# design 1

### Floorplan with the power grid, design 1

Drawn at 4 px/um. Pins as bars on the die edge.
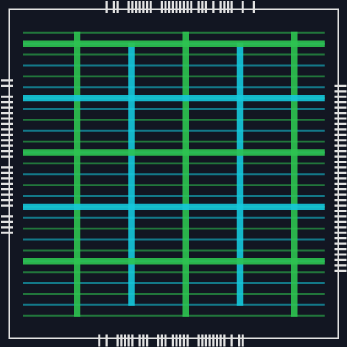
### Placed cells, one colour a class, design 1

Drawn at 3 px/um. Fill, decap, tap and diode cells in grey.
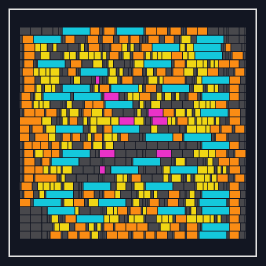
### src/rtl/regfile_wr_arbiter_if.sv
// Writeback request ports (A and B) plus the registered register-file write port.
// No storage and no latency; a_ready/b_ready are the backpressure signals.
// Each requester holds rd/data stable while its valid is high and ready is low.
interface regfile_wr_arbiter_if #(
    parameter int XLEN = 32
);
    logic            a_valid;
    logic            a_ready;
    logic [4:0]      a_rd;
    logic [XLEN-1:0] a_data;
    logic            b_valid;
    logic            b_ready;
    logic [4:0]      b_rd;
    logic [XLEN-1:0] b_data;
    logic            reg_write;
    logic [4:0]      rd_addr;
    logic [XLEN-1:0] rd_data;
    logic            b_forced;

    // Requesters and register-file observer side.
    modport master (
        output a_valid, a_rd, a_data,
        output b_valid, b_rd, b_data,
        input  a_ready, b_ready,
        input  reg_write, rd_addr, rd_data, b_forced
    );

    // Arbiter side.
    modport slave (
        input  a_valid, a_rd, a_data,
        input  b_valid, b_rd, b_data,
        output a_ready, b_ready,
        output reg_write, rd_addr, rd_data, b_forced
    );
endinterface

### src/rtl/regfile_wr_arbiter.sv
// Two-source register-file write arbiter: A favoured, B forced ahead after STARVE_LIMIT lost cycles.
// Latency: one cycle from the accept edge to the registered write; readies are combinational.
// Backpressure: only one ready per cycle, both low in reset; the loser holds its request.
module regfile_wr_arbiter #(
    parameter int XLEN         = 32,
    parameter int STARVE_LIMIT = 4,
    parameter int CNT_W        = 3
) (
    input  logic                clk,
    input  logic                reset_n,
    regfile_wr_arbiter_if.slave bus
);
    typedef enum logic {
        PRIO_A  = 1'b0,
        FORCE_B = 1'b1
    } state_t;

    typedef struct packed {
        logic [4:0]      rd;
        logic [XLEN-1:0] data;
    } wr_req_t;

    localparam logic [CNT_W-1:0] LIMIT_C = CNT_W'(STARVE_LIMIT);
    localparam logic [CNT_W-1:0] CNT_MAX = {CNT_W{1'b1}};

    state_t           state;
    logic [CNT_W-1:0] starve_cnt;
    logic [CNT_W-1:0] cnt_inc;
    logic             cnt_hit;

    wr_req_t a_req;
    wr_req_t b_req;
    wr_req_t win_req;
    logic    a_gnt;
    logic    b_gnt;
    logic    xfer;
    logic    b_wait;

    logic            reg_write_q;
    logic [4:0]      rd_addr_q;
    logic [XLEN-1:0] rd_data_q;

    assign a_req = '{rd: bus.a_rd, data: bus.a_data};
    assign b_req = '{rd: bus.b_rd, data: bus.b_data};

    // A lone requester always wins; on contention the state picks the winner.
    assign a_gnt = reset_n && bus.a_valid && !(bus.b_valid && (state == FORCE_B));
    assign b_gnt = reset_n && bus.b_valid && !(bus.a_valid && (state == PRIO_A));

    assign xfer    = a_gnt || b_gnt;
    assign win_req = a_gnt ? a_req : b_req;
    assign b_wait  = bus.b_valid && !b_gnt;

    assign cnt_inc = (starve_cnt == CNT_MAX) ? starve_cnt : starve_cnt + 1'b1;
    assign cnt_hit = (cnt_inc >= LIMIT_C);

    always_ff @(posedge clk or negedge reset_n) begin
        if (!reset_n) begin
            state      <= PRIO_A;
            starve_cnt <= '0;
        end else begin
            case (state)
                PRIO_A: begin
                    if (b_gnt) begin
                        starve_cnt <= '0;
                    end else if (b_wait) begin
                        starve_cnt <= cnt_inc;
                        if (cnt_hit) begin
                            state <= FORCE_B;
                        end
                    end
                end
                FORCE_B: begin
                    // Stay here until B actually transfers, even if b_valid is low.
                    if (b_gnt) begin
                        state      <= PRIO_A;
                        starve_cnt <= '0;
                    end
                end
                default: begin
                    state      <= PRIO_A;
                    starve_cnt <= '0;
                end
            endcase
        end
    end

    // x0 requests are consumed but never raise the write enable.
    always_ff @(posedge clk or negedge reset_n) begin
        if (!reset_n) begin
            reg_write_q <= 1'b0;
            rd_addr_q   <= '0;
            rd_data_q   <= '0;
        end else begin
            reg_write_q <= xfer && (win_req.rd != 5'd0);
            if (xfer) begin
                rd_addr_q <= win_req.rd;
                rd_data_q <= win_req.data;
            end
        end
    end

    assign bus.a_ready   = a_gnt;
    assign bus.b_ready   = b_gnt;
    assign bus.reg_write = reg_write_q;
    assign bus.rd_addr   = rd_addr_q;
    assign bus.rd_data   = rd_data_q;
    assign bus.b_forced  = (state == FORCE_B);

    a_one_grant: assert property (@(posedge clk) disable iff (!reset_n) !(a_gnt && b_gnt));
endmodule

### src/flat_wrapper.sv
// flat-port wrapper written by rule: the top's interface ports become plain ports
module regfile_wr_arbiter_flat 
#(
    parameter int XLEN         = 32,
    parameter int STARVE_LIMIT = 4,
    parameter int CNT_W        = 3
)
  (clk, reset_n, bus_a_valid, bus_a_rd, bus_a_data, bus_b_valid, bus_b_rd, bus_b_data, bus_a_ready, bus_b_ready, bus_reg_write, bus_rd_addr, bus_rd_data, bus_b_forced);
  regfile_wr_arbiter_if #(.XLEN(XLEN)) bus_i ();
  input  logic clk;
  input  logic reset_n;
  input wire logic [$bits(bus_i.a_valid)-1:0] bus_a_valid;
  input wire logic [$bits(bus_i.a_rd)-1:0] bus_a_rd;
  input wire logic [$bits(bus_i.a_data)-1:0] bus_a_data;
  input wire logic [$bits(bus_i.b_valid)-1:0] bus_b_valid;
  input wire logic [$bits(bus_i.b_rd)-1:0] bus_b_rd;
  input wire logic [$bits(bus_i.b_data)-1:0] bus_b_data;
  output wire logic [$bits(bus_i.a_ready)-1:0] bus_a_ready;
  output wire logic [$bits(bus_i.b_ready)-1:0] bus_b_ready;
  output wire logic [$bits(bus_i.reg_write)-1:0] bus_reg_write;
  output wire logic [$bits(bus_i.rd_addr)-1:0] bus_rd_addr;
  output wire logic [$bits(bus_i.rd_data)-1:0] bus_rd_data;
  output wire logic [$bits(bus_i.b_forced)-1:0] bus_b_forced;
  assign bus_i.a_valid = bus_a_valid;
  assign bus_i.a_rd = bus_a_rd;
  assign bus_i.a_data = bus_a_data;
  assign bus_i.b_valid = bus_b_valid;
  assign bus_i.b_rd = bus_b_rd;
  assign bus_i.b_data = bus_b_data;
  assign bus_a_ready = bus_i.a_ready;
  assign bus_b_ready = bus_i.b_ready;
  assign bus_reg_write = bus_i.reg_write;
  assign bus_rd_addr = bus_i.rd_addr;
  assign bus_rd_data = bus_i.rd_data;
  assign bus_b_forced = bus_i.b_forced;
  regfile_wr_arbiter #(.XLEN(XLEN), .STARVE_LIMIT(STARVE_LIMIT), .CNT_W(CNT_W)) u_core (.clk(clk), .reset_n(reset_n), .bus(bus_i));
endmodule
### config.mk
export PLATFORM = sky130hd
export DESIGN_NAME = regfile_wr_arbiter_flat
export DESIGN_NICKNAME = d
export VERILOG_FILES = /design/src/rtl/regfile_wr_arbiter_if.sv /design/src/rtl/regfile_wr_arbiter.sv /design/src/flat_wrapper.sv
export SDC_FILE = /design/constraint.sdc
export NUM_CORES = 1
export LEC_CHECK = 0
export CAP_MARGIN = 20
export CORE_MARGIN = 3
export CORE_UTILIZATION = 39
export CTS_CLUSTER_DIAMETER = 150
export DETAILED_ROUTE_END_ITERATION = 10
export PLACE_DENSITY = 0.9
export SYNTH_ARGS = -nofsm -noshare
export SYNTH_HDL_FRONTEND = slang
export SYNTH_SLANG_ARGS = --single-unit
### constraint.sdc
create_clock -name clk -period 1.8 [get_ports clk]
set_clock_uncertainty 0.15 [all_clocks]
set_input_delay 0.36 -clock clk [delete_from_list [all_inputs] [get_ports clk]]
set_output_delay 0.36 -clock clk [all_outputs]
set_load 0.03 [all_outputs]
==> run_results.csv <==
group,metric,value,unit
synth,post_synth.cell_area_avg,9.015,um^2
finish,area_growth,60.42,%
setup_path,worst-path-stages,4,
run,drv.max_cap_violation_count,0,
floorplan,initCoreUtil,42.07,%
cts,clk_pin_slew,0.08,ns
finish,fin_area,3601,um^2
finish,final_cells,434,
synth,synth-cells-yosys,249,
drt,via_per_inst,5.772,
synth,synth-seq-area-share,46.82,%
drt,route.met3.wl,524,um
setup_path,category_of_the_worst_setup_path_capture_point,"flop",
drt,topRoutingLayerUsed,"met4",
synth,synth-simple-area-share,9.420,%
drt,drt_first_iter_violations,192,
setup_path,crit_fanout,4,
status,status,"finished clean",
setup_path,setup.reg_to_reg.worst_slack,0.03,ns
synth,syn-cell-area,2245,um^2
global_route,global_route.overflow_total,0,
placement,dpl.hpwl,5217,um
pwr,p_per_area,850.7,nW/um^2
finish,postLayoutCoreUtil,67.50,%
About 'Floorplan with the power grid' of design 1:
VDD -> cyan
VSS -> green
signal pins = 119
met1 rails = 27

About 'Placed cells, one colour a class' of design 1:
remaining buffers and delay cells -> orange  # cells 139
registers -> cyan  # cells 42
clock drivers and dummy loads -> magenta  # cells 8
remaining logic cells -> yellow  # cells 175

## final cells by class
type	instances	area [um^2]
multi-input combinational	173	1042
timing repair buffer	139	1321
inverter	2	7.507
tap	70	87.58
sequential	42	1051
clock inverter	1	5.005
clock buffer	7	86.33
fill	462	1734
## registers in the layout, summed over array words and instances, names as in the netlist
signal and cells:
u_core.bus.reg_write 1, u_core.bus.rd_data 32, u_core.bus.rd_addr 5, u_core.starve_cnt 3, u_core.bus.b_forced 1

# design 2

## src/rtl/fpu_ctrl_pkg.sv

```systemverilog
// Shared types for the FP issue sequencer: opcode encoding and controller states.
package fpu_ctrl_pkg;

   localparam int OP_W  = 3;
   localparam int REG_W = 5;

   typedef enum logic [OP_W-1:0] {
      FADD = 3'd0,
      FSUB = 3'd1,
      FMUL = 3'd2,
      FDIV = 3'd3
   } fp_op_t;

   typedef enum logic [1:0] {
      IDLE = 2'd0,
      BUSY = 2'd1,
      WB   = 2'd2
   } fpu_state_t;

   // Legal opcodes occupy 0..3, so the top bit alone marks an illegal op.
   function automatic logic is_legal_op(input logic [OP_W-1:0] op);
      return !op[OP_W-1];
   endfunction

endpackage

```

## src/rtl/fpu_lat_counter.sv

```systemverilog
// Loadable down-counter that times the FP unit latency; zero marks the last BUSY cycle.
module fpu_lat_counter #(
   parameter int W = 4
) (
   input  logic         clk,
   input  logic         reset,
   input  logic         load,
   input  logic [W-1:0] load_val,
   input  logic         dec,
   output logic         zero
);

   logic [W-1:0] cnt_reg;

   always_ff @(posedge clk or negedge reset) begin
      if (!reset) begin
         cnt_reg <= '0;
      end else if (load) begin
         cnt_reg <= load_val;
      end else if (dec) begin
         cnt_reg <= cnt_reg - 1'b1;
      end
   end

   assign zero = (cnt_reg == '0);

endmodule

```

## src/rtl/fpu_issue_ctrl.sv

```systemverilog
// Issue sequencer and single-entry scoreboard for the shared multi-cycle FP unit:
// starts the unit, times the op, arbitrates the FP RF write port and raises hazard stalls.
module fpu_issue_ctrl
   import fpu_ctrl_pkg::*;
#(
   parameter int LAT_ADD = 2,
   parameter int LAT_MUL = 3,
   parameter int LAT_DIV = 16
) (
   input  logic             clk,
   input  logic             reset,
   input  logic             issue_valid_i,
   input  logic [OP_W-1:0]  issue_op_i,
   input  logic [REG_W-1:0] issue_rd_i,
   input  logic             fp_rd_use_D_i,
   input  logic [REG_W-1:0] rs1D_i,
   input  logic [REG_W-1:0] rs2D_i,
   input  logic             fp_wr_D_i,
   input  logic [REG_W-1:0] rdD_i,
   input  logic             pipe_fp_we_W_i,
   output logic             fpu_start_o,
   output logic [OP_W-1:0]  fpu_op_o,
   output logic             wb_valid_o,
   output logic [REG_W-1:0] wb_rd_o,
   output logic             stall_o,
   output logic             busy_o
);

   localparam int LAT_AM  = (LAT_ADD > LAT_MUL) ? LAT_ADD : LAT_MUL;
   localparam int LAT_MAX = (LAT_AM > LAT_DIV) ? LAT_AM : LAT_DIV;
   localparam int CNT_W   = (LAT_MAX > 1) ? $clog2(LAT_MAX) : 1;

   fpu_state_t       state_reg, state_next;
   logic [OP_W-1:0]  op_reg;
   logic [REG_W-1:0] rd_reg;
   logic             pending_reg;
   logic             start_reg;
   logic             accept;
   logic             wb_fire;
   logic             cnt_zero;
   logic [CNT_W-1:0] lat_m1;

   // Counter is loaded with latency-1 so the BUSY phase lasts exactly LAT cycles.
   always_comb begin
      lat_m1 = CNT_W'(LAT_ADD - 1);
      case (issue_op_i)
         3'(FMUL): lat_m1 = CNT_W'(LAT_MUL - 1);
         3'(FDIV): lat_m1 = CNT_W'(LAT_DIV - 1);
         default:  ;
      endcase
   end

   fpu_lat_counter #(
      .W(CNT_W)
   ) u_lat_counter (
      .clk      (clk),
      .reset    (reset),
      .load     (accept),
      .load_val (lat_m1),
      .dec      (state_reg == BUSY),
      .zero     (cnt_zero)
   );

   always_ff @(posedge clk or negedge reset) begin
      if (!reset) begin
         state_reg <= IDLE;
      end else begin
         state_reg <= state_next;
      end
   end

   always_comb begin
      state_next = state_reg;
      accept     = 1'b0;
      wb_fire    = 1'b0;
      case (state_reg)
         IDLE: begin
            if (issue_valid_i && is_legal_op(issue_op_i)) begin
               accept     = 1'b1;
               state_next = BUSY;
            end
         end
         BUSY: begin
            if (cnt_zero) begin
               state_next = WB;
            end
         end
         WB: begin
            // Pipeline writebacks own the port; retry until it is free.
            if (!pipe_fp_we_W_i) begin
               wb_fire    = 1'b1;
               state_next = IDLE;
            end
         end
         default: state_next = IDLE;
      endcase
   end

   always_ff @(posedge clk or negedge reset) begin
      if (!reset) begin
         op_reg      <= '0;
         rd_reg      <= '0;
         pending_reg <= 1'b0;
         start_reg   <= 1'b0;
      end else begin
         start_reg <= accept;
         if (accept) begin
            op_reg      <= issue_op_i;
            rd_reg      <= issue_rd_i;
            pending_reg <= 1'b1;
         end else if (wb_fire) begin
            pending_reg <= 1'b0;
         end
      end
   end

   logic [REG_W-1:0] src_sel [2];
   logic [1:0]       src_hit;

   assign src_sel[0] = rs1D_i;
   assign src_sel[1] = rs2D_i;

   genvar gi;
   generate
      for (gi = 0; gi < 2; gi++) begin : g_src
         assign src_hit[gi] = (src_sel[gi] == rd_reg);
      end
   endgenerate

   logic stall_struct, stall_raw, stall_waw;

   assign stall_struct = issue_valid_i && (state_reg != IDLE);
   assign stall_raw    = pending_reg && fp_rd_use_D_i && (|src_hit);
   assign stall_waw    = pending_reg && fp_wr_D_i && (rdD_i == rd_reg);

   assign stall_o     = stall_struct || stall_raw || stall_waw;
   assign fpu_start_o = start_reg;
   assign fpu_op_o    = op_reg;
   assign wb_valid_o  = wb_fire;
   assign wb_rd_o     = rd_reg;
   assign busy_o      = (state_reg != IDLE);

endmodule

```

## config.mk

```make
export PLATFORM = sky130hd
export DESIGN_NAME = fpu_issue_ctrl
export DESIGN_NICKNAME = d
export VERILOG_FILES = /design/src/rtl/fpu_ctrl_pkg.sv /design/src/rtl/fpu_lat_counter.sv /design/src/rtl/fpu_issue_ctrl.sv
export SDC_FILE = /design/constraint.sdc
export NUM_CORES = 1
export LEC_CHECK = 0
export CAP_MARGIN = 5
export CELL_PAD_IN_SITES_DETAIL_PLACEMENT = 0
export CELL_PAD_IN_SITES_GLOBAL_PLACEMENT = 2
export CORE_UTILIZATION = 22
export DETAILED_ROUTE_END_ITERATION = 12
export PLACE_DENSITY = 0.79
export SYNTH_ARGS = -nofsm -noshare
export SYNTH_HDL_FRONTEND = slang
export SYNTH_HIERARCHICAL = 1
export SYNTH_SLANG_ARGS = --single-unit
```

## constraint.sdc

```tcl
create_clock -name clk -period 1.39 [get_ports clk]
set_input_delay 0.417 -clock clk [delete_from_list [all_inputs] [get_ports clk]]
set_output_delay 0.417 -clock clk [all_outputs]
set_load 0.1 [all_outputs]
```

### Clock distribution, design 2

Drawn at 8 px/um.
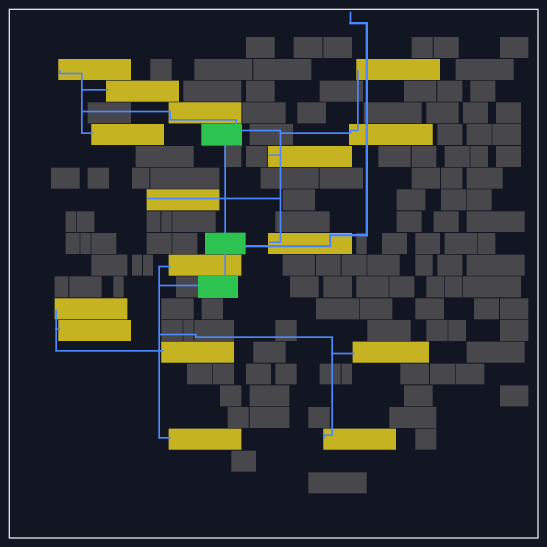
clock wires -> blue  # length 262 um
clock-net drivers -> green  # count 3
flip-flops -> yellow  # count 16
routed clock nets = 4
final clock skew: 0.001598 ns
Clock Power: 413 uW
fraction of power consumed by the clock network: 8.7%
clock latency of the later-clocked register in the worst-skew pair: 0.25 ns

==> run_results.csv <==
group,metric,value,unit
status,status,"finished, violations left",
status,violated_checks,"setup timing",
setup_path,cp.arrival,1.68,ns
setup_path,critical_path.most_common_cell,"nand4_1",
setup_path,worst-path-stages,5,
drt,detail_route.drc_violations,0,
setup_path,reg2reg_depth,5,
setup_path,cp_num_buf_inv,1,
drt,topRoutingLayerUsed,"met4",
cts,clockRootBuffer,"clkbuf_8",
final_timing,fin_worst_hold_slack,0.4946,ns
final_timing,report.final.setup_viol,20,
final_timing,final.setup.worst_slack,-0.7080,ns
global_route,grt_max_degree,17,
synth,synth_chip_area,898.4,um^2
### Floorplan with the power grid, design 2

Drawn at 6 px/um. Pins as bars on the die edge.
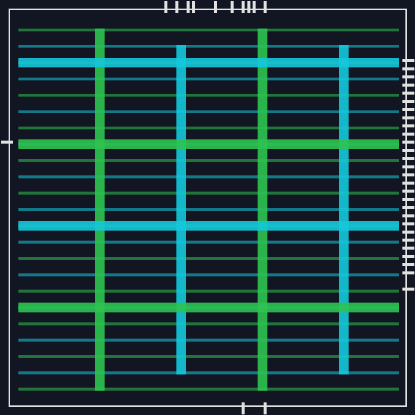
VSS -> green
VDD -> cyan
signal pins = 41
met5 straps = 4
rows = 22
met1 rails = 23
Horiz. Die Dim: 65.90 um
Chip Height: 65.90 um

where the power goes:
group	internal (mW)	switching, mW	leakage [nW]	total, mW
Combinational	1.57	1.76	0.590	3.33
Clock	0.251	0.162	0.0288	0.413
Sequential	0.721	0.261	0.189	0.982
Total	2.54	2.18	0.808	4.73
stage by stage:
step	cell area [um^2]	power [mW]	setup slack, ns
final	1807	4.727	-0.7080
after global routing	1807	4.954	-0.7458
after CTS	1807	4.784	-0.7011
after detailed placement	1667	4.090	-0.8629
after floorplan	954.7	2.836	-0.9960
after global placement	1667	4.043	-0.8405

# design 3

--- src/rtl/vending_pkg.sv ---
// Shared vending definitions: cents width, coin values, dispenser encodings.
package vending_pkg;

  localparam int CENTS_W = 8;

  localparam logic [CENTS_W-1:0] COIN_Q = 8'd25;
  localparam logic [CENTS_W-1:0] COIN_D = 8'd10;
  localparam logic [CENTS_W-1:0] COIN_N = 8'd5;

  typedef enum logic [2:0] {
    ST_IDLE   = 3'd0,
    ST_SELECT = 3'd1,
    ST_PULSE  = 3'd2,
    ST_GAP    = 3'd3,
    ST_DONE   = 3'd4
  } disp_state_t;

  typedef enum logic [1:0] {
    COIN_NONE  = 2'd0,
    COIN_SEL_Q = 2'd1,
    COIN_SEL_D = 2'd2,
    COIN_SEL_N = 2'd3
  } coin_sel_t;

  // Cent value of a coin selection; COIN_NONE is worth nothing.
  function automatic logic [CENTS_W-1:0] coin_value(input coin_sel_t sel);
    logic [CENTS_W-1:0] val;
    val = '0;
    case (sel)
      COIN_SEL_Q: val = COIN_Q;
      COIN_SEL_D: val = COIN_D;
      COIN_SEL_N: val = COIN_N;
      default:    val = '0;
    endcase
    return val;
  endfunction

endpackage

--- src/rtl/coin_stock_counter.sv ---
// Per-hopper coin stock: loads INIT on clr/reload, counts down once per coin
// paid, and never wraps below zero.
module coin_stock_counter
  import vending_pkg::*;
#(
  parameter int unsigned INIT = 20
) (
  input  logic clk,
  input  logic clr,
  input  logic reload,
  input  logic dec,
  output logic empty
);

  localparam logic [CENTS_W-1:0] INIT_V = CENTS_W'(INIT);

  logic [CENTS_W-1:0] count_q;
  logic [CENTS_W-1:0] count_d;

  // Next stock: reload has priority over a decrement; zero is sticky.
  always_comb begin
    count_d = count_q;
    if (reload) begin
      count_d = INIT_V;
    end else if (dec && (count_q != '0)) begin
      count_d = count_q - 8'd1;
    end
  end

  // Stock register with synchronous clear back to INIT.
  always_ff @(posedge clk) begin
    if (clr) begin
      count_q <= INIT_V;
    end else begin
      count_q <= count_d;
    end
  end

  assign empty = (count_q == '0);

endmodule

--- src/rtl/change_dispenser.sv ---
// Change payout engine: pays a loaded cent amount as quarter/dime/nickel
// pulses, largest coin first, falling back when a hopper is empty.
// Handshake: change_load is a one-cycle strobe accepted only while busy is
// low (IDLE); done pulses for one cycle at the end of every accepted load.
module change_dispenser
  import vending_pkg::*;
#(
  parameter int unsigned GAP_CYCLES = 2,
  parameter int unsigned INIT_Q     = 20,
  parameter int unsigned INIT_D     = 20,
  parameter int unsigned INIT_N     = 20
) (
  input  logic               clk,
  input  logic               clr,
  input  logic               change_load,
  input  logic [CENTS_W-1:0] change_in,
  input  logic               restock,
  output logic               quarter_out,
  output logic               dime_out,
  output logic               nickel_out,
  output logic               busy,
  output logic               done,
  output logic               short_change,
  output logic [CENTS_W-1:0] remaining,
  output logic [CENTS_W-1:0] dispensed,
  output logic               q_empty,
  output logic               d_empty,
  output logic               n_empty,
  output disp_state_t        dbg_state
);

  localparam logic [7:0] GAP_LAST = 8'(GAP_CYCLES - 1);

  disp_state_t        state_q, state_d;
  coin_sel_t          sel_q, sel_d;
  logic [7:0]         gap_cnt_q, gap_cnt_d;
  logic [CENTS_W-1:0] remaining_q, remaining_d;
  logic [CENTS_W-1:0] dispensed_q, dispensed_d;
  logic               short_q, short_d;

  logic reload;
  logic dec_q, dec_d, dec_n;

  // Stocks only reload between transactions; a coin is consumed as its pulse ends.
  assign reload = restock && (state_q == ST_IDLE);
  assign dec_q  = (state_q == ST_PULSE) && (sel_q == COIN_SEL_Q);
  assign dec_d  = (state_q == ST_PULSE) && (sel_q == COIN_SEL_D);
  assign dec_n  = (state_q == ST_PULSE) && (sel_q == COIN_SEL_N);

  coin_stock_counter #(.INIT(INIT_Q)) u_q_stock (
    .clk(clk), .clr(clr), .reload(reload), .dec(dec_q), .empty(q_empty)
  );
  coin_stock_counter #(.INIT(INIT_D)) u_d_stock (
    .clk(clk), .clr(clr), .reload(reload), .dec(dec_d), .empty(d_empty)
  );
  coin_stock_counter #(.INIT(INIT_N)) u_n_stock (
    .clk(clk), .clr(clr), .reload(reload), .dec(dec_n), .empty(n_empty)
  );

  // Next-state, coin selection and payout bookkeeping.
  always_comb begin
    state_d     = state_q;
    sel_d       = sel_q;
    gap_cnt_d   = gap_cnt_q;
    remaining_d = remaining_q;
    dispensed_d = dispensed_q;
    short_d     = short_q;
    case (state_q)
      ST_IDLE: begin
        if (change_load) begin
          state_d     = ST_SELECT;
          remaining_d = change_in;
          dispensed_d = '0;
          short_d     = 1'b0;
        end
      end
      ST_SELECT: begin
        state_d = ST_PULSE;
        if ((remaining_q >= COIN_Q) && !q_empty) begin
          sel_d = COIN_SEL_Q;
        end else if ((remaining_q >= COIN_D) && !d_empty) begin
          sel_d = COIN_SEL_D;
        end else if ((remaining_q >= COIN_N) && !n_empty) begin
          sel_d = COIN_SEL_N;
        end else begin
          sel_d   = COIN_NONE;
          state_d = ST_DONE;
          short_d = (remaining_q != '0);
        end
      end
      ST_PULSE: begin
        remaining_d = remaining_q - coin_value(sel_q);
        dispensed_d = dispensed_q + coin_value(sel_q);
        sel_d       = COIN_NONE;
        gap_cnt_d   = '0;
        state_d     = (GAP_CYCLES == 0) ? ST_SELECT : ST_GAP;
      end
      ST_GAP: begin
        if (gap_cnt_q == GAP_LAST) begin
          state_d = ST_SELECT;
        end else begin
          gap_cnt_d = gap_cnt_q + 8'd1;
        end
      end
      ST_DONE: begin
        state_d = ST_IDLE;
      end
      default: begin
        state_d = ST_IDLE;
      end
    endcase
  end

  // Control and datapath registers with synchronous clear.
  always_ff @(posedge clk) begin
    if (clr) begin
      state_q     <= ST_IDLE;
      sel_q       <= COIN_NONE;
      gap_cnt_q   <= '0;
      remaining_q <= '0;
      dispensed_q <= '0;
      short_q     <= 1'b0;
    end else begin
      state_q     <= state_d;
      sel_q       <= sel_d;
      gap_cnt_q   <= gap_cnt_d;
      remaining_q <= remaining_d;
      dispensed_q <= dispensed_d;
      short_q     <= short_d;
    end
  end

  assign quarter_out  = (state_q == ST_PULSE) && (sel_q == COIN_SEL_Q);
  assign dime_out     = (state_q == ST_PULSE) && (sel_q == COIN_SEL_D);
  assign nickel_out   = (state_q == ST_PULSE) && (sel_q == COIN_SEL_N);
  assign busy         = (state_q != ST_IDLE);
  assign done         = (state_q == ST_DONE);
  assign short_change = short_q;
  assign remaining    = remaining_q;
  assign dispensed    = dispensed_q;
  assign dbg_state    = state_q;

endmodule

--- config.mk ---
export PLATFORM = sky130hd
export DESIGN_NAME = change_dispenser
export DESIGN_NICKNAME = d
export VERILOG_FILES = /design/src/rtl/vending_pkg.sv /design/src/rtl/coin_stock_counter.sv /design/src/rtl/change_dispenser.sv
export SDC_FILE = /design/constraint.sdc
export NUM_CORES = 1
export LEC_CHECK = 0
export ABC_AREA = 0
export CAP_MARGIN = 20
export CORE_MARGIN = 3
export CORE_UTILIZATION = 55
export CTS_CLUSTER_DIAMETER = 60
export DETAILED_ROUTE_END_ITERATION = 8
export PLACE_DENSITY_LB_ADDON = 0.12
export SLEW_MARGIN = 10
export SYNTH_ARGS = -nofsm -noshare
export SYNTH_HDL_FRONTEND = slang
export SYNTH_SLANG_ARGS = --single-unit
--- constraint.sdc ---
create_clock -name clk -period 2.7 [get_ports clk]
set_input_delay 0.27 -clock clk [delete_from_list [all_inputs] [get_ports clk]]
set_output_delay 0.27 -clock clk [all_outputs]
set_load 0.005 [all_outputs]
### Floorplan with the power grid, design 3

Drawn at 4 px/um. Pins as bars on the die edge.
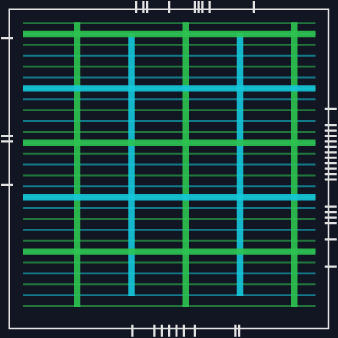
VDD -> cyan
VSS -> green
met1 rails = 27
signal pins = 40
Horiz. Die Dim: 79.44 um
area inside the core boundary: 5172 um^2
Chip Height: 79.44 um
Max IR drop VDD: 0.4033 mV

==> run_results.csv <==
group,metric,value,unit
cts,cts_tree,"built",
min_path,holdCritStartpoint,"dispensed[7]$_SDFFE_PP0P_",
global_route,grt_first_pass_wirelength,11100,um
synth,numSynthFlops,54,
finish,fin_area,3515,um^2
finish,final_cells,459,
drt,drt_first_iter_violations,108,
run,drv.max_cap_violation_count,0,
final_timing,slew_viol_final,0,
final_timing,worst_pin_slew,0.5760,ns
status,status,"finished clean",
synth,yosys-dominant-comb-family,"simple AND/OR/NAND/NOR gates",
finish,inverters_excl_clock,21,
finish,nNonClkBuffers,43,
setup_path,reg2reg_depth,11,
global_route,grt_pass1_vias,2492,
global_route,grt_max_degree,26,
drt,detail_route.wirelength.met1,2858,um
placement,placed_cells_incl_taps,451,
synth,yosys_xor_share,8.857,%
synth,synth_top_area_share,36.44,%
drt,via_per_inst,5.558,
setup_path,category_of_the_worst_setup_path_capture_point,"flop",
cts,cts-buffers-inserted,5,
### Placed cells, one colour a class, design 3

Drawn at 3 px/um. Fill, decap, tap and diode cells in grey.
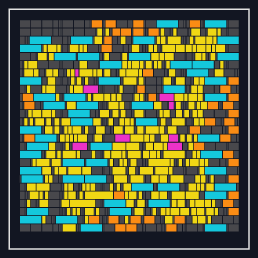
clock drivers and dummy loads -> magenta  # cells 8
remaining buffers and delay cells -> orange  # cells 43
registers -> cyan  # cells 54
remaining logic cells -> yellow  # cells 284
fraction of standard cell area that is sequential: 30.76%
total number of placement rows: 26
Final Core Density: 67.95%

[flip-flops by register name (all words and copies together) (netlist names)]
| signal | flops |
|---|---|
| u_d_stock.count_q | 8 |
| short_change | 1 |
| u_n_stock.count_q | 8 |
| remaining | 8 |
| sel_q | 2 |
| u_q_stock.count_q | 8 |
| dbg_state | 3 |
| gap_cnt_q | 8 |
| dispensed | 8 |
[power by group]
part / total (mW) / internal (mW) / switching [mW]
combinational: 0.506 / 0.237 / 0.269
sequential: 0.881 / 0.830 / 0.0510
clock: 0.445 / 0.184 / 0.261

# design 4

### Floorplan with the power grid, design 4

Drawn at 4 px/um. Pins as bars on the die edge.
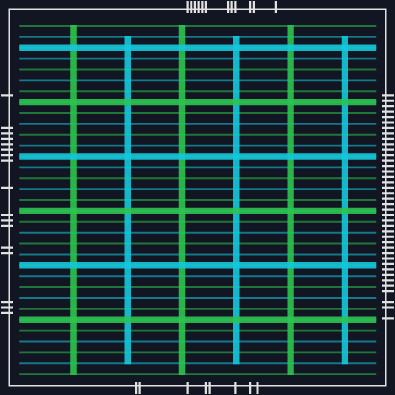
### Placed cells, one colour a class, design 4

Drawn at 3 px/um. Fill, decap, tap and diode cells in grey.
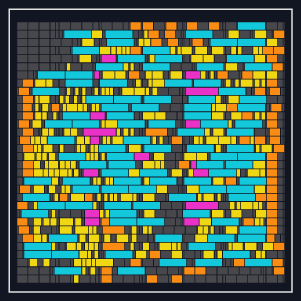
### Clock distribution, design 4

Drawn at 6 px/um.
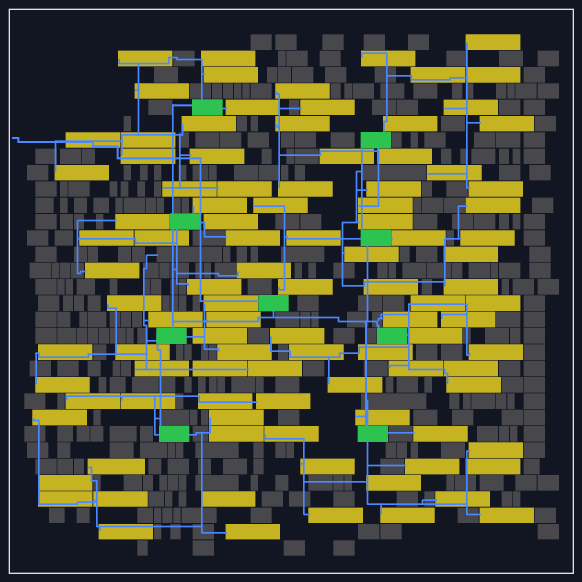
[config.mk]
export PLATFORM = sky130hd
export DESIGN_NAME = mat_result_streamer
export DESIGN_NICKNAME = d
export VERILOG_FILES = /design/src/rtl/mat_pkg.sv /design/src/rtl/result_skid_fifo.sv /design/src/rtl/mat_result_streamer.sv
export SDC_FILE = /design/constraint.sdc
export NUM_CORES = 1
export LEC_CHECK = 0
export ABC_CLOCK_PERIOD_IN_PS = 2900
export CORE_MARGIN = 2
export CORE_UTILIZATION = 55
export CTS_BUF_LIST = sky130_fd_sc_hd__clkbuf_4 sky130_fd_sc_hd__clkbuf_8
export DETAILED_ROUTE_END_ITERATION = 8
export GPL_ROUTABILITY_DRIVEN = 1
export PLACE_DENSITY = 0.91
export REMOVE_ABC_BUFFERS = 1
export SYNTH_ARGS = -nofsm -noshare
export SYNTH_HDL_FRONTEND = slang
export SYNTH_SLANG_ARGS = --single-unit
[constraint.sdc]
create_clock -name clk -period 2.9 [get_ports clk]
set_input_delay 0.58 -clock clk [delete_from_list [all_inputs] [get_ports clk]]
set_output_delay 0.58 -clock clk [all_outputs]
set_load 0.02 [all_outputs]
[src/rtl/mat_pkg.sv]
// Shared constants and FSM state encoding for the matrix-multiply result path.
package mat_pkg;

  localparam int DATA_W = 22;
  localparam int DEPTH  = 4096;
  localparam int ADDR_W = 12;

  typedef enum logic [1:0] {
    ST_IDLE   = 2'd0,
    ST_STREAM = 2'd1,
    ST_FLUSH  = 2'd2
  } state_t;

endpackage

[src/rtl/result_skid_fifo.sv]
// Two-entry FIFO whose head entry is held in registers that drive the stream outputs directly.
module result_skid_fifo #(
  parameter int WIDTH = 34
) (
  input  logic             clk,
  input  logic             rstn,
  input  logic             i_push,
  input  logic [WIDTH-1:0] i_data,
  input  logic             i_pop,
  output logic [WIDTH-1:0] o_head,
  output logic             o_valid,
  output logic [1:0]       o_count
);

  logic [WIDTH-1:0] r_head;
  logic [WIDTH-1:0] r_tail;
  logic [1:0]       r_count;
  logic             r_valid;

  // The head stays untouched unless it is popped, so the outputs hold while stalled.
  always_ff @(posedge clk or negedge rstn) begin
    if (!rstn) begin
      r_head  <= '0;
      r_tail  <= '0;
      r_count <= 2'd0;
      r_valid <= 1'b0;
    end else begin
      case (r_count)
        2'd0: begin
          if (i_push) begin
            r_head  <= i_data;
            r_count <= 2'd1;
            r_valid <= 1'b1;
          end
        end
        2'd1: begin
          if (i_push && i_pop) begin
            r_head <= i_data;
          end else if (i_push) begin
            r_tail  <= i_data;
            r_count <= 2'd2;
          end else if (i_pop) begin
            r_count <= 2'd0;
            r_valid <= 1'b0;
          end
        end
        default: begin
          if (i_pop) begin
            r_head <= r_tail;
            if (i_push) begin
              r_tail <= i_data;
            end else begin
              r_count <= 2'd1;
            end
          end
        end
      endcase
    end
  end

  assign o_head  = r_head;
  assign o_valid = r_valid;
  assign o_count = r_count;

endmodule

[src/rtl/mat_result_streamer.sv]
// Drains MEM_C in address order after done and streams each word out on a valid/ready port.
module mat_result_streamer
  import mat_pkg::*;
#(
  parameter int DATA_W = mat_pkg::DATA_W,
  parameter int DEPTH  = mat_pkg::DEPTH,
  parameter int ADDR_W = mat_pkg::ADDR_W
) (
  input  logic              clk,
  input  logic              rstn,
  input  logic              done,
  output logic              mem_cs,
  output logic [ADDR_W-1:0] mem_addr,
  input  logic [DATA_W-1:0] mem_rdata,
  output logic              out_valid,
  input  logic              out_ready,
  output logic [DATA_W-1:0] out_data,
  output logic [ADDR_W-1:0] out_index,
  output logic              out_last,
  output logic              busy,
  output logic              drain_done
);

  localparam int                FIFO_W      = DATA_W + ADDR_W;
  localparam logic [ADDR_W:0]   LP_DEPTH    = (ADDR_W + 1)'(DEPTH);
  localparam logic [ADDR_W:0]   LP_LAST_PTR = (ADDR_W + 1)'(DEPTH - 1);
  localparam logic [ADDR_W-1:0] LP_LAST_IDX = ADDR_W'(DEPTH - 1);

  state_t            r_state;
  logic [ADDR_W:0]   r_rd_ptr;
  logic              r_inflight;
  logic [ADDR_W-1:0] r_inflight_idx;
  logic              r_busy;
  logic              r_drain_done;

  logic [FIFO_W-1:0] w_head;
  logic              w_fifo_valid;
  logic [1:0]        w_fifo_count;
  logic              w_pop;
  logic [2:0]        w_used;
  logic              w_credit_ok;
  logic              w_issue;
  logic              w_final;

  assign w_pop  = w_fifo_valid & out_ready;
  assign w_used = {1'b0, w_fifo_count} + {2'b00, r_inflight};

  // A word leaving this cycle frees one slot, so a read may still be issued into a full FIFO.
  assign w_credit_ok = (w_used < (w_pop ? 3'd3 : 3'd2));
  assign w_issue     = (r_state == ST_STREAM) && (r_rd_ptr < LP_DEPTH) && w_credit_ok;

  assign w_final = (r_state == ST_FLUSH) && !r_inflight && (w_fifo_count == 2'd1) && w_pop;

  always_ff @(posedge clk or negedge rstn) begin
    if (!rstn) begin
      r_state        <= ST_IDLE;
      r_rd_ptr       <= '0;
      r_inflight     <= 1'b0;
      r_inflight_idx <= '0;
      r_busy         <= 1'b0;
      r_drain_done   <= 1'b0;
    end else begin
      r_inflight   <= w_issue;
      r_drain_done <= 1'b0;
      if (w_issue) begin
        r_inflight_idx <= r_rd_ptr[ADDR_W-1:0];
      end
      case (r_state)
        ST_IDLE: begin
          // done arriving in the drain_done cycle belongs to the drain just finished.
          if (done && !r_drain_done) begin
            r_state  <= ST_STREAM;
            r_rd_ptr <= '0;
            r_busy   <= 1'b1;
          end
        end
        ST_STREAM: begin
          if (w_issue) begin
            r_rd_ptr <= r_rd_ptr + 1'b1;
            if (r_rd_ptr == LP_LAST_PTR) begin
              r_state <= ST_FLUSH;
            end
          end
        end
        ST_FLUSH: begin
          if (w_final) begin
            r_state      <= ST_IDLE;
            r_busy       <= 1'b0;
            r_drain_done <= 1'b1;
          end
        end
        default: begin
          r_state <= ST_IDLE;
          r_busy  <= 1'b0;
        end
      endcase
    end
  end

  result_skid_fifo #(
    .WIDTH(FIFO_W)
  ) u_fifo (
    .clk    (clk),
    .rstn   (rstn),
    .i_push (r_inflight),
    .i_data ({mem_rdata, r_inflight_idx}),
    .i_pop  (w_pop),
    .o_head (w_head),
    .o_valid(w_fifo_valid),
    .o_count(w_fifo_count)
  );

  assign mem_cs     = w_issue;
  assign mem_addr   = r_rd_ptr[ADDR_W-1:0];
  assign out_valid  = w_fifo_valid;
  assign out_data   = w_head[FIFO_W-1:ADDR_W];
  assign out_index  = w_head[ADDR_W-1:0];
  assign out_last   = w_fifo_valid && (out_index == LP_LAST_IDX);
  assign busy       = r_busy;
  assign drain_done = r_drain_done;

endmodule

==> run_results.csv <==
group,metric,value,unit
synth,numSynthFlops,101,
final_timing,final.setup.worst_slack,0.1235,ns
global_route,grt_util_met2,34.82,%
synth,synth.top_cells.by_count,"dfrtp_1 (101), nand2_1 (55), a21oi_1 (43)",
final_timing,worst_pin_slew,0.7039,ns
floorplan,tap_cells,102,
finish,layout.cells.most_common,"dfrtp_1",
cts,hold_fix_buffers_cts,0,
final_timing,report.final.setup_viol,0,
global_route,grt_max_degree,69,
global_route,grt_first_pass_wirelength,14930,um
min_path,hp-class,"input port to async pin",
drt,postRouteAntennaNets,0,
setup_path,worst-path-stages,5,
status,status,"finished clean",
setup_path,category_of_the_worst_setup_path_capture_point,"output pin",
synth,synthAdderAreaFrac,0.8472,%
synth,post_synth.cell_area_avg,11.10,um^2
final_timing,fin_worst_hold_slack,0.2778,ns
placement,preCtsSetupSlack,-0.01637,ns
synth,synth-cells-yosys,399,
cts,post-cts-setup-buffer-count,0,
setup_path,cp_num_buf_inv,2,
Notes on 'Floorplan with the power grid' of design 4 above:
VSS -> green
VDD -> cyan
met1 rails = 33
met4 straps = 6
Max IR drop VDD: 0.4699 mV
Chip Height: 93.75 um
area inside the core boundary: 7767 um^2

Notes on 'Placed cells, one colour a class' of design 4 above:
clock drivers and dummy loads -> magenta  # cells 16
remaining logic cells -> yellow  # cells 265
registers -> cyan  # cells 101
remaining buffers and delay cells -> orange  # cells 83

Notes on 'Clock distribution' of design 4 above:
clock wires -> blue  # length 1030 um
clock-net drivers -> green  # count 9
flip-flops -> yellow  # count 101
routed clock nets = 10
flops lie = widely spread
clock latency of the later-clocked register in the worst-skew pair: 0.35 ns
fraction of power consumed by the clock network: 21.2%
final clock skew: 0.01199 ns
Clock Power: 1.06 mW

[sequential cells by signal (all words and copies together), names as in the netlist]
register and count:
u_fifo.o_count 2, u_fifo.o_head 34, r_state 2, busy 1, r_inflight_idx 12, r_inflight 1
u_fifo.r_tail 34, u_fifo.o_valid 1, r_rd_ptr 13, drain_done 1
[cells by family (layout without fill, tap and decap cells)]
kind of cell,count (synthesis),after routing
AND-OR/OR-AND,60,60
adder cells (fa/ha/maj),3,3
AND/OR/NAND/NOR,125,125
flip-flops,101,101
multiplexers,73,73
buffers and inverters,37,103

# design 5

### Floorplan with the power grid, design 5

Drawn at 2 px/um. Pins as bars on the die edge.
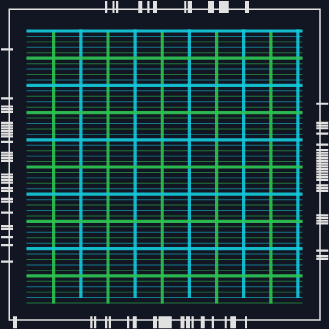
===== src/rtl/psram_pkg.sv =====
// Shared types for the bridge-to-PSRAM write path: FSM states, FIFO entry
// layout and the PSRAM word-address width.
package psram_pkg;

  localparam int PSRAM_WORD_AW = 23;

  typedef enum logic [1:0] {
    IDLE = 2'd0,
    LO   = 2'd1,
    HI   = 2'd2
  } wr_state_t;

  typedef struct packed {
    logic [21:0] addr;
    logic [31:0] data;
  } fifo_entry_t;

  localparam int FIFO_ENTRY_W = 54;

  function automatic logic [15:0] byteswap16(input logic [15:0] h);
    return {h[7:0], h[15:8]};
  endfunction

endpackage


===== src/rtl/sync_fifo.sv =====
// Single-clock FIFO with registered occupancy count, full/empty flags and
// show-ahead read data (pop_data is the head entry whenever !empty).
module sync_fifo #(
  parameter int WIDTH = 54,
  parameter int DEPTH = 4
) (
  input  logic                     clk,
  input  logic                     reset_n,
  input  logic                     push,
  input  logic [WIDTH-1:0]         push_data,
  input  logic                     pop,
  output logic [WIDTH-1:0]         pop_data,
  output logic                     full,
  output logic                     empty,
  output logic [$clog2(DEPTH):0]   count
);

  localparam int AW = $clog2(DEPTH);

  logic [WIDTH-1:0] mem_r [DEPTH];
  logic [AW-1:0]    wr_ptr_r;
  logic [AW-1:0]    rd_ptr_r;
  logic [AW:0]      count_r;
  logic             full_s;
  logic             empty_s;
  logic             push_ok_s;
  logic             pop_ok_s;

  // Full is judged on the registered count, so a same-cycle pop never frees space.
  assign full_s    = (count_r == (AW+1)'(DEPTH));
  assign empty_s   = (count_r == (AW+1)'(0));
  assign push_ok_s = push && !full_s;
  assign pop_ok_s  = pop && !empty_s;

  // Storage array; contents need no reset because count gates every read.
  always_ff @(posedge clk) begin
    if (push_ok_s) begin
      mem_r[wr_ptr_r] <= push_data;
    end
  end

  // Pointers and occupancy count.
  always_ff @(posedge clk) begin
    if (!reset_n) begin
      wr_ptr_r <= {AW{1'b0}};
      rd_ptr_r <= {AW{1'b0}};
      count_r  <= (AW+1)'(0);
    end else begin
      if (push_ok_s) begin
        wr_ptr_r <= wr_ptr_r + AW'(1);
      end
      if (pop_ok_s) begin
        rd_ptr_r <= rd_ptr_r + AW'(1);
      end
      case ({push_ok_s, pop_ok_s})
        2'b10:   count_r <= count_r + (AW+1)'(1);
        2'b01:   count_r <= count_r - (AW+1)'(1);
        default: count_r <= count_r;
      endcase
    end
  end

  assign pop_data = mem_r[rd_ptr_r];
  assign full     = full_s;
  assign empty    = empty_s;
  assign count    = count_r;

endmodule


===== src/rtl/bridge_psram_writer.sv =====
// Turns APF bridge writes inside a 16 MiB window into low-then-high halfword
// PSRAM requests. Define BRIDGE_WR_BYTESWAP_EN to byte-swap each halfword.
module bridge_psram_writer
  import psram_pkg::*;
#(
  parameter logic [7:0] WINDOW_BASE = 8'h00,
  parameter int         FIFO_DEPTH  = 4
) (
  input  logic                     clk,
  input  logic                     reset_n,
  input  logic                     bridge_wr,
  input  logic [31:0]              bridge_addr,
  input  logic [31:0]              bridge_wr_data,
  output logic                     mem_valid,
  input  logic                     mem_ready,
  output logic [PSRAM_WORD_AW-1:0] mem_addr,
  output logic [15:0]              mem_data,
  output logic                     busy,
  output logic                     overflow
);

  localparam int FIFO_CW = $clog2(FIFO_DEPTH) + 1;

  function automatic logic [15:0] half_fmt(input logic [15:0] h);
`ifdef BRIDGE_WR_BYTESWAP_EN
    return byteswap16(h);
`else
    return h;
`endif
  endfunction

  logic                     hit_s;
  logic                     unused_addr_bits_s;
  fifo_entry_t              push_entry_s;
  fifo_entry_t              head_s;
  logic                     fifo_full_s;
  logic                     fifo_empty_s;
  logic [FIFO_CW-1:0]       fifo_count_s;
  logic                     pop_s;
  logic                     load_lo_s;
  logic                     load_hi_s;
  logic                     handshake_s;
  wr_state_t                state_r;
  wr_state_t                state_s;
  logic                     mem_valid_r;
  logic [PSRAM_WORD_AW-1:0] mem_addr_r;
  logic [15:0]              mem_data_r;
  logic [15:0]              hi_data_r;
  logic                     overflow_r;

  assign hit_s              = bridge_wr && (bridge_addr[31:24] == WINDOW_BASE);
  assign unused_addr_bits_s = ^bridge_addr[1:0];
  assign push_entry_s       = '{addr: bridge_addr[23:2], data: bridge_wr_data};
  assign handshake_s        = mem_valid_r && mem_ready;

  sync_fifo #(
    .WIDTH (FIFO_ENTRY_W),
    .DEPTH (FIFO_DEPTH)
  ) u_fifo (
    .clk       (clk),
    .reset_n   (reset_n),
    .push      (hit_s),
    .push_data (push_entry_s),
    .pop       (pop_s),
    .pop_data  (head_s),
    .full      (fifo_full_s),
    .empty     (fifo_empty_s),
    .count     (fifo_count_s)
  );

  // Next-state and load decode; HI chains straight into the next low half.
  always_comb begin
    state_s   = state_r;
    pop_s     = 1'b0;
    load_lo_s = 1'b0;
    load_hi_s = 1'b0;
    case (state_r)
      IDLE: begin
        if (!fifo_empty_s) begin
          pop_s     = 1'b1;
          load_lo_s = 1'b1;
          state_s   = LO;
        end else begin
          state_s = IDLE;
        end
      end
      LO: begin
        if (handshake_s) begin
          load_hi_s = 1'b1;
          state_s   = HI;
        end else begin
          state_s = LO;
        end
      end
      HI: begin
        if (handshake_s && !fifo_empty_s) begin
          pop_s     = 1'b1;
          load_lo_s = 1'b1;
          state_s   = LO;
        end else if (handshake_s) begin
          state_s = IDLE;
        end else begin
          state_s = HI;
        end
      end
      default: begin
        state_s = IDLE;
      end
    endcase
  end

  // State register.
  always_ff @(posedge clk) begin
    if (!reset_n) begin
      state_r <= IDLE;
    end else begin
      state_r <= state_s;
    end
  end

  // Request registers; they only change on a load, so stalls hold them stable.
  always_ff @(posedge clk) begin
    if (!reset_n) begin
      mem_valid_r <= 1'b0;
      mem_addr_r  <= {PSRAM_WORD_AW{1'b0}};
      mem_data_r  <= 16'h0000;
      hi_data_r   <= 16'h0000;
    end else begin
      mem_valid_r <= (state_s != IDLE);
      if (load_lo_s) begin
        mem_addr_r <= {head_s.addr, 1'b0};
        mem_data_r <= half_fmt(head_s.data[15:0]);
        hi_data_r  <= half_fmt(head_s.data[31:16]);
      end else if (load_hi_s) begin
        mem_addr_r[0] <= 1'b1;
        mem_data_r    <= hi_data_r;
      end else begin
        mem_addr_r <= mem_addr_r;
        mem_data_r <= mem_data_r;
      end
    end
  end

  // Sticky drop flag.
  always_ff @(posedge clk) begin
    if (!reset_n) begin
      overflow_r <= 1'b0;
    end else begin
      overflow_r <= overflow_r | (hit_s && fifo_full_s);
    end
  end

  assign mem_valid = mem_valid_r;
  assign mem_addr  = mem_addr_r;
  assign mem_data  = mem_data_r;
  assign overflow  = overflow_r;
  assign busy      = (fifo_count_s != FIFO_CW'(0)) || (state_r != IDLE);

endmodule


===== config.mk =====
export PLATFORM = sky130hd
export DESIGN_NAME = bridge_psram_writer
export DESIGN_NICKNAME = d
export VERILOG_FILES = /design/src/rtl/psram_pkg.sv /design/src/rtl/sync_fifo.sv /design/src/rtl/bridge_psram_writer.sv
export SDC_FILE = /design/constraint.sdc
export NUM_CORES = 1
export LEC_CHECK = 0
export CAP_MARGIN = 20
export CORE_MARGIN = 8
export CORE_UTILIZATION = 55
export CTS_CLUSTER_SIZE = 14
export DETAILED_ROUTE_END_ITERATION = 6
export PLACE_DENSITY = 0.78
export SYNTH_ARGS = -nofsm -noshare
export SYNTH_HDL_FRONTEND = slang
export SYNTH_SLANG_ARGS = --single-unit

===== constraint.sdc =====
create_clock -name clk -period 5.8 [get_ports clk]
set_input_delay 1.45 -clock clk [delete_from_list [all_inputs] [get_ports clk]]
set_output_delay 1.45 -clock clk [all_outputs]
set_load 0.03 [all_outputs]

==> run_results.csv <==
group,metric,value,unit
setup_path,setup.worst_path.start,"bridge_addr[26]",
finish,inverters_excl_clock,2,
min_path,whs_path_cells,2,
finish,num_antenna_cells,0,
synth,synth-cells-yosys,592,
finish,final_cells,963,
pwr,pg_comb,1.31,mW
cts,cts.path.max_buffers,3,
finish,design.seq.count,284,
status,status,"finished clean",
synth,post_synth_inst_count,592,
drt,detail_route.wl_per_cell,21.46,um
synth,syn-cell-area,10580,um^2
final_timing,timing.slew.headroom,35.40,%
pwr,total_switching_power,1.573,mW
cts,hold_fix_buffers_cts,0,
final_timing,slew_viol_final,0,
drt,vias,5493,
global_route,global_route.overflow_total,0,
setup_path,crit_type,"input port to flop",
floorplan,die_w,154.7,um
synth,synthArstFlopShare,0,%
finish,num-fill-cells,1211,
finish,num-nets-final,780,
floorplan,ioPinCount,110,
finish,area_growth,21.45,%
cts,cts_tree,"built",
min_path,holdCritStartpoint,"mem_addr[18]$_SDFFE_PN0N_",
Notes on 'Floorplan with the power grid' of design 5 above:
VDD -> cyan
VSS -> green
rows = 50
met4 straps = 10
signal pins = 110

## kinds of logic (layout without fill, tap and decap cells)
logic type	Yosys count	count (layout)	synth area share (%)
muxes	71	71	13.11
adders and majority gates	5	5	0.6626
AOI/OAI and AO/OA	60	60	4.602
buffers and inverters	36	173	1.349
and+or+nand+nor	131	131	5.656
DFF	284	284	74.21
xor gates and xnor gates	5	5	0.4141
## worst reg2reg max path: cells and delay by family, from the launching register on
kind,cells,cell delay (ns)
buffers and inverters,1,0.33
DFF,1,0.43
and+or+nand+nor,3,1.41

# design 6

[src/rtl/cache_pkg.sv]
// Shared types and default geometry for the set-associative cache array.
package cache_pkg;

    localparam int unsigned IDX_W_DEF  = 4;
    localparam int unsigned OFF_W_DEF  = 2;
    localparam int unsigned TAG_W_DEF  = 5;
    localparam int unsigned DATA_W_DEF = 16;
    localparam int unsigned WAYS_DEF   = 2;

    // Encoding matches {comp, write} so the request decodes with a plain cast
    typedef enum logic [1:0] {
        ACC_RD = 2'b00,
        ACC_WR = 2'b01,
        CMP_RD = 2'b10,
        CMP_WR = 2'b11
    } op_t;

    typedef enum logic [1:0] {
        IDLE  = 2'd0,
        OP    = 2'd1,
        FLUSH = 2'd2
    } state_t;

endpackage

[src/rtl/cache_way.sv]
// One way of the cache: tag, valid, dirty and data storage for every set.
// Reads are combinational; valid/dirty reset in one cycle, tags/data are kept.
module cache_way #(
    parameter int unsigned IDX_W  = 4,
    parameter int unsigned OFF_W  = 2,
    parameter int unsigned TAG_W  = 5,
    parameter int unsigned DATA_W = 16
) (
    input  logic              clk,
    input  logic              rst,
    input  logic [IDX_W-1:0]  index,
    input  logic [OFF_W-1:0]  word,
    output logic [TAG_W-1:0]  rd_tag_c,
    output logic              rd_valid_c,
    output logic              rd_dirty_c,
    output logic [DATA_W-1:0] rd_data_c,
    input  logic              line_we,
    input  logic              word_we,
    input  logic [TAG_W-1:0]  wr_tag,
    input  logic [DATA_W-1:0] wr_data,
    input  logic              wr_valid,
    input  logic              clr,
    input  logic [IDX_W-1:0]  clr_index
);
    localparam int unsigned SETS  = 1 << IDX_W;
    localparam int unsigned WORDS = 1 << OFF_W;

    logic [TAG_W-1:0]       tag_mem  [SETS];
    logic [DATA_W-1:0]      data_mem [SETS*WORDS];
    logic [SETS-1:0]        valid_q;
    logic [SETS-1:0]        dirty_q;
    logic [IDX_W+OFF_W-1:0] addr;

    assign addr       = {index, word};
    assign rd_tag_c   = tag_mem[index];
    assign rd_data_c  = data_mem[addr];
    assign rd_valid_c = valid_q[index];
    assign rd_dirty_c = dirty_q[index];

    // Tag and data storage: line fill writes both, compare-write only the word
    always_ff @(posedge clk) begin
        if (line_we) begin
            tag_mem[index] <= wr_tag;
            data_mem[addr] <= wr_data;
        end else if (word_we) begin
            data_mem[addr] <= wr_data;
        end
    end

    // Valid/dirty flags: reset and flush clear, line fill loads, word write dirties
    always_ff @(posedge clk) begin
        if (rst) begin
            valid_q <= '0;
            dirty_q <= '0;
        end else if (clr) begin
            valid_q[clr_index] <= 1'b0;
            dirty_q[clr_index] <= 1'b0;
        end else if (line_we) begin
            valid_q[index] <= wr_valid;
            dirty_q[index] <= 1'b0;
        end else if (word_we) begin
            dirty_q[index] <= 1'b1;
        end
    end

endmodule

[src/rtl/assoc_cache.sv]
// N-way set-associative cache array with req/ack handshake and flush sweep.
// Optional hit/miss counters enabled by defining ASSOC_CACHE_STATS_EN.
module assoc_cache
    import cache_pkg::*;
#(
    parameter int unsigned IDX_W  = IDX_W_DEF,
    parameter int unsigned OFF_W  = OFF_W_DEF,
    parameter int unsigned TAG_W  = TAG_W_DEF,
    parameter int unsigned DATA_W = DATA_W_DEF,
    parameter int unsigned WAYS   = WAYS_DEF,
    localparam int unsigned WAY_W = (WAYS > 1) ? $clog2(WAYS) : 1
) (
    input  logic              clk,
    input  logic              rst,
    input  logic              req,
    input  logic              flush,
    input  logic [IDX_W-1:0]  index,
    input  logic [OFF_W-1:0]  word,
    input  logic              comp,
    input  logic              write,
    input  logic [TAG_W-1:0]  tag_in,
    input  logic [DATA_W-1:0] data_in,
    input  logic              valid_in,
    output logic              busy,
    output logic              ack,
    output logic              hit,
    output logic              dirty,
    output logic              valid,
    output logic [TAG_W-1:0]  tag_out,
    output logic [DATA_W-1:0] data_out,
    output logic [WAY_W-1:0]  way_out
`ifdef ASSOC_CACHE_STATS_EN
    ,
    output logic [15:0]       hit_cnt,
    output logic [15:0]       miss_cnt
`endif
);
    localparam int unsigned SETS = 1 << IDX_W;

    state_t             state, state_next;
    logic               accept_c, flush_clr_c;
    logic [IDX_W-1:0]   r_index, fl_cnt;
    logic [OFF_W-1:0]   r_word;
    op_t                r_op;
    logic [TAG_W-1:0]   r_tag;
    logic [DATA_W-1:0]  r_data;
    logic               r_valid;
    logic [WAY_W-1:0]   ptr [SETS];

    logic [TAG_W-1:0]   way_tag_c   [WAYS];
    logic [DATA_W-1:0]  way_data_c  [WAYS];
    logic [WAYS-1:0]    way_valid_c, way_dirty_c;
    logic [WAYS-1:0]    line_we_c, word_we_c;
    logic               hit_any_c, has_inv_c, is_cmp_c;
    logic [WAY_W-1:0]   hit_way_c, inv_way_c, victim_c, sel_c, ptr_inc_c;

    for (genvar g = 0; g < WAYS; g++) begin : g_way
        cache_way #(
            .IDX_W (IDX_W),
            .OFF_W (OFF_W),
            .TAG_W (TAG_W),
            .DATA_W(DATA_W)
        ) u_way (
            .clk       (clk),
            .rst       (rst),
            .index     (r_index),
            .word      (r_word),
            .rd_tag_c  (way_tag_c[g]),
            .rd_valid_c(way_valid_c[g]),
            .rd_dirty_c(way_dirty_c[g]),
            .rd_data_c (way_data_c[g]),
            .line_we   (line_we_c[g]),
            .word_we   (word_we_c[g]),
            .wr_tag    (r_tag),
            .wr_data   (r_data),
            .wr_valid  (r_valid),
            .clr       (flush_clr_c),
            .clr_index (fl_cnt)
        );
    end

    // Hit and victim priority encoding: lowest-numbered way wins
    always_comb begin
        hit_any_c = 1'b0;
        hit_way_c = '0;
        has_inv_c = 1'b0;
        inv_way_c = '0;
        for (int w = WAYS - 1; w >= 0; w--) begin
            if (way_valid_c[w] && (way_tag_c[w] == r_tag)) begin
                hit_any_c = 1'b1;
                hit_way_c = WAY_W'(w);
            end
            if (!way_valid_c[w]) begin
                has_inv_c = 1'b1;
                inv_way_c = WAY_W'(w);
            end
        end
        victim_c  = has_inv_c ? inv_way_c : ptr[r_index];
        is_cmp_c  = (r_op == CMP_RD) || (r_op == CMP_WR);
        sel_c     = (is_cmp_c && hit_any_c) ? hit_way_c : victim_c;
        ptr_inc_c = (WAYS == 1) ? '0 : ptr[r_index] + WAY_W'(1);
    end

    // Per-way write strobes during the operation cycle
    always_comb begin
        line_we_c = '0;
        word_we_c = '0;
        if (state == OP) begin
            if (r_op == ACC_WR)
                line_we_c[victim_c] = 1'b1;
            if ((r_op == CMP_WR) && hit_any_c)
                word_we_c[hit_way_c] = 1'b1;
        end
    end

    // FSM next state; flush takes priority over req in IDLE
    always_comb begin
        state_next  = state;
        accept_c    = 1'b0;
        flush_clr_c = 1'b0;
        case (state)
            IDLE: begin
                if (flush) begin
                    state_next = FLUSH;
                end else if (req) begin
                    state_next = OP;
                    accept_c   = 1'b1;
                end
            end
            OP:    state_next = IDLE;
            FLUSH: begin
                flush_clr_c = 1'b1;
                if (fl_cnt == IDX_W'(SETS - 1))
                    state_next = IDLE;
            end
            default: state_next = IDLE;
        endcase
    end

    // FSM state register
    always_ff @(posedge clk) begin
        if (rst) state <= IDLE;
        else     state <= state_next;
    end

    // Request capture on acceptance
    always_ff @(posedge clk) begin
        if (rst) begin
            r_index <= '0;
            r_word  <= '0;
            r_op    <= ACC_RD;
            r_tag   <= '0;
            r_data  <= '0;
            r_valid <= 1'b0;
        end else if (accept_c) begin
            r_index <= index;
            r_word  <= word;
            r_op    <= op_t'({comp, write});
            r_tag   <= tag_in;
            r_data  <= data_in;
            r_valid <= valid_in;
        end
    end

    // Round-robin pointers and flush sweep counter
    always_ff @(posedge clk) begin
        if (rst) begin
            for (int s = 0; s < SETS; s++) ptr[s] <= '0;
            fl_cnt <= '0;
        end else if (state == FLUSH) begin
            ptr[fl_cnt] <= '0;
            fl_cnt      <= (state_next == IDLE) ? '0 : fl_cnt + IDX_W'(1);
        end else if ((state == OP) && (r_op == ACC_WR)) begin
            ptr[r_index] <= ptr_inc_c;
        end
    end

    // Registered response; fields show pre-write contents and hold until next op
    always_ff @(posedge clk) begin
        if (rst) begin
            busy     <= 1'b0;
            ack      <= 1'b0;
            hit      <= 1'b0;
            dirty    <= 1'b0;
            valid    <= 1'b0;
            tag_out  <= '0;
            data_out <= '0;
            way_out  <= '0;
        end else begin
            busy <= (state_next != IDLE);
            ack  <= (state == OP) || ((state == FLUSH) && (state_next == IDLE));
            if (state == OP) begin
                hit      <= is_cmp_c && hit_any_c;
                dirty    <= way_dirty_c[sel_c];
                valid    <= way_valid_c[sel_c];
                tag_out  <= way_tag_c[sel_c];
                data_out <= way_data_c[sel_c];
                way_out  <= sel_c;
            end
        end
    end

`ifdef ASSOC_CACHE_STATS_EN
    // Saturating hit/miss counters for compare operations
    always_ff @(posedge clk) begin
        if (rst) begin
            hit_cnt  <= '0;
            miss_cnt <= '0;
        end else if ((state == OP) && is_cmp_c) begin
            if (hit_any_c) begin
                if (hit_cnt != 16'hFFFF) hit_cnt <= hit_cnt + 16'd1;
            end else begin
                if (miss_cnt != 16'hFFFF) miss_cnt <= miss_cnt + 16'd1;
            end
        end
    end
`endif

endmodule

[config.mk]
export PLATFORM = sky130hd
export DESIGN_NAME = assoc_cache
export DESIGN_NICKNAME = d
export VERILOG_FILES = /design/src/rtl/cache_pkg.sv /design/src/rtl/cache_way.sv /design/src/rtl/assoc_cache.sv
export SDC_FILE = /design/constraint.sdc
export NUM_CORES = 2
export LEC_CHECK = 0
export CELL_PAD_IN_SITES_DETAIL_PLACEMENT = 0
export CELL_PAD_IN_SITES_GLOBAL_PLACEMENT = 1
export CORE_ASPECT_RATIO = 0.7
export CORE_MARGIN = 8
export CORE_UTILIZATION = 48
export CTS_BUF_LIST = sky130_fd_sc_hd__clkbuf_4 sky130_fd_sc_hd__clkbuf_8
export DETAILED_ROUTE_END_ITERATION = 8
export GPL_ROUTABILITY_DRIVEN = 0
export HOLD_SLACK_MARGIN = 0.05
export PLACE_DENSITY_LB_ADDON = 0.1
export SYNTH_ARGS = -nofsm -noshare
export SYNTH_HDL_FRONTEND = slang
export SYNTH_SLANG_ARGS = --single-unit
[constraint.sdc]
create_clock -name clk -period 4.6 [get_ports clk]
set_input_delay 0.69 -clock clk [delete_from_list [all_inputs] [get_ports clk]]
set_output_delay 0.69 -clock clk [all_outputs]
set_load 0.1 [all_outputs]
### Floorplan with the power grid, design 6

Pins as bars on the die edge.
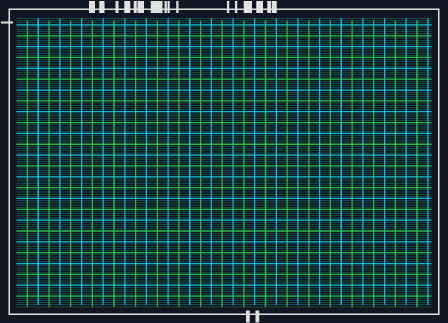
VDD -> cyan
VSS -> green
rows = 133
met1 rails = 134
met4 straps = 38

### Placed cells, one colour a class, design 6

Drawn at 1 px/um. Fill, decap, tap and diode cells in grey.
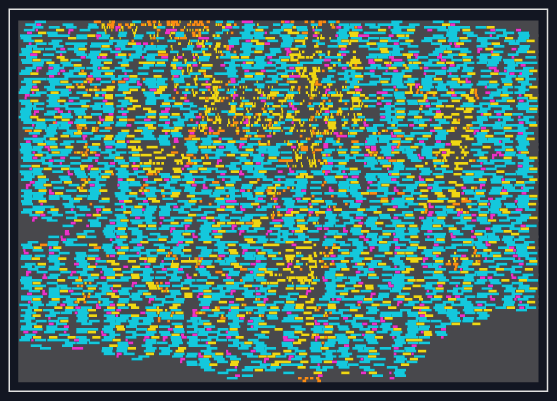
remaining logic cells -> yellow  # cells 1509
clock drivers and dummy loads -> magenta  # cells 651
registers -> cyan  # cells 2357
remaining buffers and delay cells -> orange  # cells 333
final instance area: 103900 um^2
Final Core Density: 55.21%

==> run_results.csv <==
group,metric,value,unit
setup_path,reg2reg_depth,10,
setup_path,setup.reg_to_reg.worst_slack,0.16,ns
synth,post_synth_inst_count,4109,
setup_path,critical_path.most_common_cell,"buf_4",
placement,placedInstanceArea,96880,um^2
final_timing,final_min_period_over_clock_period,96.57,%
drt,wirelength,248800,um
pwr,pwr.group.clock,17.2,mW
synth,synth-cells-yosys,4109,
finish,area.share.sequential,66.92,%
setup_path,r2r-end,"g_way[0].u_way.data_mem[39][14]$_DFFE_PP_",
finish,nNonClkBuffers,333,
synth,yosys_xor_share,0.1154,%
floorplan,ioPinCount,61,
cts,cts_max_level,5,
setup_path,cp.arrival,5.10,ns
setup_path,crit_fanout,33,
global_route,grt_util_met2,33.83,%
synth,synthArstFlopShare,0,%
global_route,antenna_found_initial,24,
synth,synth-main-ff-cell,"edfxtp_1",
pwr,power.share.sequential,55.3,%
cts,cts-buffers-inserted,358,
finish,num_antenna_cells,3,
finish,clock_cell_share_of_area,6.751,%
placement,placed_cells_incl_taps,6696,
finish,num-nets-final,4597,
status,status,"finished clean",
finish,layout-drive-gt1-share,35.55,%
layer usage:
layer  wire length, um  vias up
met5                 0        -
met4              5320        0
met3             25120      298
met2            107600     2223
met1            110700    23930
li1                  -    18330
state kept, by name (all words and copies together), names as in the netlist, 2 cells and up, named ones only:
register	count
data_out	16
fl_cnt	4
g_way.u_way.data_mem	2048
g_way.u_way.tag_mem	160
g_way.u_way.valid_q	32
ptr	16
r_data	16
r_index	4
r_op	2
r_tag	5
r_word	2
state	2
tag_out	5

# design 7

===== config.mk =====
export PLATFORM = sky130hd
export DESIGN_NAME = multicycle_control
export DESIGN_NICKNAME = d
export VERILOG_FILES = /design/src/rtl/multicycle_control.sv
export SDC_FILE = /design/constraint.sdc
export NUM_CORES = 1
export LEC_CHECK = 0
export CAP_MARGIN = 20
export CORE_MARGIN = 4
export CORE_UTILIZATION = 50
export DETAILED_ROUTE_END_ITERATION = 10
export GPL_ROUTABILITY_DRIVEN = 0
export MAX_ROUTING_LAYER = met4
export PLACE_DENSITY = 0.8
export REMOVE_ABC_BUFFERS = 1
export SYNTH_ARGS = -nofsm -noshare
export SYNTH_HDL_FRONTEND = slang
export SYNTH_SLANG_ARGS = --single-unit

===== constraint.sdc =====
create_clock -name clk -period 2.2 [get_ports clk]
set_input_delay 0.44 -clock clk [delete_from_list [all_inputs] [get_ports clk]]
set_output_delay 0.44 -clock clk [all_outputs]
set_load 0.05 [all_outputs]

===== src/rtl/multicycle_control.sv =====
`default_nettype none
// ============================================================================
// Module   : multicycle_control
// Brief    : Sequencing FSM for a multi-cycle MIPS datapath with memory
//            handshake stalls and a retired-instruction counter.
// Revision : 1.0
// ============================================================================
module multicycle_control #(
    parameter int COUNT_WIDTH = 32
) (
    input  logic                   clk,
    input  logic                   reset,
    input  logic [5:0]             op_code,
    input  logic                   memReady,
    output logic                   pcWrite,
    output logic                   pcWriteCond,
    output logic [1:0]             branchType,
    output logic [1:0]             pcSrc,
    output logic                   iorD,
    output logic                   memRead,
    output logic                   memWrite,
    output logic                   irWrite,
    output logic                   regDst,
    output logic                   memToReg,
    output logic                   regWrite,
    output logic                   aluSrcA,
    output logic [1:0]             aluSrcB,
    output logic [2:0]             aluOp,
    output logic [3:0]             state,
    output logic                   illegalOp,
    output logic                   instrRetired,
    output logic [COUNT_WIDTH-1:0] instrCount
);

    typedef enum logic [3:0] {
        FETCH   = 4'd0,
        DECODE  = 4'd1,
        MEMADR  = 4'd2,
        MEMRD   = 4'd3,
        MEMWB   = 4'd4,
        MEMWR   = 4'd5,
        RTEX    = 4'd6,
        ALUWB   = 4'd7,
        IMMEX   = 4'd8,
        BRANCH  = 4'd9,
        ILLEGAL = 4'd10
    } state_t;

    localparam logic [5:0] c_opRtype = 6'b000000;
    localparam logic [5:0] c_opLw    = 6'b100011;
    localparam logic [5:0] c_opSw    = 6'b101011;
    localparam logic [5:0] c_opBeq   = 6'b000100;
    localparam logic [5:0] c_opBne   = 6'b000101;
    localparam logic [5:0] c_opBgtz  = 6'b000111;
    localparam logic [5:0] c_opAddi  = 6'b001000;
    localparam logic [5:0] c_opAndi  = 6'b001100;
    localparam logic [5:0] c_opOri   = 6'b001101;
    localparam logic [5:0] c_opSlti  = 6'b001010;

    localparam logic [COUNT_WIDTH-1:0] c_countOne = {{(COUNT_WIDTH-1){1'b0}}, 1'b1};

    typedef struct packed {
        logic       pcWriteCond;
        logic [1:0] branchType;
        logic [1:0] pcSrc;
        logic       iorD;
        logic       memRead;
        logic       memWrite;
        logic       regDst;
        logic       memToReg;
        logic       regWrite;
        logic       aluSrcA;
        logic [1:0] aluSrcB;
        logic [2:0] aluOp;
        logic       illegalOp;
    } ctrl_t;

    // Control word that depends only on the state and the latched opcode.
    function automatic ctrl_t decodeCtrl(input state_t s, input logic [5:0] op);
        ctrl_t c;
        c = '0;
        case (s)
            FETCH: begin
                c.memRead = 1'b1;
                c.aluSrcB = 2'b01;
            end
            DECODE: c.aluSrcB = 2'b11;
            MEMADR: begin
                c.aluSrcA = 1'b1;
                c.aluSrcB = 2'b10;
            end
            MEMRD: begin
                c.memRead = 1'b1;
                c.iorD    = 1'b1;
            end
            MEMWB: begin
                c.memToReg = 1'b1;
                c.regWrite = 1'b1;
            end
            MEMWR: begin
                c.memWrite = 1'b1;
                c.iorD     = 1'b1;
            end
            RTEX: begin
                c.aluSrcA = 1'b1;
                c.aluOp   = 3'b010;
            end
            ALUWB: begin
                c.regWrite = 1'b1;
                c.regDst   = (op == c_opRtype);
            end
            IMMEX: begin
                c.aluSrcA = 1'b1;
                c.aluSrcB = 2'b10;
                case (op)
                    c_opAndi: c.aluOp = 3'b101;
                    c_opOri:  c.aluOp = 3'b011;
                    c_opSlti: c.aluOp = 3'b100;
                    default:  c.aluOp = 3'b000;
                endcase
            end
            BRANCH: begin
                c.aluSrcA     = 1'b1;
                c.aluOp       = 3'b001;
                c.pcWriteCond = 1'b1;
                c.pcSrc       = 2'b01;
                case (op)
                    c_opBne:  c.branchType = 2'b01;
                    c_opBgtz: c.branchType = 2'b10;
                    default:  c.branchType = 2'b00;
                endcase
            end
            ILLEGAL: c.illegalOp = 1'b1;
            default: c = '0;
        endcase
        return c;
    endfunction

    state_t                 r_state;
    logic [5:0]             r_opReg;
    logic [COUNT_WIDTH-1:0] r_instrCount;
    ctrl_t                  r_ctrl;

    state_t     w_nextState;
    logic [5:0] w_nextOp;
    logic       w_retire;
    logic       w_live;

    always_comb begin
        w_nextState = FETCH;
        w_nextOp    = r_opReg;
        case (r_state)
            FETCH:  w_nextState = memReady ? DECODE : FETCH;
            DECODE: begin
                w_nextOp = op_code;
                case (op_code)
                    c_opRtype:                             w_nextState = RTEX;
                    c_opLw, c_opSw:                        w_nextState = MEMADR;
                    c_opBeq, c_opBne, c_opBgtz:            w_nextState = BRANCH;
                    c_opAddi, c_opAndi, c_opOri, c_opSlti: w_nextState = IMMEX;
                    default:                               w_nextState = ILLEGAL;
                endcase
            end
            MEMADR:  w_nextState = (r_opReg == c_opLw) ? MEMRD : MEMWR;
            MEMRD:   w_nextState = memReady ? MEMWB : MEMRD;
            MEMWB:   w_nextState = FETCH;
            MEMWR:   w_nextState = memReady ? FETCH : MEMWR;
            RTEX:    w_nextState = ALUWB;
            IMMEX:   w_nextState = ALUWB;
            ALUWB:   w_nextState = FETCH;
            BRANCH:  w_nextState = FETCH;
            ILLEGAL: w_nextState = FETCH;
            default: w_nextState = FETCH;
        endcase
    end

    assign w_retire = (r_state == MEMWB) || (r_state == ALUWB) || (r_state == BRANCH) ||
                      ((r_state == MEMWR) && memReady);

    // Control word is pre-decoded for the state being entered, so it changes
    // cleanly on the clock edge.
    always_ff @(posedge clk or posedge reset) begin
        if (reset) begin
            r_state      <= FETCH;
            r_opReg      <= 6'd0;
            r_instrCount <= '0;
            r_ctrl       <= decodeCtrl(FETCH, 6'd0);
        end else begin
            r_state <= w_nextState;
            r_opReg <= w_nextOp;
            r_ctrl  <= decodeCtrl(w_nextState, w_nextOp);
            if (w_retire) begin
                r_instrCount <= r_instrCount + c_countOne;
            end
        end
    end

    // Reset blanks every output asynchronously; unused codes drive nothing.
    assign w_live = !reset && (r_state <= ILLEGAL);

    assign pcWriteCond  = w_live & r_ctrl.pcWriteCond;
    assign branchType   = w_live ? r_ctrl.branchType : 2'b00;
    assign pcSrc        = w_live ? r_ctrl.pcSrc : 2'b00;
    assign iorD         = w_live & r_ctrl.iorD;
    assign memRead      = w_live & r_ctrl.memRead;
    assign memWrite     = w_live & r_ctrl.memWrite;
    assign regDst       = w_live & r_ctrl.regDst;
    assign memToReg     = w_live & r_ctrl.memToReg;
    assign regWrite     = w_live & r_ctrl.regWrite;
    assign aluSrcA      = w_live & r_ctrl.aluSrcA;
    assign aluSrcB      = w_live ? r_ctrl.aluSrcB : 2'b00;
    assign aluOp        = w_live ? r_ctrl.aluOp : 3'b000;
    assign illegalOp    = w_live & r_ctrl.illegalOp;
    assign pcWrite      = w_live && (r_state == FETCH) && memReady;
    assign irWrite      = w_live && (r_state == FETCH) && memReady;
    assign instrRetired = w_live && w_retire;
    assign state        = r_state;
    assign instrCount   = r_instrCount;

endmodule
`default_nettype wire

### Placed cells, one colour a class, design 7

Drawn at 3 px/um. Fill, decap, tap and diode cells in grey.
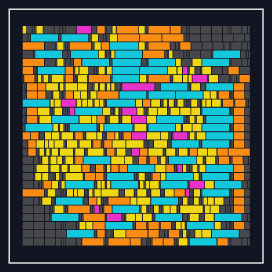
remaining buffers and delay cells -> orange  # cells 98
remaining logic cells -> yellow  # cells 197
registers -> cyan  # cells 58
clock drivers and dummy loads -> magenta  # cells 16

==> power breakdown <==
group / total [mW] / switching [mW] / internal, mW
sequential: 1.48 / 0.191 / 1.29
clock: 0.940 / 0.425 / 0.515
combinational: 2.22 / 1.27 / 0.955
total: 4.65 / 1.89 / 2.76
==> routing by layer <==
| layer | track usage, % | up-vias | part of all wire, % |
|---|---|---|---|
| met3 | 5.232 | 8 | 4.2 |
| li1 | - | 1146 | - |
| met4 | 6.287 | 0 | 1.2 |
| met2 | 36.01 | 62 | 55 |
| met5 | - | - | 0 |
| met1 | 23.21 | 1173 | 40 |
==> run_results.csv <==
group,metric,value,unit
finish,area.share.sequential,34.40,%
floorplan,core,5574,um^2
synth,synth_chip_area,2895,um^2
finish,num_antenna_cells,0,
global_route,grt_pass1_vias,2342,
status,status,"finished clean",
finish,clock_cell_share_of_area,4.370,%
finish,layout.comb_gates.multi_input,192,
final_timing,hold_viol,0,
finish,area_share_nonclk_buffers,26.01,%
synth,synthAdderAreaFrac,0.4322,%
setup_path,crit_chain,"or3b_4 -> a21oi_4 -> nor2_2 -> nor2b_4 -> buf_12",
synth,synth_warnings,0,
floorplan,rows,27,
finish,num-nets-final,374,
synth,synth-edff-count,0,

# design 8

### Floorplan with the power grid, design 8

Drawn at 4 px/um. Pins as bars on the die edge.
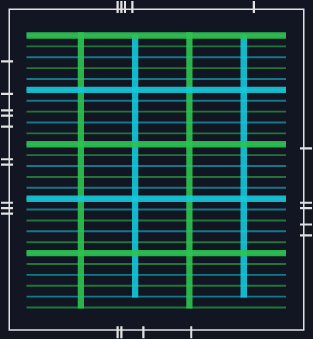
### Placed cells, one colour a class, design 8

Drawn at 3 px/um. Fill, decap, tap and diode cells in grey.
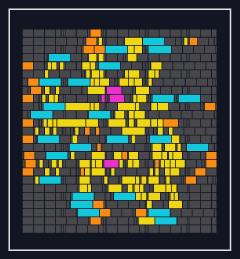
===== src/rtl/seq_gen.sv =====
// rtl/seq_gen.sv - serial stimulus transmitter for the three-state sequence detector
//
// Loads a pattern word and shifts it out LSB first, one bit per clock, with
// a programmable repeat count and a single idle gap cycle between repeats.
// Start/Busy/Done handshake toward the controlling logic.
//
// Optional feature macro: SEQ_GEN_MODEL_EN
//   defined   - a built-in model of the detector drives Expect
//   undefined - no model logic, Expect tied to 0
//
// Parameters:
//   WIDTH   maximum pattern length in bits (>= 2)
//   CNT_W   repeat-count width
//
// Ports:
//   CLK      clock, rising edge
//   RST_N    synchronous active-low reset
//   Start    transmission request, honoured only in IDLE
//   Pattern  bits to send, bit 0 first
//   Len      number of bits to send (1..WIDTH, larger values clamp to WIDTH)
//   Repeat   extra repetitions, total transmissions = Repeat + 1
//   Out1     registered serial bit
//   Valid    Out1 carries a pattern bit this cycle
//   Busy     transmission in progress (SEND, GAP, DONE)
//   Done     one-cycle completion pulse
//   Expect   expected detector output, lags the matching Out1 bit by one cycle

module seq_gen #(
    parameter int WIDTH = 8,
    parameter int CNT_W = 4
) (
    input  logic                       CLK,
    input  logic                       RST_N,
    input  logic                       Start,
    input  logic [WIDTH-1:0]           Pattern,
    input  logic [$clog2(WIDTH+1)-1:0] Len,
    input  logic [CNT_W-1:0]           Repeat,
    output logic                       Out1,
    output logic                       Valid,
    output logic                       Busy,
    output logic                       Done,
    output logic                       Expect
);

    localparam int LW = $clog2(WIDTH + 1);
    localparam int IW = $clog2(WIDTH);

    typedef enum logic [1:0] {
        ST_IDLE = 2'd0,
        ST_SEND = 2'd1,
        ST_GAP  = 2'd2,
        ST_DONE = 2'd3
    } state_t;

    state_t           state_q, state_d;
    logic [WIDTH-1:0] pat_q,   pat_d;
    logic [LW-1:0]    len_q,   len_d;
    logic [CNT_W-1:0] rep_q,   rep_d;
    logic [IW-1:0]    idx_q,   idx_d;
    logic             out1_q,  out1_d;
    logic             valid_q, valid_d;
    logic             busy_q,  busy_d;
    logic             done_q,  done_d;

    logic             start_acc;
    logic             last_bit;
    logic [IW-1:0]    idx_inc;

    // idx_q is the index of the bit currently on Out1, so the bit shown
    // this cycle is the last one when idx_q + 1 equals the captured length.
    assign idx_inc  = idx_q + IW'(1);
    assign last_bit = ((LW'(idx_q) + LW'(1)) == len_q);

    always_comb begin
        state_d   = state_q;
        pat_d     = pat_q;
        len_d     = len_q;
        rep_d     = rep_q;
        idx_d     = idx_q;
        out1_d    = 1'b0;
        valid_d   = 1'b0;
        busy_d    = 1'b0;
        done_d    = 1'b0;
        start_acc = 1'b0;

        // Outputs are computed for the state being entered so that they
        // appear registered in the very cycle that state is occupied.
        case (state_q)
            ST_IDLE: begin
                if (Start && (Len != '0)) begin
                    start_acc = 1'b1;
                    pat_d     = Pattern;
                    len_d     = (Len > LW'(WIDTH)) ? LW'(WIDTH) : Len;
                    rep_d     = Repeat;
                    idx_d     = '0;
                    out1_d    = Pattern[0];
                    valid_d   = 1'b1;
                    busy_d    = 1'b1;
                    state_d   = ST_SEND;
                end
            end
            ST_SEND: begin
                busy_d = 1'b1;
                if (last_bit) begin
                    // Test for zero before decrementing so rep_q never wraps.
                    if (rep_q == '0) begin
                        done_d  = 1'b1;
                        state_d = ST_DONE;
                    end else begin
                        rep_d   = rep_q - CNT_W'(1);
                        state_d = ST_GAP;
                    end
                end else begin
                    idx_d   = idx_inc;
                    out1_d  = pat_q[idx_inc];
                    valid_d = 1'b1;
                end
            end
            ST_GAP: begin
                busy_d  = 1'b1;
                idx_d   = '0;
                out1_d  = pat_q[0];
                valid_d = 1'b1;
                state_d = ST_SEND;
            end
            ST_DONE: begin
                state_d = ST_IDLE;
            end
            default: begin
                state_d = ST_IDLE;
            end
        endcase
    end

    always_ff @(posedge CLK) begin
        if (!RST_N) begin
            state_q <= ST_IDLE;
            pat_q   <= '0;
            len_q   <= '0;
            rep_q   <= '0;
            idx_q   <= '0;
            out1_q  <= 1'b0;
            valid_q <= 1'b0;
            busy_q  <= 1'b0;
            done_q  <= 1'b0;
        end else begin
            state_q <= state_d;
            pat_q   <= pat_d;
            len_q   <= len_d;
            rep_q   <= rep_d;
            idx_q   <= idx_d;
            out1_q  <= out1_d;
            valid_q <= valid_d;
            busy_q  <= busy_d;
            done_q  <= done_d;
        end
    end

    assign Out1  = out1_q;
    assign Valid = valid_q;
    assign Busy  = busy_q;
    assign Done  = done_q;

`ifdef SEQ_GEN_MODEL_EN
    typedef enum logic [1:0] {
        M_A = 2'd0,
        M_B = 2'd1,
        M_C = 2'd2
    } model_t;

    model_t model_q,  model_d;
    logic   expect_q, expect_d;

    // The model watches the registered serial line, so Expect trails the
    // bit it reacts to by one cycle just like the real detector's output.
    always_comb begin
        model_d  = model_q;
        expect_d = expect_q;
        if (start_acc) begin
            model_d  = M_A;
            expect_d = 1'b0;
        end else if (valid_q) begin
            case (model_q)
                M_A: begin
                    if (out1_q) begin
                        model_d  = M_B;
                        expect_d = 1'b0;
                    end
                end
                M_B: begin
                    if (!out1_q) begin
                        model_d  = M_C;
                        expect_d = 1'b1;
                    end
                end
                M_C: begin
                    if (out1_q) begin
                        model_d  = M_A;
                        expect_d = 1'b0;
                    end
                end
                default: begin
                    model_d  = M_A;
                    expect_d = 1'b0;
                end
            endcase
        end
    end

    always_ff @(posedge CLK) begin
        if (!RST_N) begin
            model_q  <= M_A;
            expect_q <= 1'b0;
        end else begin
            model_q  <= model_d;
            expect_q <= expect_d;
        end
    end

    assign Expect = expect_q;
`else
    assign Expect = 1'b0;
`endif

endmodule


===== config.mk =====
export PLATFORM = sky130hd
export DESIGN_NAME = seq_gen
export DESIGN_NICKNAME = d
export VERILOG_FILES = /design/src/rtl/seq_gen.sv
export SDC_FILE = /design/constraint.sdc
export NUM_CORES = 1
export LEC_CHECK = 0
export ABC_AREA = 0
export CAP_MARGIN = 25
export CORE_ASPECT_RATIO = 1.1
export CORE_MARGIN = 4
export CORE_UTILIZATION = 30
export DETAILED_ROUTE_END_ITERATION = 8
export GPL_TIMING_DRIVEN = 0
export PLACE_DENSITY_LB_ADDON = 0.15
export SLEW_MARGIN = 15
export SYNTH_ARGS = -nofsm -noshare
export SYNTH_HDL_FRONTEND = slang
export SYNTH_SLANG_ARGS = --single-unit

===== constraint.sdc =====
create_clock -name CLK -period 2.3 [get_ports CLK]
set_input_delay 0.23 -clock CLK [delete_from_list [all_inputs] [get_ports CLK]]
set_output_delay 0.23 -clock CLK [all_outputs]
set_load 0.03 [all_outputs]

==> run_results.csv <==
group,metric,value,unit
status,status,"finished clean",
synth,post_synth.cell_area_avg,8.845,um^2
finish,layout.cells.most_common,"dfxtp_1",
synth,ys_types,55,
pwr,p_per_area,915.8,nW/um^2
run,drv.max_cap_violation_count,0,
pwr,cell_leakage_power,0.6318,nW
pwr,total_switching_power,647.8,uW
placement,preCtsSetupSlack,0.04547,ns
synth,numSynthFlops,25,
cts,post-cts-setup-buffer-count,0,
finish,largest_reg_flops,8,
drt,dr.pass1.iters,4,
synth,synthAdderAreaFrac,5.338,%
drt,detail_route.drc_violations,0,
cts,cts-buffers-inserted,3,
setup_path,crit_type,"flop to flop",
final_timing,final.setup.tns,0,ns
drt,detail_route.wirelength.met1,1421,um
synth,synth-seq-area-share,35.59,%
About 'Floorplan with the power grid' of design 8:
VSS -> green
VDD -> cyan
met1 rails = 26
rows = 25
Max IR drop VDD: 0.2772 mV
Horiz. Die Dim: 73.28 um
Chip Height: 79.81 um
area inside the core boundary: 4410 um^2

About 'Placed cells, one colour a class' of design 8:
clock drivers and dummy loads -> magenta  # cells 4
remaining buffers and delay cells -> orange  # cells 30
remaining logic cells -> yellow  # cells 126
registers -> cyan  # cells 25
fraction of standard cell area that is sequential: 28.72%
total number of placement rows: 25
final instance area: 1747 um^2
Final Core Density: 39.60%

area by class of cell:
type                    instances  area (um^2)
fillers                       450         2664
multi-input cells             114        820.8
flip-flops and latches         25        501.7
repair buffers                 22        220.2
well taps                      54        67.56
plain buffers                   8        46.29
clock buffers                   4        45.04
inverters                      12        45.04
cells in the mapped netlist, types with 2 or more instances:
cell and number:
nand2_1 23, clkbuf_1 4, ha_1 6, a21oi_1 16, nor2_1 8, nor3b_1 3
inv_1 12, o21a_1 2, nand3_1 3, o31ai_1 2, o21ai_0 4, dfxtp_1 25
a32oi_1 2, nor3_1 8

# design 9

### Clock distribution, design 9

Drawn at 10 px/um.
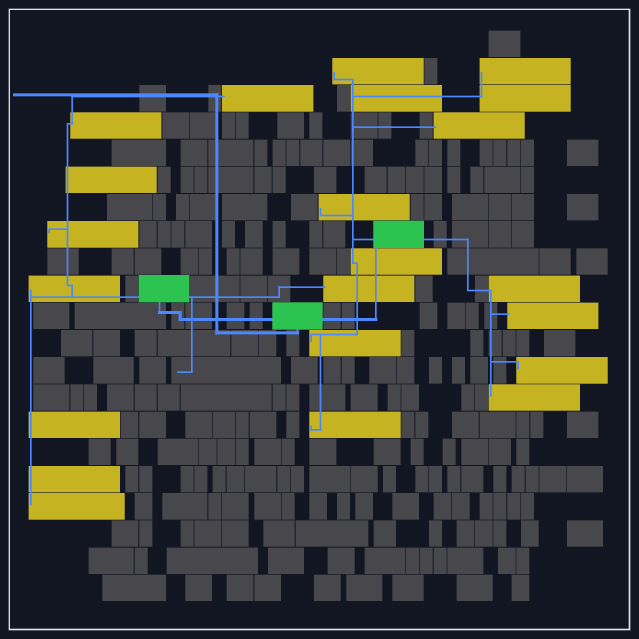
### Floorplan with the power grid, design 9

Drawn at 6 px/um. Pins as bars on the die edge.
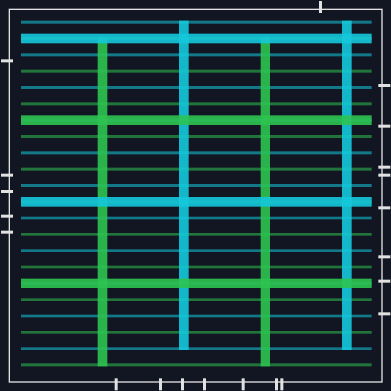
File: src/rtl/demux_1ton_collect_if.sv
// Handshake/bus bundle for demux_1ton_collect: serial input side, word output
// side and status flags. The slave modport is the demux; master is its peer.
interface demux_1ton_collect_if #(
  parameter int N         = 8,
  parameter int SEL_WIDTH = $clog2(N)
);
  logic                 In;
  logic                 In_valid;
  logic [SEL_WIDTH-1:0] Sel;
  logic                 Mode;
  logic                 Clear;
  logic [N-1:0]         Out;
  logic                 Out_valid;
  logic                 Out_ready;
  logic                 Busy;
  logic                 Overflow;

  modport slave (
    input  In, In_valid, Sel, Mode, Clear, Out_ready,
    output Out, Out_valid, Busy, Overflow
  );

  modport master (
    output In, In_valid, Sel, Mode, Clear, Out_ready,
    input  Out, Out_valid, Busy, Overflow
  );
endinterface

File: src/rtl/demux_1ton_collect.sv
// demux_1ton_collect: turns a 1-bit stream back into an N-bit word.
// Addressed mode writes In straight into Out[Sel]; scan mode assembles N
// valid bits LSB first in a shadow register and presents the finished word
// on a valid/ready handshake. Overflow flags a word lost to backpressure.
module demux_1ton_collect #(
  parameter int N         = 8,
  parameter int SEL_WIDTH = $clog2(N)
) (
  input  logic                  clk,
  input  logic                  rst_n,
  demux_1ton_collect_if.slave   bus
);

  typedef enum logic [1:0] {
    IDLE    = 2'd0,
    COLLECT = 2'd1,
    HOLD    = 2'd2
  } state_e;

  localparam logic [SEL_WIDTH-1:0] LAST_IDX = SEL_WIDTH'(N - 1);
  localparam logic [SEL_WIDTH-1:0] ONE_IDX  = SEL_WIDTH'(1);

  state_e               state_q, state_d;
  logic [SEL_WIDTH-1:0] idx_q, idx_d;
  // Only bits 0..N-2 need storing: the last bit goes straight into Out.
  logic [N-2:0]         shadow_q, shadow_d;
  logic [N-1:0]         out_q, out_d;
  logic                 out_valid_q, out_valid_d;
  logic                 overflow_q, overflow_d;

  logic accept;
  logic blocked;

  // Consumer takes the current word this cycle.
  assign accept  = out_valid_q && bus.Out_ready;
  // A word finishing now would overwrite one still waiting to be taken.
  assign blocked = out_valid_q && !bus.Out_ready;

  // State and datapath registers.
  always_ff @(posedge clk or negedge rst_n) begin
    if (!rst_n) begin
      state_q     <= IDLE;
      idx_q       <= '0;
      // NOTE: shadow is a handful of flops, not a RAM, so it is reset with the rest.
      shadow_q    <= '0;
      out_q       <= '0;
      out_valid_q <= 1'b0;
      overflow_q  <= 1'b0;
    end else begin
      // NOTE: non-blocking here so every register updates from pre-edge values.
      state_q     <= state_d;
      idx_q       <= idx_d;
      shadow_q    <= shadow_d;
      out_q       <= out_d;
      out_valid_q <= out_valid_d;
      overflow_q  <= overflow_d;
    end
  end

  // Next-state logic: Clear beats the handshake, which beats new input.
  always_comb begin
    // NOTE: defaults first, so every path assigns every signal and no latch appears.
    state_d     = state_q;
    idx_d       = idx_q;
    shadow_d    = shadow_q;
    out_d       = out_q;
    out_valid_d = out_valid_q;
    overflow_d  = overflow_q;

    if (bus.Clear) begin
      // Abort: drop any partial word and the presented word; Overflow survives.
      state_d     = IDLE;
      idx_d       = '0;
      shadow_d    = '0;
      out_d       = '0;
      out_valid_d = 1'b0;
    end else begin
      if (accept) begin
        out_valid_d = 1'b0;
      end

      unique case (state_q)
        IDLE: begin
          if (bus.In_valid) begin
            if (bus.Mode) begin
              shadow_d[0] = bus.In;
              idx_d       = ONE_IDX;
              state_d     = COLLECT;
            end else begin
              // Addressed write; an out-of-range Sel matches no lane.
              for (int i = 0; i < N; i++) begin
                if (bus.Sel == SEL_WIDTH'(i)) begin
                  out_d[i] = bus.In;
                end
              end
            end
          end
        end

        COLLECT: begin
          if (bus.In_valid) begin
            if (idx_q == LAST_IDX) begin
              if (!blocked) begin
                out_d       = {bus.In, shadow_q};
                out_valid_d = 1'b1;
              end else begin
                overflow_d  = 1'b1;
              end
              idx_d   = '0;
              state_d = HOLD;
            end else begin
              for (int i = 0; i < N - 1; i++) begin
                if (idx_q == SEL_WIDTH'(i)) begin
                  shadow_d[i] = bus.In;
                end
              end
              idx_d = idx_q + ONE_IDX;
            end
          end
        end

        HOLD: begin
          if (bus.In_valid) begin
            // Back-to-back: first bit of the next word while the old one waits.
            shadow_d[0] = bus.In;
            idx_d       = ONE_IDX;
            state_d     = COLLECT;
          end else if (!out_valid_d) begin
            state_d = IDLE;
          end
        end

        default: begin
          state_d = IDLE;
        end
      endcase
    end
  end

  assign bus.Out       = out_q;
  assign bus.Out_valid = out_valid_q;
  assign bus.Busy      = (state_q == COLLECT);
  assign bus.Overflow  = overflow_q;

endmodule

File: src/flat_wrapper.sv
// flat-port wrapper written by rule: the top's interface ports become plain ports
module demux_1ton_collect_flat 
#(
  parameter int N         = 8,
  parameter int SEL_WIDTH = $clog2(N)
)
  (clk, rst_n, bus_In, bus_In_valid, bus_Sel, bus_Mode, bus_Clear, bus_Out_ready, bus_Out, bus_Out_valid, bus_Busy, bus_Overflow);
  demux_1ton_collect_if #(.N(N), .SEL_WIDTH(SEL_WIDTH)) bus_i ();
  input  logic clk;
  input  logic rst_n;
  input wire logic [$bits(bus_i.In)-1:0] bus_In;
  input wire logic [$bits(bus_i.In_valid)-1:0] bus_In_valid;
  input wire logic [$bits(bus_i.Sel)-1:0] bus_Sel;
  input wire logic [$bits(bus_i.Mode)-1:0] bus_Mode;
  input wire logic [$bits(bus_i.Clear)-1:0] bus_Clear;
  input wire logic [$bits(bus_i.Out_ready)-1:0] bus_Out_ready;
  output wire logic [$bits(bus_i.Out)-1:0] bus_Out;
  output wire logic [$bits(bus_i.Out_valid)-1:0] bus_Out_valid;
  output wire logic [$bits(bus_i.Busy)-1:0] bus_Busy;
  output wire logic [$bits(bus_i.Overflow)-1:0] bus_Overflow;
  assign bus_i.In = bus_In;
  assign bus_i.In_valid = bus_In_valid;
  assign bus_i.Sel = bus_Sel;
  assign bus_i.Mode = bus_Mode;
  assign bus_i.Clear = bus_Clear;
  assign bus_i.Out_ready = bus_Out_ready;
  assign bus_Out = bus_i.Out;
  assign bus_Out_valid = bus_i.Out_valid;
  assign bus_Busy = bus_i.Busy;
  assign bus_Overflow = bus_i.Overflow;
  demux_1ton_collect #(.N(N), .SEL_WIDTH(SEL_WIDTH)) u_core (.clk(clk), .rst_n(rst_n), .bus(bus_i));
endmodule
File: config.mk
export PLATFORM = sky130hd
export DESIGN_NAME = demux_1ton_collect_flat
export DESIGN_NICKNAME = d
export VERILOG_FILES = /design/src/rtl/demux_1ton_collect_if.sv /design/src/rtl/demux_1ton_collect.sv /design/src/flat_wrapper.sv
export SDC_FILE = /design/constraint.sdc
export NUM_CORES = 1
export LEC_CHECK = 0
export ABC_AREA = 1
export CORE_MARGIN = 1.5
export CORE_UTILIZATION = 44
export CTS_BUF_LIST = sky130_fd_sc_hd__clkbuf_8
export DETAILED_ROUTE_END_ITERATION = 8
export PLACE_DENSITY = 0.69
export SYNTH_ARGS = -nofsm -noshare
export SYNTH_HDL_FRONTEND = slang
export SYNTH_SLANG_ARGS = --single-unit
File: constraint.sdc
create_clock -name clk -period 1.6 [get_ports clk]
set_input_delay 0.32 -clock clk [delete_from_list [all_inputs] [get_ports clk]]
set_output_delay 0.32 -clock clk [all_outputs]
set_load 0.03 [all_outputs]
==> run_results.csv <==
group,metric,value,unit
finish,num-fill-cells,290,
finish,clock_cell_share_of_area,3.200,%
synth,syn-cell-area,1525,um^2
finish,ff_latch_area,551.8,um^2
pwr,total_switching_power,1.422,mW
finish,area_share_nonclk_buffers,22.46,%
setup_path,crit_fanout,8,
final_timing,slew_viol_final,0,
cts,cts_tree,"built",
finish,final_cells,316,
finish,comb_area_share,40.43,%
global_route,grt_busiest_layer,"met2",
cts,post-cts-setup-buffer-count,0,
synth,fp_nets,232,
cts,clock_latency_of_the_later_clocked_register_in_the_worst_skew_pair,0.26,ns
finish,area.share.sequential,24.76,%
status,status,"finished clean",
drt,topRoutingLayerUsed,"met4",
Notes on 'Clock distribution' of design 9 above:
flip-flops -> yellow  # count 22
clock wires -> blue  # length 300 um
clock-net drivers -> green  # count 3
routed clock nets = 4
Clock Power: 524 uW
fraction of power consumed by the clock network: 15.7%
final clock skew: 0.002441 ns

Notes on 'Floorplan with the power grid' of design 9 above:
VDD -> cyan
VSS -> green
met4 straps = 4
rows = 21

==> metrics by stage <==
step | setup WS, ns | TNS, ns | util [%] | total power [mW] | cell area, um^2
detailed placement | -0.2058 | -2.921 | 58.61 | 2.461 | 1956
global route | -0.08216 | -0.5801 | 66.78 | 3.604 | 2228
finish | 0.01993 | 0 | 66.78 | 3.342 | 2228
global placement | -0.1491 | -2.231 | 58.61 | 2.431 | 1956
floorplan | 0.008490 | 0 | - | 1.846 | 1528
CTS | 0.009376 | 0 | 60.52 | 2.934 | 2019

# design 10

### Floorplan with the power grid, design 10

Drawn at 4 px/um. Pins as bars on the die edge.
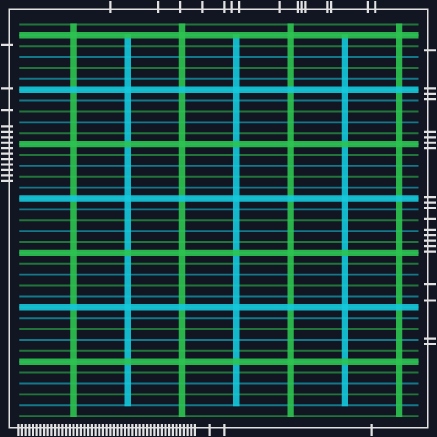
### Placed cells, one colour a class, design 10

Drawn at 3 px/um. Fill, decap, tap and diode cells in grey.
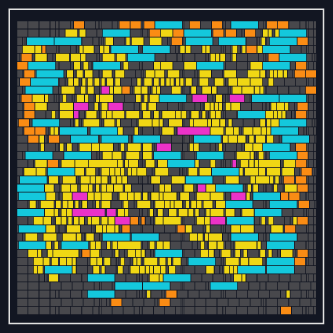
### Clock distribution, design 10

Drawn at 6 px/um.
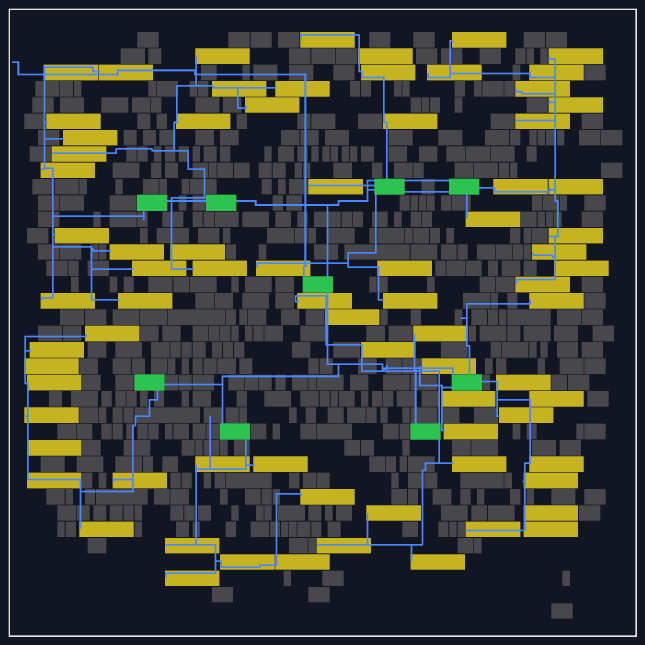
$ cat config.mk
export PLATFORM = sky130hd
export DESIGN_NAME = acc_sample_conditioner_flat
export DESIGN_NICKNAME = d
export VERILOG_FILES = /design/src/rtl/acc_sample_conditioner_if.sv /design/src/rtl/acc_sample_conditioner.sv /design/src/flat_wrapper.sv
export SDC_FILE = /design/constraint.sdc
export NUM_CORES = 1
export LEC_CHECK = 0
export ABC_CLOCK_PERIOD_IN_PS = 5000
export CORE_MARGIN = 2
export CORE_UTILIZATION = 50
export DETAILED_ROUTE_END_ITERATION = 16
export PLACE_DENSITY = 0.74
export RECOVER_POWER = 25
export SYNTH_ARGS = -nofsm -noshare
export SYNTH_HDL_FRONTEND = slang
export SYNTH_SLANG_ARGS = --single-unit
$ cat constraint.sdc
create_clock -name clk -period 5 [get_ports clk]
set_input_delay 1.5 -clock clk [delete_from_list [all_inputs] [get_ports clk]]
set_output_delay 1.5 -clock clk [all_outputs]
set_load 0.005 [all_outputs]
$ cat src/rtl/acc_sample_conditioner_if.sv
// Bundle between the I2C driver, the sample conditioner and esti_core.
// The master side owns the I2C results and recal; the slave side produces conditioned samples.
interface acc_sample_conditioner_if;
  logic              end_flag;
  logic [7:0]        received_data [7:0];
  logic              recal;
  logic signed [15:0] acc_out;
  logic              acc_valid;
  logic              calib_done;
  logic signed [15:0] offset_out;

  modport master (
    output end_flag, received_data, recal,
    input  acc_out, acc_valid, calib_done, offset_out
  );

  modport slave (
    input  end_flag, received_data, recal,
    output acc_out, acc_valid, calib_done, offset_out
  );
endinterface

$ cat src/rtl/acc_sample_conditioner.sv
// Accelerometer sample conditioner: edge-detected capture, zero-offset calibration, saturating subtract.
// Optional moving average over 2^AVG_LOG2 samples is enabled by defining ACC_AVG_EN.
module acc_sample_conditioner #(
  parameter int CALIB_LOG2 = 4,
  parameter int AVG_LOG2   = 2
) (
  input  logic clk,
  input  logic reset,
  acc_sample_conditioner_if.slave bus
);
  localparam int SUM_W = 16 + CALIB_LOG2;

  typedef enum logic {CALIB, RUN} state_t;

  state_t                  state_reg, state_next;
  logic                    end_flag_d_reg;
  logic                    ev_reg;
  logic signed [15:0]      raw_reg;
  logic [CALIB_LOG2-1:0]   count_reg;
  logic signed [SUM_W-1:0] sum_reg;
  logic signed [15:0]      offset_reg;
  logic signed [15:0]      acc_out_reg;
  logic                    acc_valid_reg;

  logic                    event_now;
  logic                    last_calib;
  logic                    run_sample;
  logic signed [SUM_W-1:0] sum_plus;
  logic signed [SUM_W-1:0] sum_shift;
  logic signed [16:0]      diff;
  logic signed [15:0]      corr;

  assign event_now  = bus.end_flag & ~end_flag_d_reg;
  assign last_calib = ev_reg && (state_reg == CALIB) && (&count_reg);
  assign run_sample = ev_reg && (state_reg == RUN) && !bus.recal;
  assign sum_plus   = sum_reg + {{CALIB_LOG2{raw_reg[15]}}, raw_reg};
  assign sum_shift  = sum_plus >>> CALIB_LOG2;
  assign diff       = {raw_reg[15], raw_reg} - {offset_reg[15], offset_reg};

  always_comb begin
    corr = diff[15:0];
    if (diff[16] != diff[15]) corr = diff[16] ? 16'sh8000 : 16'sh7FFF;
  end

  // A sample coinciding with recal is dropped before it reaches the pipeline.
  always_ff @(posedge clk or posedge reset) begin
    if (reset) begin
      end_flag_d_reg <= 1'b0;
      ev_reg         <= 1'b0;
      raw_reg        <= '0;
    end else begin
      end_flag_d_reg <= bus.end_flag;
      ev_reg         <= event_now & ~bus.recal;
      if (event_now) raw_reg <= {bus.received_data[0], bus.received_data[1]};
    end
  end

  always_ff @(posedge clk or posedge reset) begin
    if (reset) state_reg <= CALIB;
    else       state_reg <= state_next;
  end

  always_comb begin
    state_next = state_reg;
    if (bus.recal)       state_next = CALIB;
    else if (last_calib) state_next = RUN;
  end

  always_ff @(posedge clk or posedge reset) begin
    if (reset) begin
      sum_reg    <= '0;
      count_reg  <= '0;
      offset_reg <= '0;
    end else if (bus.recal) begin
      sum_reg   <= '0;
      count_reg <= '0;
    end else if (ev_reg && state_reg == CALIB) begin
      if (&count_reg) begin
        offset_reg <= sum_shift[15:0];
        sum_reg    <= '0;
        count_reg  <= '0;
      end else begin
        sum_reg   <= sum_plus;
        count_reg <= count_reg + 1'b1;
      end
    end
  end

`ifdef ACC_AVG_EN
  localparam int AVG_N = 1 << AVG_LOG2;
  localparam int AVG_W = 16 + AVG_LOG2;

  logic signed [15:0]      corr_reg;
  logic                    corr_v_reg;
  logic signed [15:0]      ring_reg [AVG_N];
  logic [AVG_LOG2-1:0]     wr_ptr_reg;
  logic signed [AVG_W-1:0] sum_avg_reg;
  logic signed [AVG_W-1:0] sum_avg_next;
  logic signed [AVG_W-1:0] avg_shift;
  logic                    avg_clear;
  logic                    avg_step;

  assign avg_clear    = last_calib && !bus.recal;
  assign avg_step     = corr_v_reg && !bus.recal;
  assign sum_avg_next = sum_avg_reg + {{AVG_LOG2{corr_reg[15]}}, corr_reg}
                      - {{AVG_LOG2{ring_reg[wr_ptr_reg][15]}}, ring_reg[wr_ptr_reg]};
  assign avg_shift    = sum_avg_next >>> AVG_LOG2;

  always_ff @(posedge clk or posedge reset) begin
    if (reset) begin
      corr_reg    <= '0;
      corr_v_reg  <= 1'b0;
      wr_ptr_reg  <= '0;
      sum_avg_reg <= '0;
      acc_out_reg <= '0;
      acc_valid_reg <= 1'b0;
      for (int i = 0; i < AVG_N; i++) ring_reg[i] <= '0;
    end else begin
      corr_v_reg    <= run_sample;
      acc_valid_reg <= avg_step;
      if (run_sample) corr_reg <= corr;
      if (avg_clear) begin
        wr_ptr_reg  <= '0;
        sum_avg_reg <= '0;
        for (int i = 0; i < AVG_N; i++) ring_reg[i] <= '0;
      end else if (avg_step) begin
        ring_reg[wr_ptr_reg] <= corr_reg;
        wr_ptr_reg  <= wr_ptr_reg + 1'b1;
        sum_avg_reg <= sum_avg_next;
        acc_out_reg <= avg_shift[15:0];
      end
    end
  end

  logic unused_avg;
  assign unused_avg = ^avg_shift[AVG_W-1:16];
`else
  always_ff @(posedge clk or posedge reset) begin
    if (reset) begin
      acc_out_reg   <= '0;
      acc_valid_reg <= 1'b0;
    end else begin
      acc_valid_reg <= run_sample;
      if (run_sample) acc_out_reg <= corr;
    end
  end
`endif

  assign bus.acc_out    = acc_out_reg;
  assign bus.acc_valid  = acc_valid_reg;
  assign bus.calib_done = (state_reg == RUN);
  assign bus.offset_out = offset_reg;

  logic unused_bits;
  assign unused_bits = ^{bus.received_data[2], bus.received_data[3], bus.received_data[4],
                         bus.received_data[5], bus.received_data[6], bus.received_data[7],
                         sum_shift[SUM_W-1:16]};
endmodule

$ cat src/flat_wrapper.sv
// flat-port wrapper written by rule: the top's interface ports become plain ports
module acc_sample_conditioner_flat 
#(
  parameter int CALIB_LOG2 = 4,
  parameter int AVG_LOG2   = 2
)
  (clk, reset, bus_end_flag, bus_received_data, bus_recal, bus_acc_out, bus_acc_valid, bus_calib_done, bus_offset_out);
  acc_sample_conditioner_if bus_i ();
  input  logic clk;
  input  logic reset;
  input wire logic [$bits(bus_i.end_flag)-1:0] bus_end_flag;
  input wire logic [$bits(bus_i.received_data)-1:0] bus_received_data;
  input wire logic [$bits(bus_i.recal)-1:0] bus_recal;
  output wire logic [$bits(bus_i.acc_out)-1:0] bus_acc_out;
  output wire logic [$bits(bus_i.acc_valid)-1:0] bus_acc_valid;
  output wire logic [$bits(bus_i.calib_done)-1:0] bus_calib_done;
  output wire logic [$bits(bus_i.offset_out)-1:0] bus_offset_out;
  assign bus_i.end_flag = bus_end_flag;
  assign bus_i.received_data = {>>{bus_received_data}};
  assign bus_i.recal = bus_recal;
  assign bus_acc_out = bus_i.acc_out;
  assign bus_acc_valid = bus_i.acc_valid;
  assign bus_calib_done = bus_i.calib_done;
  assign bus_offset_out = bus_i.offset_out;
  acc_sample_conditioner #(.CALIB_LOG2(CALIB_LOG2), .AVG_LOG2(AVG_LOG2)) u_core (.clk(clk), .reset(reset), .bus(bus_i));
endmodule
==> run_results.csv <==
group,metric,value,unit
setup_path,crit_fanout,26,
synth,yosys-dominant-comb-family,"AND-OR/OR-AND gates",
pwr,power.largest_group,"sequential cells",
cts,post-cts-setup-buffer-count,0,
floorplan,die_w,104.2,um
placement,buffer_ports.inserted,53,
setup_path,worstReg2RegStart,"u_core.raw_reg[0]$_DFFE_PP0P_",
synth,synth_warnings,0,
finish,final_cells,720,
cts,cts_max_level,3,
cts,cts_repair_resize_count,0,
placement,placed_cells_incl_taps,704,
placement,dpl.hpwl,9027,um
final_timing,timing.slew.headroom,3.893,%
synth,synth.cellmix.compoundShare,20.82,%
status,status,"finished clean",
finish,design.seq.count,76,
placement,gp_congestion,0.9082,
cts,clockRootBuffer,"clkbuf_8",
synth,synth-edff-count,0,
pwr,cell_leakage_power,2.584,nW
cts,clock_latency_of_the_later_clocked_register_in_the_worst_skew_pair,0.35,ns
setup_path,cpLargestDelayFamily,"buffers and inverters",
finish,layout.cells.most_common,"dfrtp_1",
synth,ys_types,63,
drt,detail_route.wl_per_cell,16.52,um
pwr,power_internal,1.212,mW
finish,ff_latch_area,1902,um^2
Notes on 'Floorplan with the power grid' of design 10 above:
VSS -> green
VDD -> cyan
met5 straps = 7
signal pins = 102

Notes on 'Placed cells, one colour a class' of design 10 above:
registers -> cyan  # cells 76
remaining buffers and delay cells -> orange  # cells 61
remaining logic cells -> yellow  # cells 434
clock drivers and dummy loads -> magenta  # cells 16
total number of placement rows: 36
final instance area: 5877 um^2
fraction of standard cell area that is sequential: 32.36%
Final Core Density: 60.13%
area inside the core boundary: 9774 um^2

Notes on 'Clock distribution' of design 10 above:
flip-flops -> yellow  # count 76
clock wires -> blue  # length 1070 um
clock-net drivers -> green  # count 9
flops lie = widely spread
routed clock nets = 10

[routing by layer]
metal | GRT usage [%] | part of all wire [%] | wire length (um)
met1 | 32.37 | 48 | 5758
met2 | 35.29 | 45 | 5324
met3 | 4.762 | 4.6 | 547
met4 | 6.757 | 2.2 | 263
met5 | 0 | 0 | 0
[logic make-up (layout without fill, tap and decap cells)]
group,Yosys count,after routing
DFF,76,76
and+or+nand+nor,149,149
muxes,24,24
buffers and inverters,54,107
AOI/OAI and AO/OA,157,157
adders and majority gates,48,48
xor gates and xnor gates,26,26

# design 11

### Floorplan with the power grid, design 11

Drawn at 6 px/um. Pins as bars on the die edge.
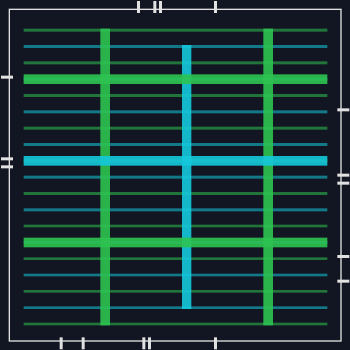
### Placed cells, one colour a class, design 11

Drawn at 4 px/um. Fill, decap, tap and diode cells in grey.
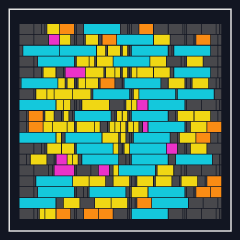
[config.mk]
export PLATFORM = sky130hd
export DESIGN_NAME = z_byte_collector
export DESIGN_NICKNAME = d
export VERILOG_FILES = /design/src/rtl/z_byte_collector.sv
export SDC_FILE = /design/constraint.sdc
export NUM_CORES = 1
export LEC_CHECK = 0
export ABC_AREA = 0
export CAP_MARGIN = 20
export CORE_MARGIN = 2
export CORE_UTILIZATION = 58
export DETAILED_ROUTE_END_ITERATION = 8
export PLACE_DENSITY = 0.88
export SLEW_MARGIN = 5
export SYNTH_ARGS = -nofsm -noshare
export SYNTH_HDL_FRONTEND = slang
export SYNTH_SLANG_ARGS = --single-unit
[constraint.sdc]
create_clock -name clk -period 3.43 [get_ports clk]
set_input_delay 0.8575 -clock clk [delete_from_list [all_inputs] [get_ports clk]]
set_output_delay 0.8575 -clock clk [all_outputs]
set_load 0.05 [all_outputs]
[src/rtl/z_byte_collector.sv]
// z_byte_collector: hunts for SYNC_PAT in the qualified Z bit stream, then
// gathers DATA_W bits MSB-first and queues the word in a 2-entry FIFO that
// drains through a valid/ready port.
// Optional build macro: Z_BYTE_COLLECTOR_PARITY_EN adds a trailing even-parity
// bit per frame; failing frames are discarded and pulse frame_err.
module z_byte_collector #(
    parameter int                DATA_W   = 8,
    parameter int                SYNC_W   = 4,
    parameter logic [SYNC_W-1:0] SYNC_PAT = 4'b1011
) (
    input  logic              clk,
    input  logic              rst,
    input  logic              Z,
    input  logic              z_en,
    input  logic              out_ready,
    output logic [DATA_W-1:0] out_data,
    output logic              out_valid,
    output logic              busy,
    output logic              overflow,
    output logic              frame_err
);

    localparam int CNT_W = (DATA_W > 1) ? $clog2(DATA_W) : 1;
    localparam logic [CNT_W-1:0] LAST_BIT = CNT_W'(DATA_W - 1);

    typedef enum logic [1:0] {
        ST_HUNT = 2'd0,
        ST_DATA = 2'd1,
        ST_PAR  = 2'd2
    } state_t;

    state_t            state_reg, state_next;
    logic [SYNC_W-1:0] sync_reg, sync_next, sync_shift;
    logic [CNT_W-1:0]  cnt_reg, cnt_next;
    logic [DATA_W-1:0] data_reg, data_next, data_shift;

    logic              push_valid;
    logic [DATA_W-1:0] push_word;
`ifdef Z_BYTE_COLLECTOR_PARITY_EN
    logic              par_fail;
    logic              frame_err_reg;
`endif

    // Candidate register contents once the current bit is shifted in
    assign sync_shift = {sync_reg[SYNC_W-2:0], Z};
    assign data_shift = {data_reg[DATA_W-2:0], Z};

    // State register together with the sync/data shifters and bit counter
    always_ff @(posedge clk or negedge rst) begin
        if (!rst) begin
            state_reg <= ST_HUNT;
            sync_reg  <= '0;
            cnt_reg   <= '0;
            data_reg  <= '0;
        end else begin
            state_reg <= state_next;
            sync_reg  <= sync_next;
            cnt_reg   <= cnt_next;
            data_reg  <= data_next;
        end
    end

    // Next-state logic; everything holds when z_en is low
    always_comb begin
        state_next = state_reg;
        sync_next  = sync_reg;
        cnt_next   = cnt_reg;
        data_next  = data_reg;
        if (z_en) begin
            case (state_reg)
                ST_HUNT: begin
                    if (sync_shift == SYNC_PAT) begin
                        // Sync register is left cleared so the next hunt starts fresh
                        state_next = ST_DATA;
                        sync_next  = '0;
                        cnt_next   = '0;
                    end else begin
                        sync_next = sync_shift;
                    end
                end
                ST_DATA: begin
                    data_next = data_shift;
                    if (cnt_reg == LAST_BIT) begin
                        cnt_next = '0;
`ifdef Z_BYTE_COLLECTOR_PARITY_EN
                        state_next = ST_PAR;
`else
                        state_next = ST_HUNT;
`endif
                    end else begin
                        cnt_next = cnt_reg + 1'b1;
                    end
                end
                ST_PAR: begin
                    state_next = ST_HUNT;
                end
                default: begin
                    state_next = ST_HUNT;
                    sync_next  = '0;
                    cnt_next   = '0;
                end
            endcase
        end
    end

    // Output logic: busy flag and the word/push request handed to the FIFO
    always_comb begin
        busy       = (state_reg != ST_HUNT);
        push_valid = 1'b0;
        push_word  = data_shift;
`ifdef Z_BYTE_COLLECTOR_PARITY_EN
        par_fail   = 1'b0;
`endif
        if (z_en) begin
            case (state_reg)
                ST_DATA: begin
`ifndef Z_BYTE_COLLECTOR_PARITY_EN
                    push_valid = (cnt_reg == LAST_BIT);
`endif
                end
                ST_PAR: begin
`ifdef Z_BYTE_COLLECTOR_PARITY_EN
                    // Even parity: payload plus parity bit must have an even number of ones
                    push_word = data_reg;
                    if (^{data_reg, Z}) begin
                        par_fail = 1'b1;
                    end else begin
                        push_valid = 1'b1;
                    end
`endif
                end
                default: begin
                end
            endcase
        end
    end

`ifdef Z_BYTE_COLLECTOR_PARITY_EN
    // One-cycle error pulse following a failed parity sample
    always_ff @(posedge clk or negedge rst) begin
        if (!rst) begin
            frame_err_reg <= 1'b0;
        end else begin
            frame_err_reg <= par_fail;
        end
    end
    assign frame_err = frame_err_reg;
`else
    assign frame_err = 1'b0;
`endif

    // ------------------------------------------------------------------
    // Two-entry circular FIFO
    // ------------------------------------------------------------------
    logic [DATA_W-1:0] mem_reg [2];
    logic              wr_ptr_reg, rd_ptr_reg;
    logic [1:0]        count_reg;
    logic              overflow_reg;
    logic              fifo_pop, fifo_full, push_acc, push_drop;

    assign fifo_pop  = (count_reg != 2'd0) && out_ready;
    assign fifo_full = (count_reg == 2'd2);
    // A pop on the same edge frees a slot, so a full FIFO can still accept
    assign push_acc  = push_valid && (!fifo_full || fifo_pop);
    assign push_drop = push_valid && fifo_full && !fifo_pop;

    generate
        for (genvar gi = 0; gi < 2; gi++) begin : g_slot
            // Storage slot written when the write pointer selects it
            always_ff @(posedge clk or negedge rst) begin
                if (!rst) begin
                    mem_reg[gi] <= '0;
                end else if (push_acc && (wr_ptr_reg == 1'(gi))) begin
                    mem_reg[gi] <= push_word;
                end
            end
        end
    endgenerate

    // Pointers, occupancy and sticky overflow flag
    always_ff @(posedge clk or negedge rst) begin
        if (!rst) begin
            wr_ptr_reg   <= 1'b0;
            rd_ptr_reg   <= 1'b0;
            count_reg    <= 2'd0;
            overflow_reg <= 1'b0;
        end else begin
            if (push_acc) begin
                wr_ptr_reg <= ~wr_ptr_reg;
            end
            if (fifo_pop) begin
                rd_ptr_reg <= ~rd_ptr_reg;
            end
            case ({push_acc, fifo_pop})
                2'b10:   count_reg <= count_reg + 2'd1;
                2'b01:   count_reg <= count_reg - 2'd1;
                default: count_reg <= count_reg;
            endcase
            if (push_drop) begin
                overflow_reg <= 1'b1;
            end
        end
    end

    assign out_data  = mem_reg[rd_ptr_reg];
    assign out_valid = (count_reg != 2'd0);
    assign overflow  = overflow_reg;

endmodule

==> run_results.csv <==
group,metric,value,unit
pwr,seq-power,663,uW
setup_path,worstReg2RegStart,"cnt_reg[0]$_DFFE_PN0P_",
finish,layout.comb_gates.multi_input,78,
pwr,total_switching_power,502.2,uW
finish,num_antenna_cells,0,
cts,hold_fix_buffers_cts,0,
synth,synth.mux.area_fraction,19.29,%
global_route,use_met1,26.12,%
final_timing,final.setup.tns,0,ns
finish,comb_area_share,34.99,%
placement,gp_congestion,0.7400,
pwr,p_comb_share,33.7,%
status,status,"finished clean",
pwr,cell_leakage_power,0.8702,nW
setup_path,crit_type,"flop to output pin",
cts,numClockSinks,35,
drt,postRouteAntennaNets,0,
drt,vias,938,
final_timing,finClkSkew,0.009141,ns
drt,topRoutingLayerUsed,"met4",
## Picture notes: 'Floorplan with the power grid' of design 11
VDD -> cyan
VSS -> green
met1 rails = 19
rows = 18
met4 straps = 3
Chip Height: 55.05 um
area inside the core boundary: 2477 um^2
Max IR drop VDD: 0.5438 mV
Horiz. Die Dim: 55.05 um

## Picture notes: 'Placed cells, one colour a class' of design 11
clock drivers and dummy loads -> magenta  # cells 8
remaining buffers and delay cells -> orange  # cells 16
remaining logic cells -> yellow  # cells 79
registers -> cyan  # cells 35

==> how the worst max path moves through the flow <==
stage                                 startpoint                       end  slack (ns)  depth (start not counted)
after CTS                 rd_ptr_reg$_DFFE_PN0P_               out_data[5]        0.53                          2
after detailed placement                    z_en  count_reg[1]$_DFFE_PN0P_        0.75                          6
final                     rd_ptr_reg$_DFFE_PN0P_               out_data[5]        0.57                          2
after global placement                      z_en  count_reg[1]$_DFFE_PN0P_        0.83                          6
after global routing      rd_ptr_reg$_DFFE_PN0P_               out_data[4]        0.48                          2
after floorplan           rd_ptr_reg$_DFFE_PN0P_               out_data[0]        1.46                          2


==> notes/layouts.md <==
Pictures saved along the way, in no particular order.

Clock distribution.
(a)
Drawn at 8 px/um.
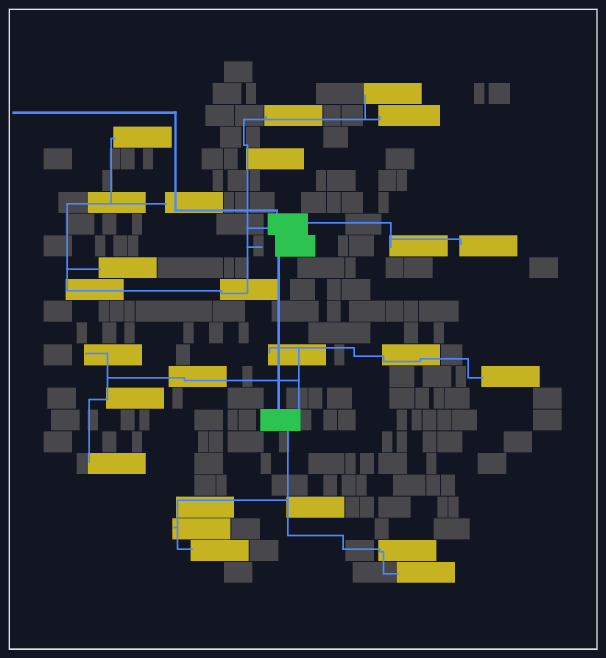
(b)
Drawn at 6 px/um.
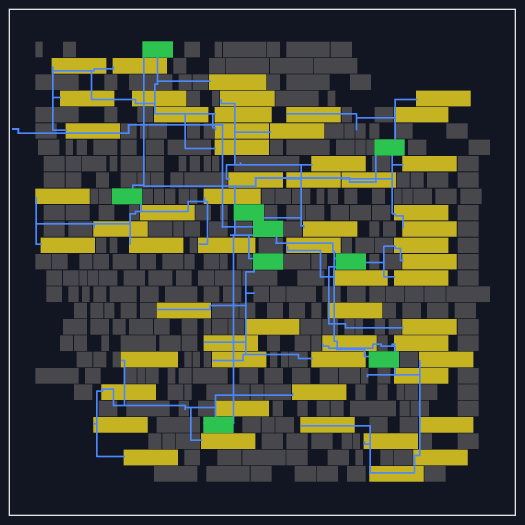
(c)
Drawn at 8 px/um.
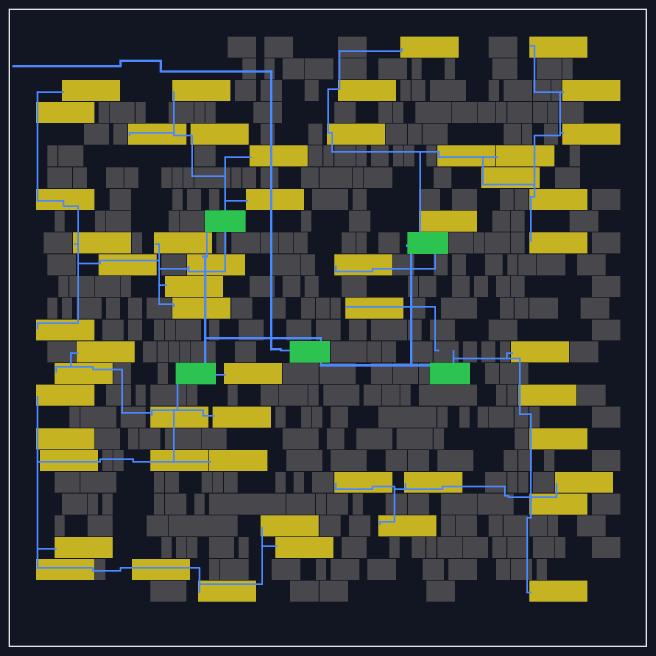
(d)
Drawn at 6 px/um.
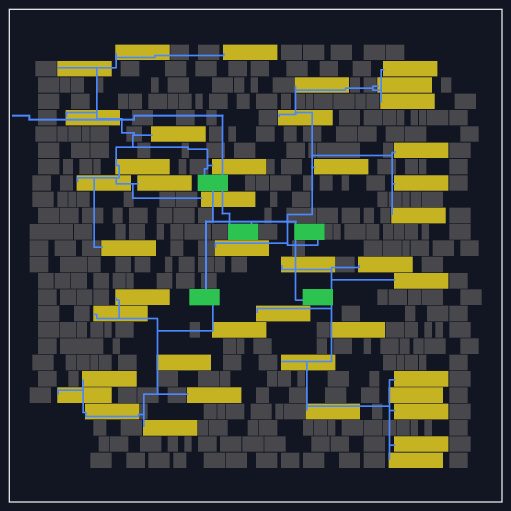
(e)
Drawn at 4 px/um.
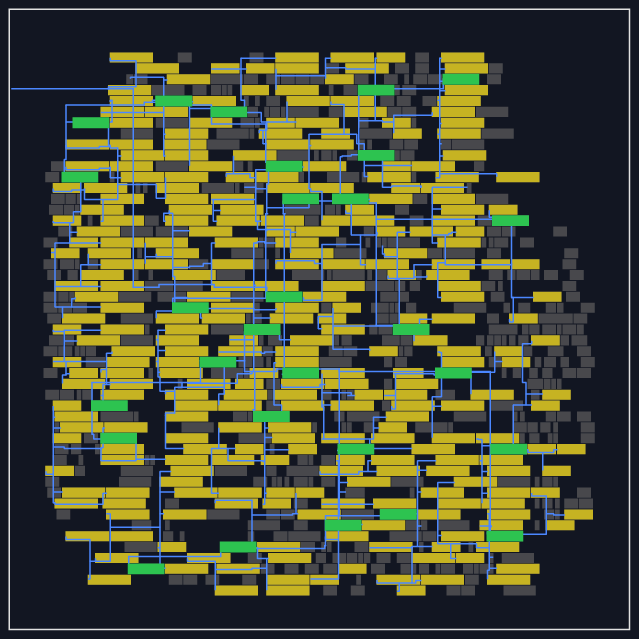
(f)
Drawn at 1 px/um.
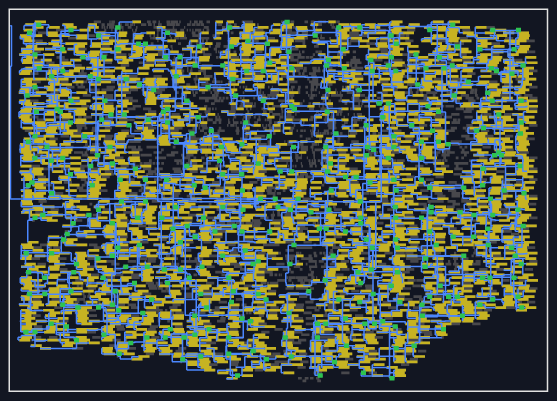
(a) -> design 8
(b) -> design 7
(c) -> design 3
(e) -> design 5
(d) -> design 1
(f) -> design 6


## Gallery

Signal wires by layer.
image #1
Drawn at 6 px/um. Two of the layers only.
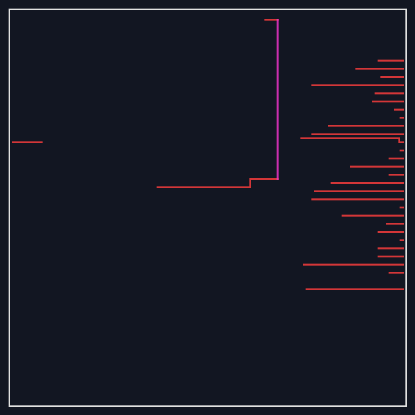
image #2
Drawn at 6 px/um. Two of the layers only.
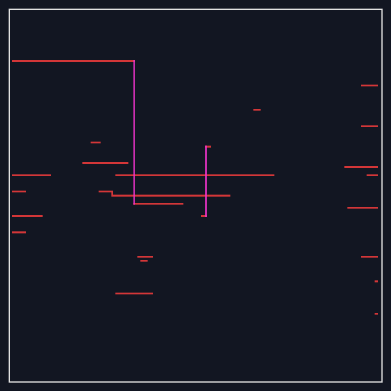
image #3
Drawn at 4 px/um. Two of the layers only.
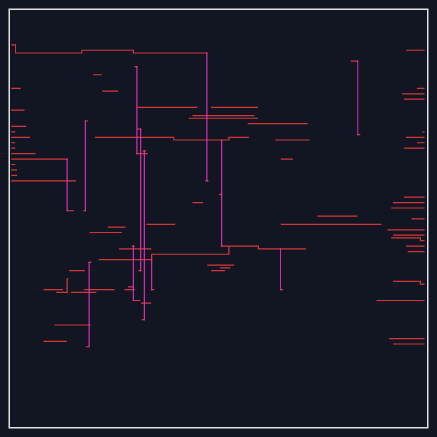
image #4
Drawn at 4 px/um. Two of the layers only.
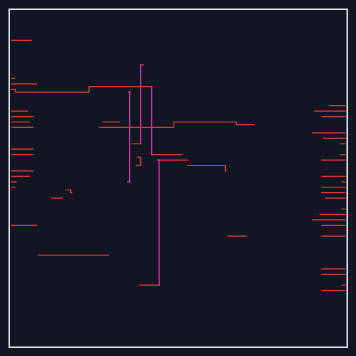
image #5
Drawn at 1 px/um. Two of the layers only.
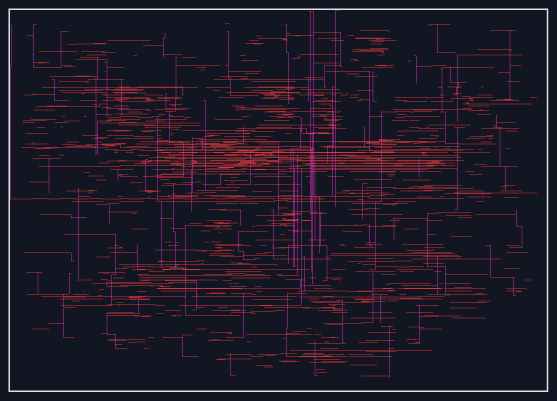
image #6
Drawn at 2 px/um. Two of the layers only.
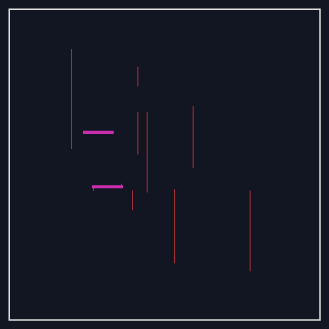
image #6 -> design 5
image #5 -> design 6
image #4 -> design 7
image #1 -> design 2
image #3 -> design 10
image #2 -> design 9

Key to image #5:
M3 -> red  # wire length 25.1 mm
M4 -> magenta  # wire length 5320 um

Power and IR drop assume default switching activity.
